# design 1

File: src/rtl/next_pc_unit_pkg.sv
// Shared CPU constants: fetch FSM state encoding and PC reset defaults.
package next_pc_unit_pkg;

  // PC and address width used across the CPU datapath
  localparam int PC_WIDTH = 32;

  // Default fetch address after reset (word-aligned)
  localparam logic [31:0] RESET_PC_DEFAULT = 32'h0000_0000;

  // Byte distance between sequential instructions
  localparam logic [31:0] INSTR_BYTES = 32'd4;

  // RUN: no redirect waiting; PEND: redirect captured while fetch was stalled
  typedef enum logic {
    RUN  = 1'b0,
    PEND = 1'b1
  } fetch_state_e;

endpackage

File: src/rtl/next_pc_unit_target_sel.sv
// Combinational redirect target selection: jr > jump > branch.
module pc_target_sel
  import next_pc_unit_pkg::*;
(
  input  logic [31:0] base_pc_i,
  input  logic        branch_i,
  input  logic [31:0] branch_offset_i,
  input  logic        jump_i,
  input  logic [27:0] jump_target_i,
  input  logic        jr_i,
  input  logic [31:0] jr_addr_i,
  output logic        req_o,
  output logic [31:0] target_o,
  output logic        misaligned_o
);

  // Pick the highest-priority request and form its target address
  always_comb begin
    req_o        = jr_i | jump_i | branch_i;
    target_o     = base_pc_i + {branch_offset_i[29:0], 2'b00};
    misaligned_o = 1'b0;
    if (jr_i) begin
      target_o     = {jr_addr_i[31:2], 2'b00};
      misaligned_o = (jr_addr_i[1:0] != 2'b00);
    end else if (jump_i) begin
      target_o = {base_pc_i[31:28], jump_target_i};
    end
  end

endmodule

File: src/rtl/next_pc_unit.sv
// Fetch PC register with stall handling and a one-deep pending redirect.
module next_pc_unit
  import next_pc_unit_pkg::*;
#(
  parameter logic [31:0] RESET_PC = RESET_PC_DEFAULT,
  parameter int          WIDTH    = PC_WIDTH
) (
  input  logic             clk_i,
  input  logic             rst_i,
  input  logic             stall_i,
  input  logic [WIDTH-1:0] base_pc_i,
  input  logic             branch_i,
  input  logic [WIDTH-1:0] branch_offset_i,
  input  logic             jump_i,
  input  logic [27:0]      jump_target_i,
  input  logic             jr_i,
  input  logic [WIDTH-1:0] jr_addr_i,
  output logic [WIDTH-1:0] pc_o,
  output logic [WIDTH-1:0] pc_plus4_o,
  output logic             redirect_o,
  output logic             misaligned_o
);

  fetch_state_e state_q, state_d;
  logic [31:0]  pc_q, pc_d;
  logic [31:0]  pend_target_q, pend_target_d;
  logic         pend_mis_q, pend_mis_d;
  logic         redirect_q, redirect_d;
  logic         mis_q, mis_d;

  logic         sel_req;
  logic [31:0]  sel_target;
  logic         sel_mis;

  pc_target_sel u_target_sel (
    .base_pc_i       (base_pc_i),
    .branch_i        (branch_i),
    .branch_offset_i (branch_offset_i),
    .jump_i          (jump_i),
    .jump_target_i   (jump_target_i),
    .jr_i            (jr_i),
    .jr_addr_i       (jr_addr_i),
    .req_o           (sel_req),
    .target_o        (sel_target),
    .misaligned_o    (sel_mis)
  );

  // Next-state, next-PC and pending-redirect decisions for RUN/PEND
  always_comb begin
    state_d       = state_q;
    pc_d          = pc_q;
    pend_target_d = pend_target_q;
    pend_mis_d    = pend_mis_q;
    redirect_d    = 1'b0;
    mis_d         = 1'b0;
    unique case (state_q)
      RUN: begin
        if (sel_req) begin
          if (stall_i) begin
            pend_target_d = sel_target;
            pend_mis_d    = sel_mis;
            state_d       = PEND;
          end else begin
            pc_d       = sel_target;
            redirect_d = 1'b1;
            mis_d      = sel_mis;
          end
        end else if (!stall_i) begin
          pc_d = pc_q + INSTR_BYTES;
        end
      end
      PEND: begin
        if (stall_i) begin
          if (sel_req) begin
            pend_target_d = sel_target;
            pend_mis_d    = sel_mis;
          end
        end else begin
          if (sel_req) begin
            pc_d  = sel_target;
            mis_d = sel_mis;
          end else begin
            pc_d  = pend_target_q;
            mis_d = pend_mis_q;
          end
          redirect_d    = 1'b1;
          pend_target_d = 32'h0;
          pend_mis_d    = 1'b0;
          state_d       = RUN;
        end
      end
      default: state_d = RUN;
    endcase
  end

  // State registers; reset overrides stall and any pending or incoming redirect
  always_ff @(posedge clk_i) begin
    if (rst_i) begin
      state_q       <= RUN;
      pc_q          <= RESET_PC;
      pend_target_q <= 32'h0;
      pend_mis_q    <= 1'b0;
      redirect_q    <= 1'b0;
      mis_q         <= 1'b0;
    end else begin
      state_q       <= state_d;
      pc_q          <= pc_d;
      pend_target_q <= pend_target_d;
      pend_mis_q    <= pend_mis_d;
      redirect_q    <= redirect_d;
      mis_q         <= mis_d;
    end
  end

  assign pc_o         = pc_q;
  assign pc_plus4_o   = pc_q + INSTR_BYTES;
  assign redirect_o   = redirect_q;
  assign misaligned_o = mis_q;

endmodule

File: config.mk
export PLATFORM = sky130hd
export DESIGN_NAME = next_pc_unit
export DESIGN_NICKNAME = d
export VERILOG_FILES = /design/src/rtl/next_pc_unit_pkg.sv /design/src/rtl/next_pc_unit_target_sel.sv /design/src/rtl/next_pc_unit.sv
export SDC_FILE = /design/constraint.sdc
export NUM_CORES = 1
export LEC_CHECK = 0
export ABC_AREA = 0
export CORE_UTILIZATION = 45
export DETAILED_ROUTE_END_ITERATION = 8
export HOLD_SLACK_MARGIN = 0.1
export PLACE_DENSITY = 0.78
export SLEW_MARGIN = 20
export SYNTH_ARGS = -nofsm -noshare
export SYNTH_HDL_FRONTEND = slang
export SYNTH_SLANG_ARGS = --single-unit
File: constraint.sdc
create_clock -name clk_i -period 3.6 [get_ports clk_i]
set_input_delay 0.72 -clock clk_i [delete_from_list [all_inputs] [get_ports clk_i]]
set_output_delay 0.72 -clock clk_i [all_outputs]
set_load 0.05 [all_outputs]
# design 2

`src/rtl/btb_pkg.sv`:
```
// Shared types and constants for the branch target buffer controller.
// Entry layout, update record and controller state encoding.
package btb_pkg;

    localparam int BTB_ENTRIES = 512;
    localparam int BTB_IDX_W   = $clog2(BTB_ENTRIES);
    localparam int TAG_W       = 5;
    localparam int PC_W        = 14;

    // tag[20:16] | V[15] | S[14] | target[13:0]
    typedef struct packed {
        logic [TAG_W-1:0] tag;
        logic             v;
        logic             s;
        logic [PC_W-1:0]  target;
    } btb_entry_t;

    localparam int ENTRY_W = $bits(btb_entry_t);

    typedef struct packed {
        logic [PC_W-1:0] pc;
        logic [PC_W-1:0] target;
        logic            taken;
    } btb_upd_t;

    typedef enum logic [1:0] {
        ST_INIT   = 2'd0,
        ST_IDLE   = 2'd1,
        ST_UPD_RD = 2'd2,
        ST_UPD_WR = 2'd3
    } btb_ctrl_state_e;

    function automatic logic [TAG_W-1:0] pc_tag(
        input logic [PC_W-1:0] pc
    );
        return pc[PC_W-1 -: TAG_W];
    endfunction

endpackage

```
`src/rtl/btb_ctrl_if.sv`:
```
// Lookup, update and memory-port signals of the BTB controller.
// master = controller side, slave = fetch/execute/memory side.
interface btb_ctrl_if;
    import btb_pkg::*;

    logic                 lkup_vld;
    logic [PC_W-1:0]      lkup_pc;
    logic                 lkup_rdy;

    logic                 pred_vld;
    logic                 pred_hit;
    logic [PC_W-1:0]      pred_target;

    logic                 upd_vld;
    logic [PC_W-1:0]      upd_pc;
    logic [PC_W-1:0]      upd_target;
    logic                 upd_taken;
    logic                 upd_rdy;

    logic                 mem_en;
    logic                 mem_we;
    logic [BTB_IDX_W-1:0] mem_addr;
    logic [ENTRY_W-1:0]   mem_wdata;
    logic [ENTRY_W-1:0]   mem_rdata;

    modport master (
        input  lkup_vld, lkup_pc,
        input  upd_vld, upd_pc, upd_target, upd_taken,
        input  mem_rdata,
        output lkup_rdy,
        output pred_vld, pred_hit, pred_target,
        output upd_rdy,
        output mem_en, mem_we, mem_addr, mem_wdata
    );

    modport slave (
        output lkup_vld, lkup_pc,
        output upd_vld, upd_pc, upd_target, upd_taken,
        output mem_rdata,
        input  lkup_rdy,
        input  pred_vld, pred_hit, pred_target,
        input  upd_rdy,
        input  mem_en, mem_we, mem_addr, mem_wdata
    );

endinterface

```
`src/rtl/btb_upd_fifo.sv`:
```
// Small synchronous FIFO holding resolved branch updates.
// Extra pointer bit distinguishes full from empty.
module btb_upd_fifo
    import btb_pkg::*;
#(
    parameter int UPD_DEPTH = 4
) (
    input  logic     clk,
    input  logic     rst_n,
    input  logic     clr_i,
    input  logic     push_i,
    input  btb_upd_t push_data_i,
    input  logic     pop_i,
    output btb_upd_t head_o,
    output logic     full_o,
    output logic     empty_o
);

    localparam int PW = $clog2(UPD_DEPTH);

    btb_upd_t        mem_q [UPD_DEPTH];
    logic [PW:0]     wr_q, wr_d;
    logic [PW:0]     rd_q, rd_d;
    logic            do_push;
    logic            do_pop;

    assign empty_o = (wr_q == rd_q);
    assign full_o  = (wr_q[PW] != rd_q[PW]) &&
                     (wr_q[PW-1:0] == rd_q[PW-1:0]);
    assign head_o  = mem_q[rd_q[PW-1:0]];

    assign do_push = push_i && !full_o;
    assign do_pop  = pop_i && !empty_o;

    // Pointer advance; clear wins over push/pop.
    always_comb begin
        wr_d = wr_q;
        rd_d = rd_q;
        if (clr_i) begin
            wr_d = '0;
            rd_d = '0;
        end else begin
            if (do_push) wr_d = wr_q + (PW+1)'(1);
            if (do_pop)  rd_d = rd_q + (PW+1)'(1);
        end
    end

    // Pointer registers.
    always_ff @(posedge clk or negedge rst_n) begin
        if (!rst_n) begin
            wr_q <= '0;
            rd_q <= '0;
        end else begin
            wr_q <= wr_d;
            rd_q <= rd_d;
        end
    end

    // Entry storage, written at the tail on push.
    always_ff @(posedge clk or negedge rst_n) begin
        if (!rst_n) begin
            for (int i = 0; i < UPD_DEPTH; i++) begin
                mem_q[i] <= '0;
            end
        end else if (do_push && !clr_i) begin
            mem_q[wr_q[PW-1:0]] <= push_data_i;
        end
    end

endmodule

```
`src/rtl/btb_ctrl.sv`:
```
// BTB memory-port owner: clear sweep, lookup/update arbitration,
// and read-modify-write of valid/hysteresis bits per entry.
module btb_ctrl
    import btb_pkg::*;
#(
    parameter int UPD_DEPTH  = 4,
    parameter int STARVE_MAX = 8,
    parameter int IDX_W      = BTB_IDX_W
) (
    input  logic       clk,
    input  logic       rst_n,
    input  logic       flush,
    btb_ctrl_if.master bus,
    output logic       init_done
);

    localparam int SC_W = $clog2(STARVE_MAX + 1);
    localparam logic [SC_W-1:0] SC_MAX = SC_W'(STARVE_MAX);

    btb_ctrl_state_e  state_q, state_d;
    btb_ctrl_state_e  st;
    logic [IDX_W-1:0] sweep_q, sweep_d;
    logic [SC_W-1:0]  starve_q, starve_d;
    logic             init_done_q, init_done_d;
    logic             pend_q;
    logic [TAG_W-1:0] ltag_q;

    btb_upd_t         head;
    btb_upd_t         push_data;
    logic             full;
    logic             empty;
    logic             push;
    logic             pop;

    logic             start_upd;
    logic             grant;
    btb_entry_t       rd_e;
    btb_entry_t       wr_e;
    logic             upd_hit;
    logic             wr_en;
    logic [TAG_W-1:0] upd_tag;

    assign push_data = '{
        pc:     bus.upd_pc,
        target: bus.upd_target,
        taken:  bus.upd_taken
    };

    assign push = bus.upd_vld && bus.upd_rdy;
    assign pop  = (st == ST_UPD_WR) && !flush;

    btb_upd_fifo #(
        .UPD_DEPTH (UPD_DEPTH)
    ) u_fifo (
        .clk         (clk),
        .rst_n       (rst_n),
        .clr_i       (flush),
        .push_i      (push),
        .push_data_i (push_data),
        .pop_i       (pop),
        .head_o      (head),
        .full_o      (full),
        .empty_o     (empty)
    );

    // The IDLE cycle that starts an update is itself the read cycle,
    // so an update costs exactly two port cycles.
    assign start_upd = (state_q == ST_IDLE) && !empty &&
                       (full || (starve_q == SC_MAX) ||
                        !bus.lkup_vld);
    assign st        = start_upd ? ST_UPD_RD : state_q;

    assign grant         = (st == ST_IDLE) && bus.lkup_vld && !flush;
    assign bus.lkup_rdy  = (st == ST_IDLE) && !flush;
    assign bus.upd_rdy   = init_done_q && !full && !flush;
    assign init_done     = init_done_q;

    assign rd_e    = btb_entry_t'(bus.mem_rdata);
    assign upd_tag = pc_tag(head.pc);
    assign upd_hit = rd_e.v && (rd_e.tag == upd_tag);

    // Prediction from the entry read in the previous (granted) cycle.
    assign bus.pred_vld    = pend_q && !flush;
    assign bus.pred_hit    = bus.pred_vld && rd_e.v &&
                             (rd_e.tag == ltag_q);
    assign bus.pred_target = bus.pred_hit ? rd_e.target : '0;

    // New entry contents for the write half of an update.
    always_comb begin
        wr_e  = rd_e;
        wr_en = 1'b1;
        if (head.taken) begin
            wr_e.tag    = upd_tag;
            wr_e.v      = 1'b1;
            wr_e.s      = upd_hit;
            wr_e.target = head.target;
        end else if (upd_hit && rd_e.s) begin
            wr_e.s = 1'b0;
        end else if (upd_hit) begin
            wr_e.v = 1'b0;
        end else begin
            wr_en = 1'b0;
        end
    end

    // Memory port drive; flush blocks all access that cycle.
    always_comb begin
        bus.mem_en    = 1'b0;
        bus.mem_we    = 1'b0;
        bus.mem_addr  = '0;
        bus.mem_wdata = '0;
        if (!flush) begin
            unique case (st)
                ST_INIT: begin
                    bus.mem_en   = rst_n;
                    bus.mem_we   = rst_n;
                    bus.mem_addr = sweep_q;
                end
                ST_IDLE: begin
                    if (bus.lkup_vld) begin
                        bus.mem_en   = 1'b1;
                        bus.mem_addr = bus.lkup_pc[IDX_W-1:0];
                    end
                end
                ST_UPD_RD: begin
                    bus.mem_en   = 1'b1;
                    bus.mem_addr = head.pc[IDX_W-1:0];
                end
                ST_UPD_WR: begin
                    bus.mem_en    = wr_en;
                    bus.mem_we    = wr_en;
                    bus.mem_addr  = head.pc[IDX_W-1:0];
                    bus.mem_wdata = wr_e;
                end
                default: ;
            endcase
        end
    end

    // Next state, sweep address, starvation counter.
    always_comb begin
        state_d     = state_q;
        sweep_d     = sweep_q;
        starve_d    = starve_q;
        init_done_d = init_done_q;
        if (flush) begin
            state_d     = ST_INIT;
            sweep_d     = '0;
            starve_d    = '0;
            init_done_d = 1'b0;
        end else begin
            unique case (st)
                ST_INIT: begin
                    sweep_d = sweep_q + IDX_W'(1);
                    if (sweep_q == '1) begin
                        state_d     = ST_IDLE;
                        init_done_d = 1'b1;
                    end
                end
                ST_IDLE: begin
                    if (empty) begin
                        starve_d = '0;
                    end else if (bus.lkup_vld &&
                                 starve_q != SC_MAX) begin
                        starve_d = starve_q + SC_W'(1);
                    end
                end
                ST_UPD_RD: begin
                    starve_d = '0;
                    state_d  = ST_UPD_WR;
                end
                ST_UPD_WR: begin
                    state_d = ST_IDLE;
                end
                default: ;
            endcase
        end
    end

    // Control registers.
    always_ff @(posedge clk or negedge rst_n) begin
        if (!rst_n) begin
            state_q     <= ST_INIT;
            sweep_q     <= '0;
            starve_q    <= '0;
            init_done_q <= 1'b0;
        end else begin
            state_q     <= state_d;
            sweep_q     <= sweep_d;
            starve_q    <= starve_d;
            init_done_q <= init_done_d;
        end
    end

    // Pending-prediction flag and tag of the granted lookup.
    always_ff @(posedge clk or negedge rst_n) begin
        if (!rst_n) begin
            pend_q <= 1'b0;
            ltag_q <= '0;
        end else begin
            pend_q <= grant;
            if (grant) begin
                ltag_q <= pc_tag(bus.lkup_pc);
            end
        end
    end

endmodule

```
`src/flat_wrapper.sv`:
```
// flat-port wrapper written by rule: the top's interface ports become plain ports
module btb_ctrl_flat import btb_pkg::*;
#(
    parameter int UPD_DEPTH  = 4,
    parameter int STARVE_MAX = 8,
    parameter int IDX_W      = BTB_IDX_W
)
  (clk, rst_n, flush, init_done, bus_lkup_vld, bus_lkup_pc, bus_upd_vld, bus_upd_pc, bus_upd_target, bus_upd_taken, bus_mem_rdata, bus_lkup_rdy, bus_pred_vld, bus_pred_hit, bus_pred_target, bus_upd_rdy, bus_mem_en, bus_mem_we, bus_mem_addr, bus_mem_wdata);
  btb_ctrl_if bus_i ();
  input  logic clk;
  input  logic rst_n;
  input  logic flush;
  output logic init_done;
  input wire logic [$bits(bus_i.lkup_vld)-1:0] bus_lkup_vld;
  input wire logic [$bits(bus_i.lkup_pc)-1:0] bus_lkup_pc;
  input wire logic [$bits(bus_i.upd_vld)-1:0] bus_upd_vld;
  input wire logic [$bits(bus_i.upd_pc)-1:0] bus_upd_pc;
  input wire logic [$bits(bus_i.upd_target)-1:0] bus_upd_target;
  input wire logic [$bits(bus_i.upd_taken)-1:0] bus_upd_taken;
  input wire logic [$bits(bus_i.mem_rdata)-1:0] bus_mem_rdata;
  output wire logic [$bits(bus_i.lkup_rdy)-1:0] bus_lkup_rdy;
  output wire logic [$bits(bus_i.pred_vld)-1:0] bus_pred_vld;
  output wire logic [$bits(bus_i.pred_hit)-1:0] bus_pred_hit;
  output wire logic [$bits(bus_i.pred_target)-1:0] bus_pred_target;
  output wire logic [$bits(bus_i.upd_rdy)-1:0] bus_upd_rdy;
  output wire logic [$bits(bus_i.mem_en)-1:0] bus_mem_en;
  output wire logic [$bits(bus_i.mem_we)-1:0] bus_mem_we;
  output wire logic [$bits(bus_i.mem_addr)-1:0] bus_mem_addr;
  output wire logic [$bits(bus_i.mem_wdata)-1:0] bus_mem_wdata;
  assign bus_i.lkup_vld = bus_lkup_vld;
  assign bus_i.lkup_pc = bus_lkup_pc;
  assign bus_i.upd_vld = bus_upd_vld;
  assign bus_i.upd_pc = bus_upd_pc;
  assign bus_i.upd_target = bus_upd_target;
  assign bus_i.upd_taken = bus_upd_taken;
  assign bus_i.mem_rdata = bus_mem_rdata;
  assign bus_lkup_rdy = bus_i.lkup_rdy;
  assign bus_pred_vld = bus_i.pred_vld;
  assign bus_pred_hit = bus_i.pred_hit;
  assign bus_pred_target = bus_i.pred_target;
  assign bus_upd_rdy = bus_i.upd_rdy;
  assign bus_mem_en = bus_i.mem_en;
  assign bus_mem_we = bus_i.mem_we;
  assign bus_mem_addr = bus_i.mem_addr;
  assign bus_mem_wdata = bus_i.mem_wdata;
  btb_ctrl #(.UPD_DEPTH(UPD_DEPTH), .STARVE_MAX(STARVE_MAX), .IDX_W(IDX_W)) u_core (.clk(clk), .rst_n(rst_n), .flush(flush), .bus(bus_i), .init_done(init_done));
endmodule
```
`config.mk`:
```
export PLATFORM = sky130hd
export DESIGN_NAME = btb_ctrl_flat
export DESIGN_NICKNAME = d
export VERILOG_FILES = /design/src/rtl/btb_pkg.sv /design/src/rtl/btb_ctrl_if.sv /design/src/rtl/btb_upd_fifo.sv /design/src/rtl/btb_ctrl.sv /design/src/flat_wrapper.sv
export SDC_FILE = /design/constraint.sdc
export NUM_CORES = 1
export LEC_CHECK = 0
export ABC_AREA = 0
export CAP_MARGIN = 20
export CORE_MARGIN = 1
export CORE_UTILIZATION = 46
export CTS_BUF_LIST = sky130_fd_sc_hd__clkbuf_2
export DETAILED_ROUTE_END_ITERATION = 8
export PLACE_DENSITY = 0.75
export SLEW_MARGIN = 20
export SYNTH_ARGS = -nofsm -noshare
export SYNTH_HDL_FRONTEND = slang
export SYNTH_HIERARCHICAL = 1
export SYNTH_SLANG_ARGS = --single-unit
export TNS_END_PERCENT = 30
```
`constraint.sdc`:
```
create_clock -name clk -period 3.3 [get_ports clk]
set_input_delay 0.66 -clock clk [delete_from_list [all_inputs] [get_ports clk]]
set_output_delay 0.66 -clock clk [all_outputs]
set_load 0.05 [all_outputs]
```
# design 3

$ cat config.mk
export PLATFORM = sky130hd
export DESIGN_NAME = sdf_bf2_stage_ifft_flat
export DESIGN_NICKNAME = d
export VERILOG_FILES = /design/src/rtl/sdf_bf2_stage_ifft_if.sv /design/src/rtl/sdf_bf2_stage_ifft.sv /design/src/flat_wrapper.sv
export SDC_FILE = /design/constraint.sdc
export NUM_CORES = 1
export LEC_CHECK = 0
export ABC_AREA = 1
export ABC_CLOCK_PERIOD_IN_PS = 24200
export CAP_MARGIN = 5
export CORE_MARGIN = 2
export CORE_UTILIZATION = 60
export CTS_BUF_LIST = sky130_fd_sc_hd__clkbuf_4 sky130_fd_sc_hd__clkbuf_8
export DETAILED_ROUTE_END_ITERATION = 12
export HOLD_SLACK_MARGIN = 0.12
export PLACE_DENSITY = 0.76
export SLEW_MARGIN = 20
export SYNTH_ARGS = -nofsm -noshare
export SYNTH_HDL_FRONTEND = slang
export SYNTH_SLANG_ARGS = --single-unit
$ cat constraint.sdc
create_clock -name clk -period 24.2 [get_ports clk]
set_clock_uncertainty 0.05 [all_clocks]
set_input_delay 2.42 -clock clk [delete_from_list [all_inputs] [get_ports clk]]
set_output_delay 2.42 -clock clk [all_outputs]
set_load 0.005 [all_outputs]
$ cat src/rtl/sdf_bf2_stage_ifft_if.sv
// sdf_bf2_stage_ifft_if: sample stream into and butterfly stream out of the SDF radix-2 stage.
interface sdf_bf2_stage_ifft_if #(
    parameter int DATA_WIDTH = 18
);
    logic                         in_valid;
    logic signed [DATA_WIDTH-1:0] in_r;
    logic signed [DATA_WIDTH-1:0] in_i;
    logic                         out_valid;
    logic signed [DATA_WIDTH-1:0] out_r;
    logic signed [DATA_WIDTH-1:0] out_i;
    logic [5:0]                   address;

    modport master (
        output in_valid, in_r, in_i,
        input  out_valid, out_r, out_i, address
    );

    modport slave (
        input  in_valid, in_r, in_i,
        output out_valid, out_r, out_i, address
    );
endinterface

$ cat src/rtl/sdf_bf2_stage_ifft.sv
// sdf_bf2_stage_ifft: radix-2 SDF butterfly with trivial-multiplier address; SDF_BF_SAT_EN selects saturation over wrap.
module sdf_bf2_stage_ifft #(
    parameter int INTEGER_SIZE = 6,
    parameter int FRACT_SIZE   = 12,
    parameter int DELAY        = 16
) (
    input logic                 clk,
    input logic                 rst,
    sdf_bf2_stage_ifft_if.slave bus
);
    localparam int DW = INTEGER_SIZE + FRACT_SIZE;
    localparam int CW = $clog2(DELAY) + 1;
    localparam int OW = $clog2(4 * DELAY);

    logic signed [DW-1:0] line_r [DELAY];
    logic signed [DW-1:0] line_i [DELAY];
    logic [CW-1:0]        icnt;
    logic [OW-1:0]        ocnt;
    logic                 primed;
    logic                 phase;
    logic [DW:0]          sum_r, sum_i, dif_r, dif_i;
    logic signed [DW-1:0] res_r, res_i, push_r, push_i;

    function automatic logic signed [DW-1:0] fit(input logic [DW:0] v);
`ifdef SDF_BF_SAT_EN
        return (v[DW] != v[DW-1]) ? {v[DW], {(DW-1){~v[DW]}}} : v[DW-1:0];
`else
        return v[DW-1:0];
`endif
    endfunction

    // line index 0 is the oldest entry, i.e. the value leaving this cycle
    always_comb begin
        phase  = icnt[CW-1];
        sum_r  = {line_r[0][DW-1], line_r[0]} + {bus.in_r[DW-1], bus.in_r};
        sum_i  = {line_i[0][DW-1], line_i[0]} + {bus.in_i[DW-1], bus.in_i};
        dif_r  = {line_r[0][DW-1], line_r[0]} - {bus.in_r[DW-1], bus.in_r};
        dif_i  = {line_i[0][DW-1], line_i[0]} - {bus.in_i[DW-1], bus.in_i};
        res_r  = phase ? fit(sum_r) : line_r[0];
        res_i  = phase ? fit(sum_i) : line_i[0];
        push_r = phase ? fit(dif_r) : bus.in_r;
        push_i = phase ? fit(dif_i) : bus.in_i;
    end

    always_ff @(posedge clk) begin
        if (!rst) begin
            icnt          <= '0;
            ocnt          <= '0;
            primed        <= 1'b0;
            bus.out_valid <= 1'b0;
            bus.out_r     <= '0;
            bus.out_i     <= '0;
            bus.address   <= '0;
            for (int k = 0; k < DELAY; k++) begin
                line_r[k] <= '0;
                line_i[k] <= '0;
            end
        end else begin
            bus.out_valid <= bus.in_valid & primed;
            if (bus.in_valid) begin
                icnt <= icnt + CW'(1);
                if (icnt == CW'(DELAY - 1))
                    primed <= 1'b1;
                if (primed)
                    ocnt <= ocnt + OW'(1);
                bus.out_r   <= res_r;
                bus.out_i   <= res_i;
                bus.address <= {5'd0, primed & (&ocnt[OW-1 -: 2])};
                for (int k = 0; k < DELAY - 1; k++) begin
                    line_r[k] <= line_r[k+1];
                    line_i[k] <= line_i[k+1];
                end
                line_r[DELAY-1] <= push_r;
                line_i[DELAY-1] <= push_i;
            end
        end
    end
endmodule

$ cat src/flat_wrapper.sv
// flat-port wrapper written by rule: the top's interface ports become plain ports
module sdf_bf2_stage_ifft_flat 
#(
    parameter int INTEGER_SIZE = 6,
    parameter int FRACT_SIZE   = 12,
    parameter int DELAY        = 16
)
  (clk, rst, bus_in_valid, bus_in_r, bus_in_i, bus_out_valid, bus_out_r, bus_out_i, bus_address);
  sdf_bf2_stage_ifft_if #(.DATA_WIDTH(18)) bus_i ();
  input logic clk;
  input logic rst;
  input wire logic [$bits(bus_i.in_valid)-1:0] bus_in_valid;
  input wire logic [$bits(bus_i.in_r)-1:0] bus_in_r;
  input wire logic [$bits(bus_i.in_i)-1:0] bus_in_i;
  output wire logic [$bits(bus_i.out_valid)-1:0] bus_out_valid;
  output wire logic [$bits(bus_i.out_r)-1:0] bus_out_r;
  output wire logic [$bits(bus_i.out_i)-1:0] bus_out_i;
  output wire logic [$bits(bus_i.address)-1:0] bus_address;
  assign bus_i.in_valid = bus_in_valid;
  assign bus_i.in_r = bus_in_r;
  assign bus_i.in_i = bus_in_i;
  assign bus_out_valid = bus_i.out_valid;
  assign bus_out_r = bus_i.out_r;
  assign bus_out_i = bus_i.out_i;
  assign bus_address = bus_i.address;
  sdf_bf2_stage_ifft #(.INTEGER_SIZE(INTEGER_SIZE), .FRACT_SIZE(FRACT_SIZE), .DELAY(DELAY)) u_core (.clk(clk), .rst(rst), .bus(bus_i));
endmodule
Design 3, the metal 4 layer:
Drawn at 2 px/µm. Supply wires on this layer in gray.
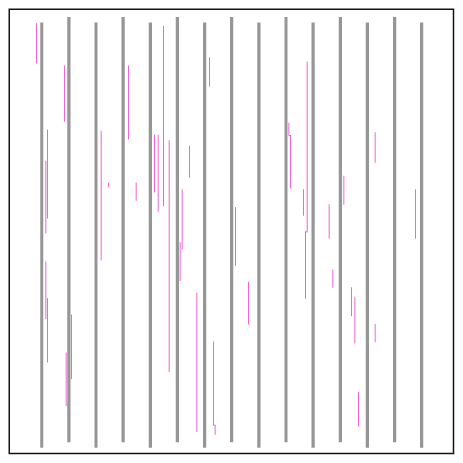
longest straight run: 116 µm
main direction: vertical
share of all routed wire: 2.2%
wire length on this layer: 1190 µm
nets with wire on the layer: 22
Vias: 18000
DRT Wirelength: 55100 µm

==> impl_metrics.yaml, design 3 <==
# generated from flow reports
synthesis:
  ys_sh_mux_pct: 0
  yosysWarningCount: 0
  synth_seq_share_pct: 64.5
  ys_top_cells_by_count: "inv_1, edfxtp_1, nor2_1"
  ys_cells: 2867
  top_area_cell: "edfxtp_1"
  top_cells_by_area: "edfxtp_1, inv_1, nor2_1, nand2_1, dfxtp_1"
  synth_area_mm2: 0.0283
pwr:
  p_int_mw: 1.75
  sequentialPowerShare_pct: 55.4
  p_sw_mw: 0.567
  finalPower_mw: 2.32
  maxPowerGroup: "registers"
  cellPowerDensity_mw_per_mm2: 74.3
floorplanning:
  chipArea_mm2: 0.0490
  taps: 607
  die_h_um: 221
clock_network:
  post_cts_buffers: 0
  clock-root-buffer: "clkbuf_8"
run:
  warnings: 68
critical_path:
  cp_cell_sequence: "buf_6 > inv_2 > nor2_4 > inv_8 > buf_4 > buf_6"
  crit_cells: 6
  cp_common_cell: "buf_6"
  crit_path_end: "u_core.line_i[2][67]"
  arrival_ns: 6.34
  r2r-end: "u_core.line_r[1][142]"
  cp-start-kind: "primary input"
cells_and_area:
  syn_to_final_growth_pct: 10.2
  flops: 626
  dominant_cells: "flip-flops and latches"
  mostFrequentLayoutCell: "inv_1"
  sh_seq_area_pct: 58.6
  inverters: 718
global_routing:
  grt_pass1_vias: 17500
  grt_overflow: 0
  use_met2_pct: 33.7
  grt_antenna_before_repair: 0
min_path:
  min-delay-start: "u_core.bus.out_r[15]"
  hold_depth: 2
routing:
  dr.max_layer_used: "met4"
  met2_length_um: 24100
  drt_iter0_drc: 1501
timing:
  rsz0062_at_grt: "no"
outcome:
  status: "complete, no violations"
## design 3: per-stage QoR
step           setup WS [ns]  utilization [%]  hold slack (ns)  cells  instance area, µm²
2_1_floorplan           9.33                -            0.392   2871               28400
3_3_place_gp           17.26             63.1            0.389   3451               29400
3_5_place_dp           17.15             63.1            0.392   3451               29400
4_1_cts                17.91             67.0            0.407   3617               31200
5_1_grt                17.82             67.1            0.419   3618               31200
6_report               18.11             67.1            0.400   3618               31200
## design 3: worst min-delay path: cells and delay by family (launching register included)
| kind | cells | cell delay (ns) |
|---|---|---|
| DFF | 1 | 0.31 |
| and+or+nand+nor | 2 | 0.10 |
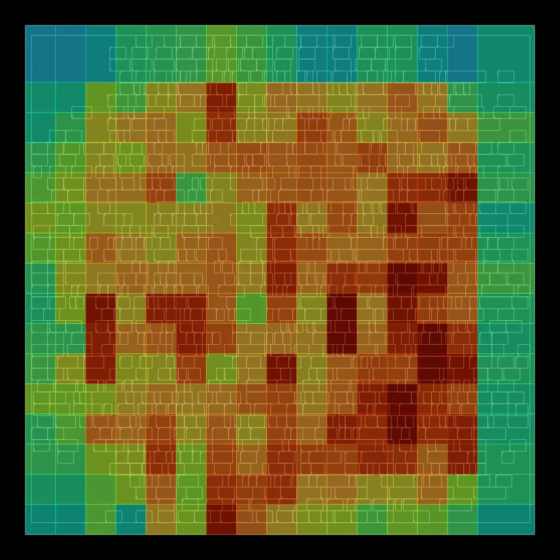
Design 1: routing congestion map
met2 usage: 50.3%
gr usage total: 31.2%

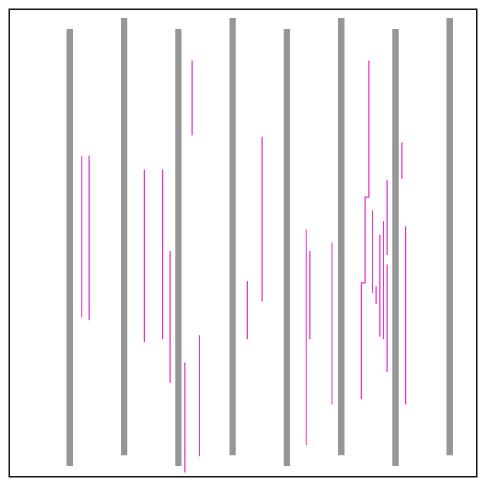
Design 1: the metal 4 layer
Drawn at 4 px/µm. Supply wires on this layer in gray.
main direction: vertical
wire length on this layer: 708 µm
longest straight run: 53.7 µm
DRT Wirelength: 20700 µm
Vias: 6778

==> impl_metrics.yaml, design 1 <==
# generated from flow reports
synthesis:
  ys_sh_adder_pct: 6.70
  synth-area-yosys_mm2: 0.00590
  yosysWarningCount: 0
  top_area_cell: "dfxtp_1"
critical_path:
  crit_path_end: "pc_plus4_o[30]"
  r2r_start: "pc_o[2]"
cells_and_area:
  fin_area_mm2: 0.00853
  utilization_pct: 67.0
  n_antenna_cell: 0
  mi_logic_area_mm2: 0.00421
  fin_nets: 1152
timing:
  fin_crit_ns: 3.44
  finalCritPeriodShare_pct: 95.5
  finalMaxSlewViolations: 0
min_path:
  holdPathEnd: "pend_target_q[21]"
routing:
  ant_nets: 0
  drt_iter0_drc: 601
pwr:
  maxPowerGroup: "combinational logic"
floorplanning:
  num_rows: 41
clock_network:
  numCtsBuffers: 9
outcome:
  status: "complete, no violations"
==> design 1: layout by cell type, fill, tap and decap left out, types with 25 or more instances in the layout <==
cell type and count:
clkdlybuf4s50_1 177, nand2_1 83, dfxtp_1 68, buf_4 68
nor2_1 66, a21oi_1 62, o21ai_0 46, xnor2_1 30
ha_1 30, inv_1 28, nand3_1 27, a21o_1 25
==> design 1: routing by layer <==
| layer | wire length (µm) | up-vias |
|---|---|---|
| li1 | - | 3304 |
| met1 | 9010 | 3089 |
| met2 | 9390 | 334 |
| met3 | 1630 | 51 |
| met4 | 707 | 0 |
| met5 | 0 | - |
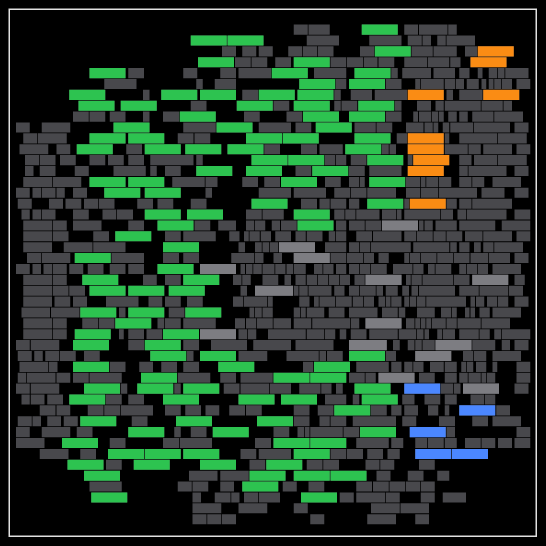
Design 2: register map, names as in the netlist
Drawn at 4 px/µm. Other sequential cells in the stronger gray, the rest of the logic in the fainter gray.
[`u_core/u_fifo/mem_q`] green | sequential cells: 116
[`u_core/ltag_q`] blue | sequential cells: 5 | where: bottom right
[`u_core/sweep_q`] orange | sequential cells: 9 | where: top right
not colored: 14

==> impl_metrics.yaml, design 2 <==
# generated from flow reports
global_routing:
  use_met2_pct: 38.9
critical_path:
  arrival_ns: 3.35
  worst_path_max_delay_cell: "dfrtp_2"
synthesis:
  edf_count: 0
  synthDistinctLibCells: 54
cells_and_area:
  fin_area_mm2: 0.0112
  syn_to_final_growth_pct: 45.3
  largest_reg_flops: 116
  fin_nets: 867
  mi_logic_area_mm2: 0.00442
  inverters: 17
timing:
  setup_viol: 34
  finalMaxSlewViolations: 0
  fin_ws_ns: -0.714
pwr:
  peakVddDrop_uv: 242
outcome:
  status: "finished with violations"
  violations: "negative setup slack"
placement:
  pre_cts_ws_ns: -0.336
floorplanning:
  chipArea_mm2: 0.0173
clock_network:
  clock-root-buffer: "clkbuf_2"
==> design 2: repair_timing <==
action                     4_1_cts  5_1_grt
buffers inserted                33        6
resized                         62       54
cloned                           2        4
pin swaps                       18       27
hold endpoints to repair        12        0
setup endpoints to repair       33       34
hold buffers                     1        0
==> design 2: power by group <==
group          leakage (nW)  switching [mW]  internal [mW]
Clock                 0.138           0.625          0.340
Sequential             2.00          0.0459           1.81
Combinational          2.90           0.547          0.542
Total                  5.04            1.22           2.70

# design 4

Design 4, routing congestion map:
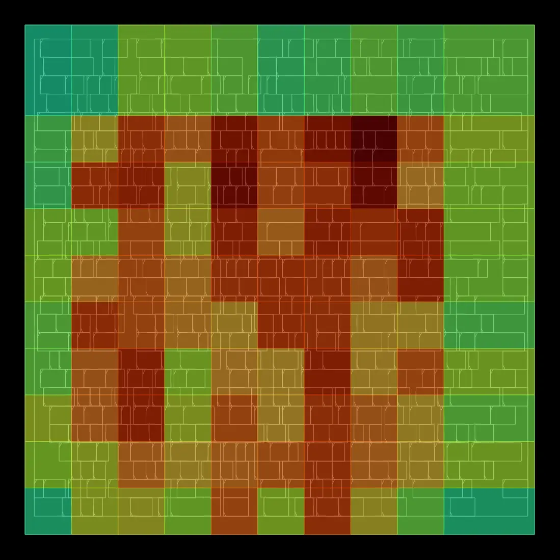

**config.mk**
```make
export PLATFORM = sky130hd
export DESIGN_NAME = alu_seq_unit
export DESIGN_NICKNAME = d
export VERILOG_FILES = /design/src/rtl/alu_seq_unit.sv
export SDC_FILE = /design/constraint.sdc
export NUM_CORES = 1
export LEC_CHECK = 0
export CORE_UTILIZATION = 44
export DETAILED_ROUTE_END_ITERATION = 7
export PLACE_DENSITY = 0.75
export REMOVE_ABC_BUFFERS = 1
export SYNTH_ARGS = -nofsm -noshare
export SYNTH_HDL_FRONTEND = slang
export SYNTH_SLANG_ARGS = --single-unit
```
**constraint.sdc**
```tcl
create_clock -name clk -period 2.7 [get_ports clk]
set_clock_uncertainty 0.1 [all_clocks]
set_input_delay 0.81 -clock clk [delete_from_list [all_inputs] [get_ports clk]]
set_output_delay 0.81 -clock clk [all_outputs]
set_load 0.03 [all_outputs]
```
**src/rtl/alu_seq_unit.sv**
```systemverilog
// alu_seq_unit: registered ALU for the basic-computer datapath.
//
// Executes the AC/DR/E/INPR operations under a start/done handshake.
// Single-cycle operations register their result at the edge that samples
// `start`; the optional shift-add multiply runs for WIDTH cycles in a MUL
// state before registering its result.
//
// Optional feature macro: ALU_MUL_EN
//   defined   -> MUL state, step counter, product register and code 0100 exist.
//   undefined -> none of that logic exists; busy is tied low and code 0100
//                behaves as an unknown code.
//
// Ports:
//   clk          in   1           single clock, rising edge
//   rst          in   1           synchronous, active-high reset
//   start        in   1           request, sampled only in IDLE
//   alu_code     in   4           operation, sampled with start
//   ac_outdata   in   WIDTH       AC operand
//   dr_outdata   in   WIDTH       DR operand
//   e_outdata    in   1           current E flag
//   inpr_outdata in   INPR_WIDTH  input character
//   alu_outdata  out  WIDTH       registered result, held between operations
//   e_indata     out  1           registered new E value
//   ff_en        out  1           one-cycle E-load strobe, coincident with done
//   done         out  1           one-cycle completion pulse
//   busy         out  1           high while a multiply is in progress
//
// Handshake: a request is accepted when start=1 at a rising edge while the
// unit is idle (busy=0 during the preceding cycle). Every accepted request
// produces exactly one done pulse; requests made while busy are dropped.
// start during the done cycle is accepted. rst wins over start.

module alu_seq_unit #(
  parameter int WIDTH      = 16,
  parameter int INPR_WIDTH = 8
) (
  input  logic                  clk,
  input  logic                  rst,
  input  logic                  start,
  input  logic [3:0]            alu_code,
  input  logic [WIDTH-1:0]      ac_outdata,
  input  logic [WIDTH-1:0]      dr_outdata,
  input  logic                  e_outdata,
  input  logic [INPR_WIDTH-1:0] inpr_outdata,
  output logic [WIDTH-1:0]      alu_outdata,
  output logic                  e_indata,
  output logic                  ff_en,
  output logic                  done,
  output logic                  busy
);

  localparam logic [3:0] OP_AND = 4'b0001;
  localparam logic [3:0] OP_ADD = 4'b0010;
  localparam logic [3:0] OP_LDA = 4'b0011;
  localparam logic [3:0] OP_CMA = 4'b1001;
  localparam logic [3:0] OP_CME = 4'b1010;
  localparam logic [3:0] OP_CIR = 4'b1011;
  localparam logic [3:0] OP_CIL = 4'b1100;
  localparam logic [3:0] OP_INP = 4'b1101;

  // Single-cycle result. Unknown codes (and 0100 when the multiplier is
  // absent) fall to the default and leave both outputs unchanged.
  logic [WIDTH-1:0] sc_out;
  logic             sc_e;
  logic             sc_ff;

  always_comb begin
    sc_out = alu_outdata;
    sc_e   = e_indata;
    sc_ff  = 1'b0;
    case (alu_code)
      OP_AND: sc_out = ac_outdata & dr_outdata;
      OP_ADD: begin
        {sc_e, sc_out} = {1'b0, ac_outdata} + {1'b0, dr_outdata};
        sc_ff = 1'b1;
      end
      OP_LDA: sc_out = dr_outdata;
      OP_CMA: sc_out = ~ac_outdata;
      OP_CME: begin
        sc_e  = ~e_outdata;
        sc_ff = 1'b1;
      end
      // Rotates take E from the input port, never from e_indata, so a
      // rotate issued right after an E-changing op cannot see a stale E.
      OP_CIR: begin
        sc_out = {e_outdata, ac_outdata[WIDTH-1:1]};
        sc_e   = ac_outdata[0];
        sc_ff  = 1'b1;
      end
      OP_CIL: begin
        sc_out = {ac_outdata[WIDTH-2:0], e_outdata};
        sc_e   = ac_outdata[WIDTH-1];
        sc_ff  = 1'b1;
      end
      OP_INP: sc_out = {ac_outdata[WIDTH-1:INPR_WIDTH], inpr_outdata};
      default: ;
    endcase
  end

`ifdef ALU_MUL_EN
  localparam logic [3:0] OP_MUL = 4'b0100;
  localparam int         CW     = $clog2(WIDTH + 1);
  localparam logic [CW-1:0] LAST_STEP = CW'(WIDTH - 1);

  typedef enum logic {S_IDLE, S_MUL} state_t;

  // `state` is the observable FSM state for checkers.
  state_t             state;
  logic [CW-1:0]      step;
  logic [2*WIDTH-1:0] mcand;
  logic [WIDTH-1:0]   mplier;
  logic [2*WIDTH-1:0] product;
  logic [2*WIDTH-1:0] prod_next;

  // One shift-add step: add the shifted multiplicand when the current
  // multiplier LSB is set.
  assign prod_next = product + (mplier[0] ? mcand : '0);

  always_ff @(posedge clk) begin
    if (rst) begin
      state       <= S_IDLE;
      step        <= '0;
      mcand       <= '0;
      mplier      <= '0;
      product     <= '0;
      alu_outdata <= '0;
      e_indata    <= 1'b0;
      ff_en       <= 1'b0;
      done        <= 1'b0;
      busy        <= 1'b0;
    end else begin
      done  <= 1'b0;
      ff_en <= 1'b0;
      case (state)
        S_IDLE: begin
          if (start) begin
            if (alu_code == OP_MUL) begin
              mcand   <= {{WIDTH{1'b0}}, ac_outdata};
              mplier  <= dr_outdata;
              product <= '0;
              step    <= '0;
              busy    <= 1'b1;
              state   <= S_MUL;
            end else begin
              alu_outdata <= sc_out;
              e_indata    <= sc_e;
              ff_en       <= sc_ff;
              done        <= 1'b1;
            end
          end
        end
        S_MUL: begin
          product <= prod_next;
          mcand   <= mcand << 1;
          mplier  <= mplier >> 1;
          step    <= step + 1'b1;
          // The final step's sum goes straight to the outputs so busy
          // falls at the same edge done rises.
          if (step == LAST_STEP) begin
            alu_outdata <= prod_next[WIDTH-1:0];
            e_indata    <= |prod_next[2*WIDTH-1:WIDTH];
            ff_en       <= 1'b1;
            done        <= 1'b1;
            busy        <= 1'b0;
            state       <= S_IDLE;
          end
        end
        default: state <= S_IDLE;
      endcase
    end
  end
`else
  always_ff @(posedge clk) begin
    if (rst) begin
      alu_outdata <= '0;
      e_indata    <= 1'b0;
      ff_en       <= 1'b0;
      done        <= 1'b0;
    end else begin
      done  <= start;
      ff_en <= start & sc_ff;
      if (start) begin
        alu_outdata <= sc_out;
        e_indata    <= sc_e;
      end
    end
  end

  assign busy = 1'b0;
`endif

endmodule

```
# design 5

### config.mk
export PLATFORM = sky130hd
export DESIGN_NAME = prbs_burst_ctrl
export DESIGN_NICKNAME = d
export VERILOG_FILES = /design/src/rtl/prbs_pkg.sv /design/src/rtl/prbs_lfsr.sv /design/src/rtl/prbs_burst_ctrl.sv
export SDC_FILE = /design/constraint.sdc
export NUM_CORES = 1
export LEC_CHECK = 0
export CORE_ASPECT_RATIO = 0.8
export CORE_UTILIZATION = 51
export DETAILED_ROUTE_END_ITERATION = 16
export GPL_TIMING_DRIVEN = 0
export PLACE_DENSITY = 0.83
export SYNTH_ARGS = -nofsm -noshare
export SYNTH_HDL_FRONTEND = slang
export SYNTH_HIERARCHICAL = 1
export SYNTH_SLANG_ARGS = --single-unit
### constraint.sdc
create_clock -name clk -period 2.9 [get_ports clk]
set_input_delay 0.725 -clock clk [delete_from_list [all_inputs] [get_ports clk]]
set_output_delay 0.725 -clock clk [all_outputs]
set_load 0.05 [all_outputs]
### src/rtl/prbs_pkg.sv
// Shared definitions for the burst PRBS controller: FSM state encoding and
// feedback tap pairs for the supported PRBS orders.
package prbs_pkg;

   typedef enum logic [2:0] {
      ST_IDLE  = 3'd0,
      ST_LOAD  = 3'd1,
      ST_RUN   = 3'd2,
      ST_DONE  = 3'd3,
      ST_ABORT = 3'd4
   } state_t;

   localparam int PRBS7_TAP_A  = 7;
   localparam int PRBS7_TAP_B  = 6;
   localparam int PRBS15_TAP_A = 15;
   localparam int PRBS15_TAP_B = 14;
   localparam int PRBS31_TAP_A = 31;
   localparam int PRBS31_TAP_B = 28;

endpackage

### src/rtl/prbs_lfsr.sv
// Fibonacci LFSR datapath: shifts left, feedback from two 1-based taps into bit 0.
// Load has priority over shift; the register resets to 1 so it never starts locked.
module prbs_lfsr
   import prbs_pkg::*;
#(
   parameter int LFSR_W = PRBS31_TAP_A,
   parameter int TAP_A  = PRBS31_TAP_A,
   parameter int TAP_B  = PRBS31_TAP_B
) (
   input  logic              clk,
   input  logic              rst_n,
   input  logic              load,
   input  logic [LFSR_W-1:0] load_val,
   input  logic              shift,
   output logic [LFSR_W-1:0] q
);

   logic [LFSR_W-1:0] q_q, q_d;

   always_comb begin
      q_d = q_q;
      if (load) begin
         q_d = load_val;
      end else if (shift) begin
         q_d = {q_q[LFSR_W-2:0], q_q[TAP_A-1] ^ q_q[TAP_B-1]};
      end
   end

   always_ff @(posedge clk or negedge rst_n) begin
      if (!rst_n) begin
         q_q <= {{(LFSR_W-1){1'b0}}, 1'b1};
      end else begin
         q_q <= q_d;
      end
   end

   assign q = q_q;

endmodule

### src/rtl/prbs_burst_ctrl.sv
// Burst sequencer around prbs_lfsr: seed load, N-bit run with pause, abort and
// completion pulses. The burst counter is a down-counter with terminal count at 1.
//
//   state    | meaning
//   ---------+-----------------------------------------------------------
//   ST_IDLE  | waiting for start; lfsr holds its value between bursts
//   ST_LOAD  | one cycle after seed capture, no bit emitted
//   ST_RUN   | one bit per cycle unless paused; counter decrements per bit
//   ST_DONE  | done pulse, burst completed normally
//   ST_ABORT | aborted pulse, burst terminated early
module prbs_burst_ctrl
   import prbs_pkg::*;
#(
   parameter int LFSR_W = PRBS31_TAP_A,
   parameter int TAP_A  = PRBS31_TAP_A,
   parameter int TAP_B  = PRBS31_TAP_B,
   parameter int LEN_W  = 16
) (
   input  logic              clk,
   input  logic              rst_n,
   input  logic              start,
   input  logic              abort,
   input  logic              pause,
   input  logic [LFSR_W-1:0] seed,
   input  logic [LEN_W-1:0]  burst_len,
   output logic              prbs_bit,
   output logic              bit_valid,
   output logic              busy,
   output logic              done,
   output logic              aborted,
   output logic              seed_fixed,
   output logic [LEN_W-1:0]  bits_left
);

   state_t            state_q, state_d;
   logic [LEN_W-1:0]  count_q, count_d;
   logic              seed_fixed_q, seed_fixed_d;
   logic              done_q, done_d;
   logic              aborted_q, aborted_d;
   logic              busy_q, busy_d;
   logic              lfsr_load, lfsr_shift;
   logic [LFSR_W-1:0] lfsr_load_val, lfsr_q;
   logic              run_bit;

   assign run_bit = (state_q == ST_RUN) && !pause;

   always_comb begin
      state_d       = state_q;
      count_d       = count_q;
      seed_fixed_d  = seed_fixed_q;
      lfsr_load     = 1'b0;
      lfsr_shift    = 1'b0;
      lfsr_load_val = (seed == '0) ? LFSR_W'(1) : seed;

      case (state_q)
         ST_IDLE: begin
            if (start) begin
               count_d      = burst_len;
               seed_fixed_d = 1'b0;
               if (burst_len == '0) begin
                  state_d = ST_DONE;
               end else begin
                  state_d      = ST_LOAD;
                  lfsr_load    = 1'b1;
                  seed_fixed_d = (seed == '0);
               end
            end
         end
         ST_LOAD: state_d = ST_RUN;
         ST_RUN: begin
            if (run_bit) begin
               lfsr_shift = 1'b1;
               if (count_q != '0) count_d = count_q - LEN_W'(1);
               if (count_q == LEN_W'(1)) state_d = ST_DONE;
            end
         end
         ST_DONE:  state_d = ST_IDLE;
         ST_ABORT: state_d = ST_IDLE;
         default:  state_d = ST_IDLE;
      endcase

      // Abort overrides completion and pause; the bit emitted this cycle still counts.
      if (abort && (state_q inside {ST_LOAD, ST_RUN, ST_DONE})) state_d = ST_ABORT;

      // Recovery guard: an all-zero register would lock the generator forever.
      if (state_q != ST_IDLE && lfsr_q == '0) begin
         lfsr_load     = 1'b1;
         lfsr_load_val = LFSR_W'(1);
      end

      done_d    = (state_d == ST_DONE);
      aborted_d = (state_d == ST_ABORT);
      busy_d    = (state_d != ST_IDLE);
   end

   always_ff @(posedge clk or negedge rst_n) begin
      if (!rst_n) begin
         state_q      <= ST_IDLE;
         count_q      <= '0;
         seed_fixed_q <= 1'b0;
         done_q       <= 1'b0;
         aborted_q    <= 1'b0;
         busy_q       <= 1'b0;
      end else begin
         state_q      <= state_d;
         count_q      <= count_d;
         seed_fixed_q <= seed_fixed_d;
         done_q       <= done_d;
         aborted_q    <= aborted_d;
         busy_q       <= busy_d;
      end
   end

   prbs_lfsr #(
      .LFSR_W (LFSR_W),
      .TAP_A  (TAP_A),
      .TAP_B  (TAP_B)
   ) u_lfsr (
      .clk      (clk),
      .rst_n    (rst_n),
      .load     (lfsr_load),
      .load_val (lfsr_load_val),
      .shift    (lfsr_shift),
      .q        (lfsr_q)
   );

   assign prbs_bit   = lfsr_q[LFSR_W-1];
   assign bit_valid  = run_bit;
   assign busy       = busy_q;
   assign done       = done_q;
   assign aborted    = aborted_q;
   assign seed_fixed = seed_fixed_q;
   assign bits_left  = count_q;

endmodule

# design 6

<file path="config.mk">
export PLATFORM = sky130hd
export DESIGN_NAME = seq0011_tx
export DESIGN_NICKNAME = d
export VERILOG_FILES = /design/src/rtl/seq0011_tx_pkg.sv /design/src/rtl/seq_shift_reg.sv /design/src/rtl/seq0011_tx.sv
export SDC_FILE = /design/constraint.sdc
export NUM_CORES = 1
export LEC_CHECK = 0
export CAP_MARGIN = 5
export CORE_MARGIN = 1.5
export CORE_UTILIZATION = 50
export CTS_CLUSTER_SIZE = 30
export DETAILED_ROUTE_END_ITERATION = 6
export GPL_TIMING_DRIVEN = 0
export HOLD_SLACK_MARGIN = 0.02
export PLACE_DENSITY_LB_ADDON = 0.05
export SYNTH_ARGS = -nofsm -noshare
export SYNTH_HDL_FRONTEND = slang
export SYNTH_SLANG_ARGS = --single-unit
export TNS_END_PERCENT = 50
</file>
<file path="constraint.sdc">
create_clock -name clk -period 1.9 [get_ports clk]
set_clock_uncertainty 0.2 [all_clocks]
set_input_delay 0.38 -clock clk [delete_from_list [all_inputs] [get_ports clk]]
set_output_delay 0.38 -clock clk [all_outputs]
set_load 0.01 [all_outputs]
</file>
<file path="src/rtl/seq0011_tx_pkg.sv">
// Shared definitions for the 0011 serial pattern transmitter: FSM encoding and defaults.
package seq0011_tx_pkg;

  typedef enum logic [1:0] {
    StIdle  = 2'd0,
    StShift = 2'd1,
    StGap   = 2'd2,
    StDone  = 2'd3
  } state_e;

  localparam logic [3:0] DefPattern = 4'b0011;
  localparam logic       DefIdleBit = 1'b1;

endpackage

</file>
<file path="src/rtl/seq_shift_reg.sv">
// Parallel-load, MSB-first shift register; msb is the next bit to leave.
module seq_shift_reg #(
  parameter int unsigned Width = 4
) (
  input  logic             clk,
  input  logic             reset,
  input  logic             load,
  input  logic             shift,
  input  logic [Width-1:0] load_val,
  output logic             msb
);

  logic [Width-1:0] q;

  always_ff @(posedge clk) begin
    if (!reset) begin
      q <= '0;
    end else if (load) begin
      q <= load_val;
    end else if (shift) begin
      q <= {q[Width-2:0], 1'b0};
    end
  end

  assign msb = q[Width-1];

endmodule

</file>
<file path="src/rtl/seq0011_tx.sv">
// Serial pattern transmitter: sends PATTERN MSB-first reps times with optional idle gaps.
module seq0011_tx
  import seq0011_tx_pkg::*;
#(
  parameter int unsigned      PAT_W    = 4,
  parameter logic [PAT_W-1:0] PATTERN  = PAT_W'(DefPattern),
  parameter int unsigned      CNT_W    = 8,
  parameter int unsigned      GAP_W    = 4,
  parameter logic             IDLE_BIT = DefIdleBit
) (
  input  logic             clk,
  input  logic             reset,
  input  logic             start,
  input  logic [CNT_W-1:0] reps,
  input  logic [GAP_W-1:0] gap,
  input  logic             abort,
  output logic             w_out,
  output logic             valid,
  output logic             busy,
  output logic             done
);

  localparam int unsigned      IDX_W    = $clog2(PAT_W);
  localparam logic [IDX_W-1:0] LAST_IDX = IDX_W'(PAT_W - 1);
  // First bit goes straight to w_out; the register holds the remaining bits.
  localparam logic [PAT_W-1:0] TAIL     = {PATTERN[PAT_W-2:0], 1'b0};

  state_e           state;
  logic [CNT_W-1:0] rep_cnt;
  logic [GAP_W-1:0] gap_len;
  logic [GAP_W-1:0] gap_cnt;
  logic [IDX_W-1:0] bit_idx;

  logic sr_msb, sr_load, sr_shift;
  logic accept, last_bit, more_reps, gap_end, halt;

  always_comb begin
    accept    = ((state == StIdle) || (state == StDone)) && start && (reps != '0);
    last_bit  = (state == StShift) && (bit_idx == LAST_IDX);
    more_reps = rep_cnt > CNT_W'(1);
    gap_end   = (state == StGap) && (gap_cnt == GAP_W'(1));
    halt      = abort && ((state == StShift) || (state == StGap));
    sr_load   = accept || (last_bit && more_reps && (gap_len == '0)) || gap_end;
    sr_shift  = (state == StShift) && !last_bit;
  end

  seq_shift_reg #(
    .Width(PAT_W)
  ) u_shift (
    .clk     (clk),
    .reset   (reset),
    .load    (sr_load),
    .shift   (sr_shift),
    .load_val(TAIL),
    .msb     (sr_msb)
  );

  always_ff @(posedge clk) begin
    if (!reset) begin
      state   <= StIdle;
      rep_cnt <= '0;
      gap_len <= '0;
      gap_cnt <= '0;
      bit_idx <= '0;
      w_out   <= IDLE_BIT;
      valid   <= 1'b0;
      busy    <= 1'b0;
      done    <= 1'b0;
    end else if (halt) begin
      state <= StIdle;
      w_out <= IDLE_BIT;
      valid <= 1'b0;
      busy  <= 1'b0;
      done  <= 1'b0;
    end else begin
      done <= 1'b0;
      unique case (state)
        StIdle, StDone: begin
          state <= StIdle;
          w_out <= IDLE_BIT;
          valid <= 1'b0;
          busy  <= 1'b0;
          if (accept) begin
            state   <= StShift;
            rep_cnt <= reps;
            gap_len <= gap;
            bit_idx <= '0;
            w_out   <= PATTERN[PAT_W-1];
            valid   <= 1'b1;
            busy    <= 1'b1;
          end else if (start) begin
            // Zero repetitions: completes immediately without ever going busy.
            state <= StDone;
            done  <= 1'b1;
          end
        end
        StShift: begin
          if (!last_bit) begin
            bit_idx <= bit_idx + 1'b1;
            w_out   <= sr_msb;
          end else if (!more_reps) begin
            state   <= StDone;
            rep_cnt <= '0;
            w_out   <= IDLE_BIT;
            valid   <= 1'b0;
            busy    <= 1'b0;
            done    <= 1'b1;
          end else begin
            rep_cnt <= rep_cnt - 1'b1;
            bit_idx <= '0;
            if (gap_len == '0) begin
              w_out <= PATTERN[PAT_W-1];
            end else begin
              state   <= StGap;
              gap_cnt <= gap_len;
              w_out   <= IDLE_BIT;
              valid   <= 1'b0;
            end
          end
        end
        StGap: begin
          if (gap_end) begin
            state <= StShift;
            w_out <= PATTERN[PAT_W-1];
            valid <= 1'b1;
          end else begin
            gap_cnt <= gap_cnt - 1'b1;
          end
        end
        default: state <= StIdle;
      endcase
    end
  end

endmodule

</file>
Design 6, M1 wires:
Drawn at 10 px/µm. Supply wires on this layer in gray.
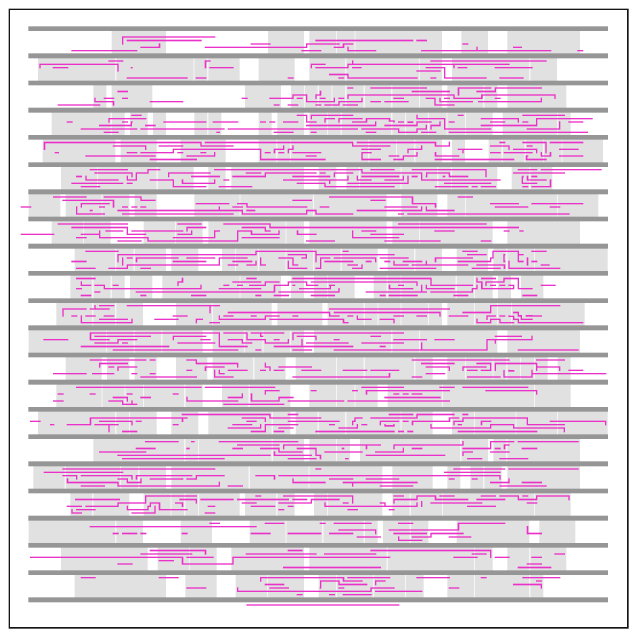
share of all routed wire: 38%
longest straight run: 24.8 µm

==> impl_metrics.yaml, design 6 <==
# generated from flow reports
synthesis:
  synthArstFlopShare_pct: 0
  most_common_cell: "nand2_1"
  synthDistinctLibCells: 52
  synthAoiAreaFrac_pct: 28.4
global_routing:
  grt_max_degree: 16
  grt_overflow: 0
placement:
  place_congestion: 0.914
outcome:
  violations: "negative setup slack"
  status: "finished with violations"
pwr:
  power_leakage_nw: 0.989
  p_clk_share_pct: 6.9
  p_sw_mw: 1.77
  pg_comb_mw: 2.74
  maxPowerGroup: "combinational logic"
cells_and_area:
  regMostFlops: "rep_cnt"
  nClkBuffers: 3
  clockNetworkAreaShare_pct: 1.04
  largest_reg_flops: 8
critical_path:
  critPathKind: "register to register"
  cp_cell_sequence: "or4_4 > a311o_1 > buf_4 > a21oi_1 > a311oi_2"
clock_network:
  post_cts_buffers: 18
floorplanning:
  core_mm2: 0.00331
  ios: 20
timing:
  fin_ws_ns: -0.0942
  setup_viol: 8
[design 6: critical path, delay by kind of cell (launching register included)]
family / cells / cell delay, ns
DFF: 1 / 0.36
and+or+nand+nor: 1 / 0.54
buffers and inverters: 1 / 0.17
AOI/OAI and AO/OA: 3 / 0.63
[design 6: worst max path at each step]
stage,endpoint
final,state[1]
after CTS,state[0]
after detailed placement,rep_cnt[5]
after global placement,rep_cnt[5]
after global routing,state[0]
after floorplan,state[0]
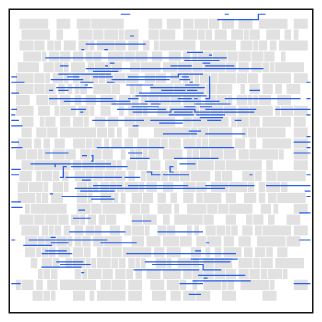
Design 4: met3 routing
Drawn at 4 px/µm.
main direction: horizontal
longest straight run: 45.1 µm
nets with wire on the layer: 120
share of all routed wire: 9.9%

## Picture notes: 'routing congestion map' of design 4
GR Util met3: 6.08%
met2 usage: 60.5%
wire per inst: 18.7 µm
gr busiest metal: met2

==> impl_metrics.yaml, design 4 <==
# generated from flow reports
synthesis:
  synth-area-yosys_mm2: 0.00238
  ys_cells: 345
  top_area_cell: "dfxtp_1"
  most_common_cell: "a21oi_1"
outcome:
  status: "finished with violations"
  violations: "negative setup slack"
timing:
  fmax_mhz: 361
  setup_viol: 3
  finalCritPeriodShare_pct: 102
  fin_ws_ns: -0.0664
global_routing:
  met1_usage_pct: 50.6
pwr:
  p_clk_share_pct: 16.1
  power_leakage_nw: 1.86
  sequentialPowerShare_pct: 23.1
  cellPowerDensity_mw_per_mm2: 311
  swShare_pct: 39.7
floorplanning:
  initCoreUtil_pct: 46.0
critical_path:
  crit_path_end: "alu_outdata[14]"
  r2r_start: "alu_outdata[14]"
  worst-path-max-fanout: 4
min_path:
  min-delay-start: "alu_outdata[12]"
cells_and_area:
  inverters: 10
routing:
  routedLengthMet1_um: 4670
[design 4: stage by stage]
step	area (µm²)	worst slack, ns	power, mW
final	4300	-0.0664	1.34
after global routing	4300	-0.122	1.40
after CTS	4160	-0.102	1.27
after detailed placement	3920	-0.865	1.02
after global placement	3920	-0.749	1.00
after floorplan	2300	-0.167	0.633
[design 4: cell families after synthesis]
group | synth area share, %
fa+ha+maj | 9.26
simple gates | 22.8
other cells | 0.158
flops | 16.0
buf+inv | 4.73
mux | 1.74
compound gates | 40.9
xor+xnor | 4.42
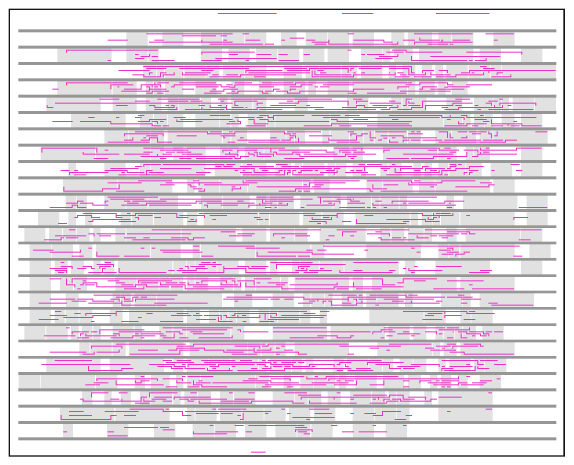
Design 5: M1 wires
Drawn at 6 px/µm. Supply wires on this layer in gray.
share of all routed wire: 46%
main direction: horizontal
nets with wire on the layer: 444
wire length on this layer: 4190 µm

==> impl_metrics.yaml, design 5 <==
# generated from flow reports
outcome:
  status: "complete, no violations"
pwr:
  pwr-share-comb_pct: 53.3
  seq_power_mw: 1.46
  peakVddDrop_uv: 410
  swShare_pct: 46.0
critical_path:
  crit_start: "pause"
  cp_cell_sequence: "clkdlybuf4s50_1 > or4b_1 > inv_2 > buf_4"
  required_ns: 2.17
  cpPeakStageDelay_ns: 0.54
  worst-path-max-fanout: 4
  crit_path_end: "bit_valid"
  ff2ff_setup_slack_ns: 0.14
cells_and_area:
  mi_logic_area_mm2: 0.00180
  sh_seq_area_pct: 31.3
  fin_nets: 496
  fin_area_mm2: 0.00432
  area.share.combinational_pct: 41.7
  mostFrequentLayoutCell: "clkdlybuf4s50_1"
  most-common-layout-cells: "clkdlybuf4s50_1, dfrtp_1, nand2_1, o21ai_1, mux2i_1"
  clockNetworkAreaShare_pct: 3.30
  buf_share_pct: 20.8
  flops: 54
  regArea_mm2: 0.00135
  nClkBuffers: 6
  nFillCells: 481
  dominant_cells: "multi-input combinational cells"
  largest_reg_flops: 31
placement:
  dp_cells: 515
global_routing:
  use_met2_pct: 44.1
  grt_antenna_before_repair: 0
  top_usage_layer: "met2"
  grt_pass1_wl_um: 14900
  grt_usage_pct: 28.0
routing:
  met2_length_um: 4070
  drt_iter0_drc: 232
  avgRoutedWirePerCell_um: 17.3
  drc_errors: 0
clock_network:
  clockBufferDepth: 2
  cts_htree_levels: 2
  numCtsBuffers: 5
synthesis:
  netlist.area_leader.share_pct: 39.9
  syn_nets: 415
  yosysWarningCount: 6
  synthCells: 360
  ff_type: "dfrtp_1"
timing:
  finalMaxSlewViolations: 0
  worstMarginPinSlew_ns: 1.16
  fin_crit_ns: 2.82
  rsz0062_at_grt: "no"
  skew_ns: 0.00687
run:
  warnings: 28
  drv_cap: 0
floorplanning:
  chipWidth_um: 92.3
==> design 5: logic make-up (layout without fill, tap and decap cells) <==
logic type                 after synthesis  after routing  synth area share (%)
and+or+nand+nor                        163            163                  28.2
buffers and inverters                   32            114                  5.27
xor gates and xnor gates                 1              1                 0.264
muxes                                   33             33                  9.98
adders and majority gates                3              3                  1.13
DFF                                     54             54                  40.7
AOI/OAI and AO/OA                       74             74                  14.4
==> design 5: critical path: cells and delay by family <==
kind	cells	cell delay (ns)
buf+inv	3	0.82
simple gates	1	0.54

## Gallery

Routed metal, one color a layer.
picture 1
Drawn at 8 px/µm. Two of the layers only.
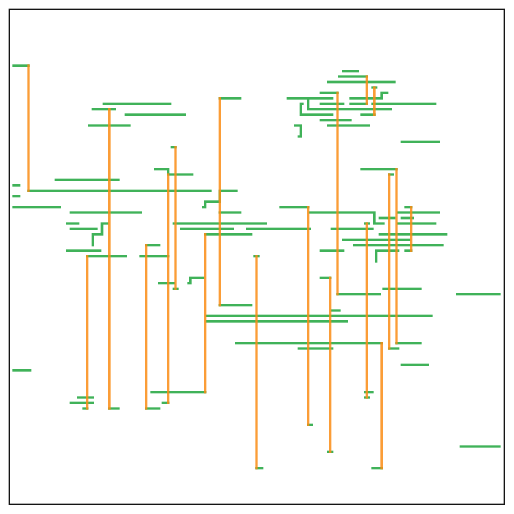
picture 2
Drawn at 6 px/µm. Two of the layers only.
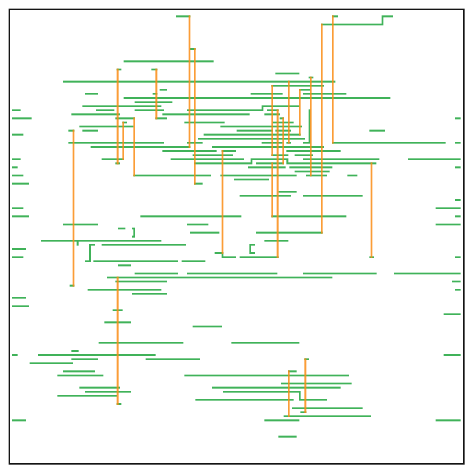
picture 3
Drawn at 4 px/µm. Two of the layers only.
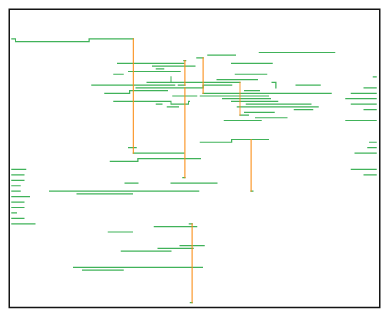
design 6: picture 1
design 5: picture 3
design 4: picture 2
Of these, least wire: picture 1

Key to picture 1:
[M3] green | wire length: 416 µm
[M4] orange | wire length: 378 µm


# design 7

===== config.mk =====
export PLATFORM = sky130hd
export DESIGN_NAME = seq_magnitude_comparator
export DESIGN_NICKNAME = d
export VERILOG_FILES = /design/src/rtl/cmp_pkg.sv /design/src/rtl/cmp_flag_encode.sv /design/src/rtl/seq_magnitude_comparator.sv
export SDC_FILE = /design/constraint.sdc
export NUM_CORES = 1
export LEC_CHECK = 0
export ABC_CLOCK_PERIOD_IN_PS = 3680
export CAP_MARGIN = 20
export CORE_UTILIZATION = 50
export DETAILED_ROUTE_END_ITERATION = 8
export PLACE_DENSITY = 0.78
export SLEW_MARGIN = 20
export SYNTH_ARGS = -nofsm -noshare
export SYNTH_HDL_FRONTEND = slang
export SYNTH_SLANG_ARGS = --single-unit

===== constraint.sdc =====
create_clock -name clk -period 3.68 [get_ports clk]
set_clock_uncertainty 0.05 [all_clocks]
set_input_delay 0.736 -clock clk [delete_from_list [all_inputs] [get_ports clk]]
set_output_delay 0.736 -clock clk [all_outputs]
set_load 0.01 [all_outputs]

===== src/rtl/cmp_pkg.sv =====
// Shared definitions for the magnitude comparators: scan FSM state encoding,
// bit positions inside the 6-bit relational flag vector, and the helper that
// builds that vector from a {lt,gt} decision.
package cmp_pkg;

    typedef enum logic [1:0] {
        IDLE = 2'd0,
        SCAN = 2'd1,
        DONE = 2'd2
    } state_t;

    localparam int EQ  = 0;
    localparam int NEQ = 1;
    localparam int LT  = 2;
    localparam int GT  = 3;
    localparam int LE  = 4;
    localparam int GE  = 5;

    // {lt,gt} = 2'b10 -> less, 2'b01 -> greater, anything else -> equal.
    function automatic logic [5:0] build_flags(input logic [1:0] lt_gt);
        logic [5:0] flags;
        flags = '0;
        case (lt_gt)
            2'b10: begin
                flags[LT]  = 1'b1;
                flags[LE]  = 1'b1;
                flags[NEQ] = 1'b1;
            end
            2'b01: begin
                flags[GT]  = 1'b1;
                flags[GE]  = 1'b1;
                flags[NEQ] = 1'b1;
            end
            default: begin
                flags[EQ] = 1'b1;
                flags[LE] = 1'b1;
                flags[GE] = 1'b1;
            end
        endcase
        return flags;
    endfunction

endpackage


===== src/rtl/cmp_flag_encode.sv =====
// Combinational flag encoder shared by the 2-bit and sequential comparators
// so both present an identical eq/neq/lt/gt/le/ge layout.
module cmp_flag_encode
    import cmp_pkg::*;
(
    input  logic       lt,
    input  logic       gt,
    input  logic       eq,
    output logic [5:0] y
);

    // eq takes priority so a contradictory lt/gt pair can never leak out
    always_comb begin
        y = build_flags({lt, gt});
        if (eq) begin
            y = build_flags(2'b00);
        end
    end

endmodule


===== src/rtl/seq_magnitude_comparator.sv =====
// Multi-cycle magnitude comparator: captures A/B on start, scans MSB-first one
// bit per clock, stops at the first differing bit and reports six relational
// flags with a one-cycle done pulse. Optional two's-complement ordering.
module seq_magnitude_comparator
    import cmp_pkg::*;
#(
    parameter int WIDTH  = 8,
    parameter int SIGNED = 0
) (
    input  logic             clk,
    input  logic             rst,
    input  logic             start,
    input  logic [WIDTH-1:0] A,
    input  logic [WIDTH-1:0] B,
    output logic             busy,
    output logic             done,
    output logic [5:0]       Y
);

    localparam int              IDX_W   = $clog2(WIDTH);
    localparam logic [IDX_W-1:0] MSB_IDX = IDX_W'(WIDTH - 1);

    state_t           state_reg;
    logic [WIDTH-1:0] a_reg;
    logic [WIDTH-1:0] b_reg;
    logic [IDX_W-1:0] idx_reg;
    logic             busy_reg;
    logic             done_reg;
    logic [5:0]       y_reg;

    logic       a_bit;
    logic       b_bit;
    logic       bits_differ;
    logic       at_msb;
    logic       a_greater;
    logic       lt_now;
    logic       gt_now;
    logic       eq_now;
    logic       scan_last;
    logic [5:0] flags_next;

    // Per-bit decision for the bit currently under the scan pointer.
    // In signed mode the sign bit has inverted weight: a set MSB means negative.
    always_comb begin
        a_bit       = a_reg[idx_reg];
        b_bit       = b_reg[idx_reg];
        bits_differ = a_bit ^ b_bit;
        at_msb      = (idx_reg == MSB_IDX);
        a_greater   = ((SIGNED != 0) && at_msb) ? ~a_bit : a_bit;
        gt_now      = bits_differ & a_greater;
        lt_now      = bits_differ & ~a_greater;
        eq_now      = ~bits_differ;
        scan_last   = bits_differ | (idx_reg == '0);
    end

    cmp_flag_encode u_flag_encode (
        .lt (lt_now),
        .gt (gt_now),
        .eq (eq_now),
        .y  (flags_next)
    );

    // Scan FSM with registered busy/done/Y; DONE can accept a new request
    // directly so back-to-back compares need no idle cycle in between.
    always_ff @(posedge clk) begin
        if (rst) begin
            state_reg <= IDLE;
            a_reg     <= '0;
            b_reg     <= '0;
            idx_reg   <= '0;
            busy_reg  <= 1'b0;
            done_reg  <= 1'b0;
            y_reg     <= '0;
        end else begin
            case (state_reg)
                IDLE, DONE: begin
                    done_reg <= 1'b0;
                    if (start) begin
                        a_reg     <= A;
                        b_reg     <= B;
                        idx_reg   <= MSB_IDX;
                        y_reg     <= '0;
                        busy_reg  <= 1'b1;
                        state_reg <= SCAN;
                    end else begin
                        busy_reg  <= 1'b0;
                        state_reg <= IDLE;
                    end
                end
                SCAN: begin
                    if (scan_last) begin
                        y_reg     <= flags_next;
                        busy_reg  <= 1'b0;
                        done_reg  <= 1'b1;
                        state_reg <= DONE;
                    end else begin
                        idx_reg <= idx_reg - 1'b1;
                    end
                end
                default: begin
                    busy_reg  <= 1'b0;
                    done_reg  <= 1'b0;
                    state_reg <= IDLE;
                end
            endcase
        end
    end

    assign busy = busy_reg;
    assign done = done_reg;
    assign Y    = y_reg;

endmodule


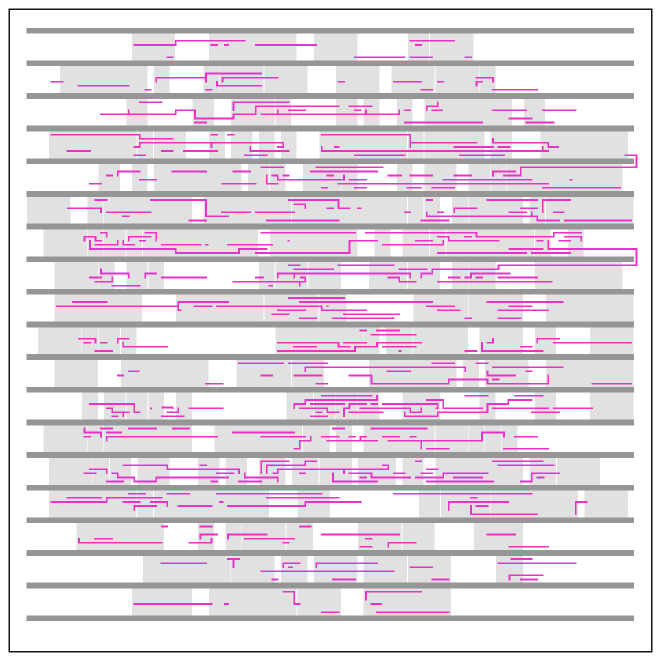
Design 7: M1 wires
Drawn at 12 px/µm. Supply wires on this layer in gray.
nets with wire on the layer: 170
wire length on this layer: 1190 µm
share of all routed wire: 45%
longest straight run: 18.9 µm
main direction: horizontal
Vias: 1103
DRT Wirelength: 2650 µm
met1 Usage GRT: 25.5%

==> impl_metrics.yaml <==
# generated from flow reports
outcome:
  status: "complete, no violations"
cells_and_area:
  fin_cells: 203
  drive_above_1_share_pct: 7.51
  area.share.combinational_pct: 41.0
  n_antenna_cell: 0
  mi_logic_area_um2: 678
  sh_seq_area_pct: 35.1
  flops: 29
  clockNetworkAreaShare_pct: 4.24
clock_network:
  cts_htree_levels: 2
  clock-root-buffer: "clkbuf_4"
  cts.sinks: 29
  clk_pin_slew_ns: 0.09
  numCtsBuffers: 5
  cts_hold_buf: 0
critical_path:
  r2r-end: "Y[4]"
  critPathKind: "register to register"
  worst-path-max-fanout: 10
  cp-end-kind: "register"
  rr_worst_depth: 6
  cp-start-kind: "register"
synthesis:
  ys_sh_mux_pct: 11.2
  synthDistinctLibCells: 29
  synth_seq_share_pct: 43.9
  synthTopLogicFamily: "simple AND/OR/NAND/NOR gates"
  synthCells: 147
  top_area_cell: "dfxtp_1"
routing:
  drt_iter0_drc: 13
  drc_errors: 0
placement:
  placed_cell_area_mm2: 0.00158
  pre_cts_ws_ns: 1.16
  dp_cells: 195
timing:
  finalCritPeriodShare_pct: 69.1
  fin_crit_ns: 2.54
  fin_setup_tns_ns: 0
global_routing:
  grt_pass1_wl_um: 4260
  grt_max_degree: 27
floorplanning:
  ios: 27
  chipWidth_um: 53.4
  initCoreUtil_pct: 53.3
  taps: 30
  die_h_um: 53.4
pwr:
  p_sw_mw: 0.214
  pwr-share-comb_pct: 21.5
  pg_comb_mw: 0.159
worst max-delay path, stage by stage (launching register included):
cell     delay, ns
dfxtp_1       0.51
mux4_1        0.62
nand2_1       0.11
and2_1        0.16
ha_1          0.36
a21oi_4       0.27
mux2_2        0.36
cells in the final DEF (no fill, tap or decap), types with 3 or more instances in the layout:
cell type,n
nand2_1,41
dfxtp_1,29
clkdlybuf4s50_1,26
a21oi_1,19
ha_1,6
clkbuf_4,5
mux4_1,4
nor2_1,4
nand3_1,4
nand2b_1,3
and3_1,3


==> notes/layouts.md <==
Pictures saved along the way, in no particular order.

Met3 routing.
(a)
Drawn at 3 px/µm.
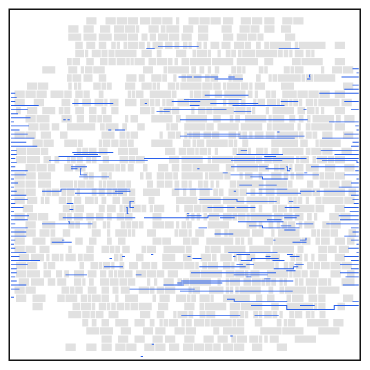
(b)
Drawn at 4 px/µm.
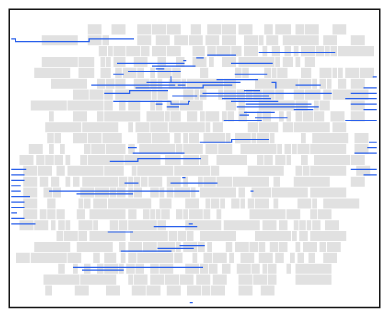
(c)
Drawn at 8 px/µm.
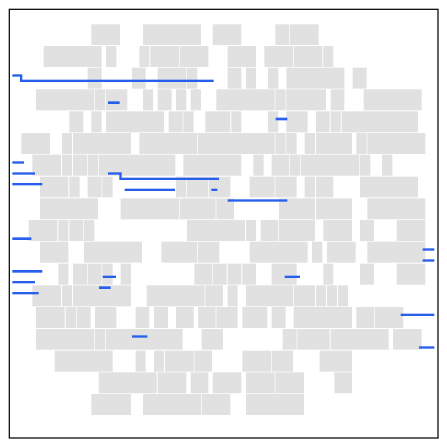
Of these, largest die: (a)
Design 5 is (b).
Design 7 is (c).
Design 1 is (a).

Key to (a):
longest straight run: 53.8 µm
share of all routed wire: 7.9%
wire length on this layer: 1630 µm
nets with wire on the layer: 179


==> gallery <==
The metal 4 layer.
image #1
Drawn at 4 px/µm. Supply wires on this layer in gray.
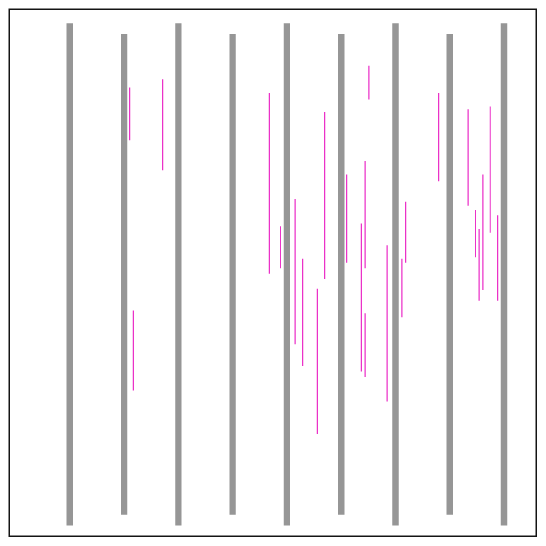
image #2
Drawn at 8 px/µm. Supply wires on this layer in gray.
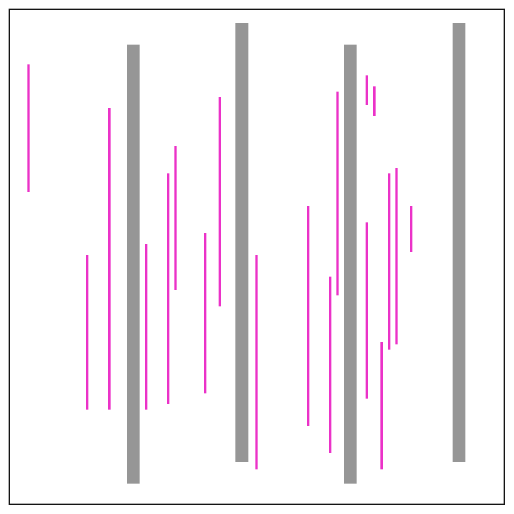
image #3
Drawn at 6 px/µm. Supply wires on this layer in gray.
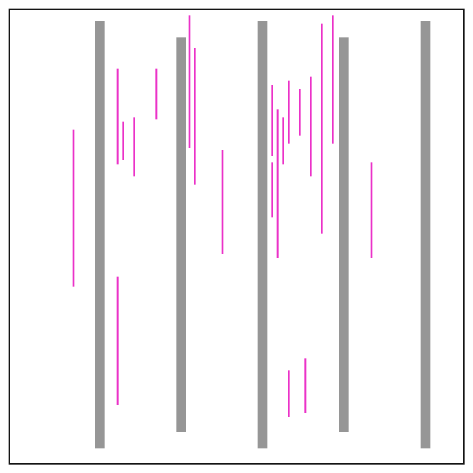
| picture | from |
|---|---|
| image #3 | design 4 |
| image #2 | design 6 |
| image #1 | design 2 |
Of these, largest die: image #1
Of these, smallest die: image #2

Key to image #1:
share of all routed wire: 2.8%
nets with wire on the layer: 20
main direction: vertical
longest straight run: 44.9 µm

Power is estimated from default activity; no workload was simulated.
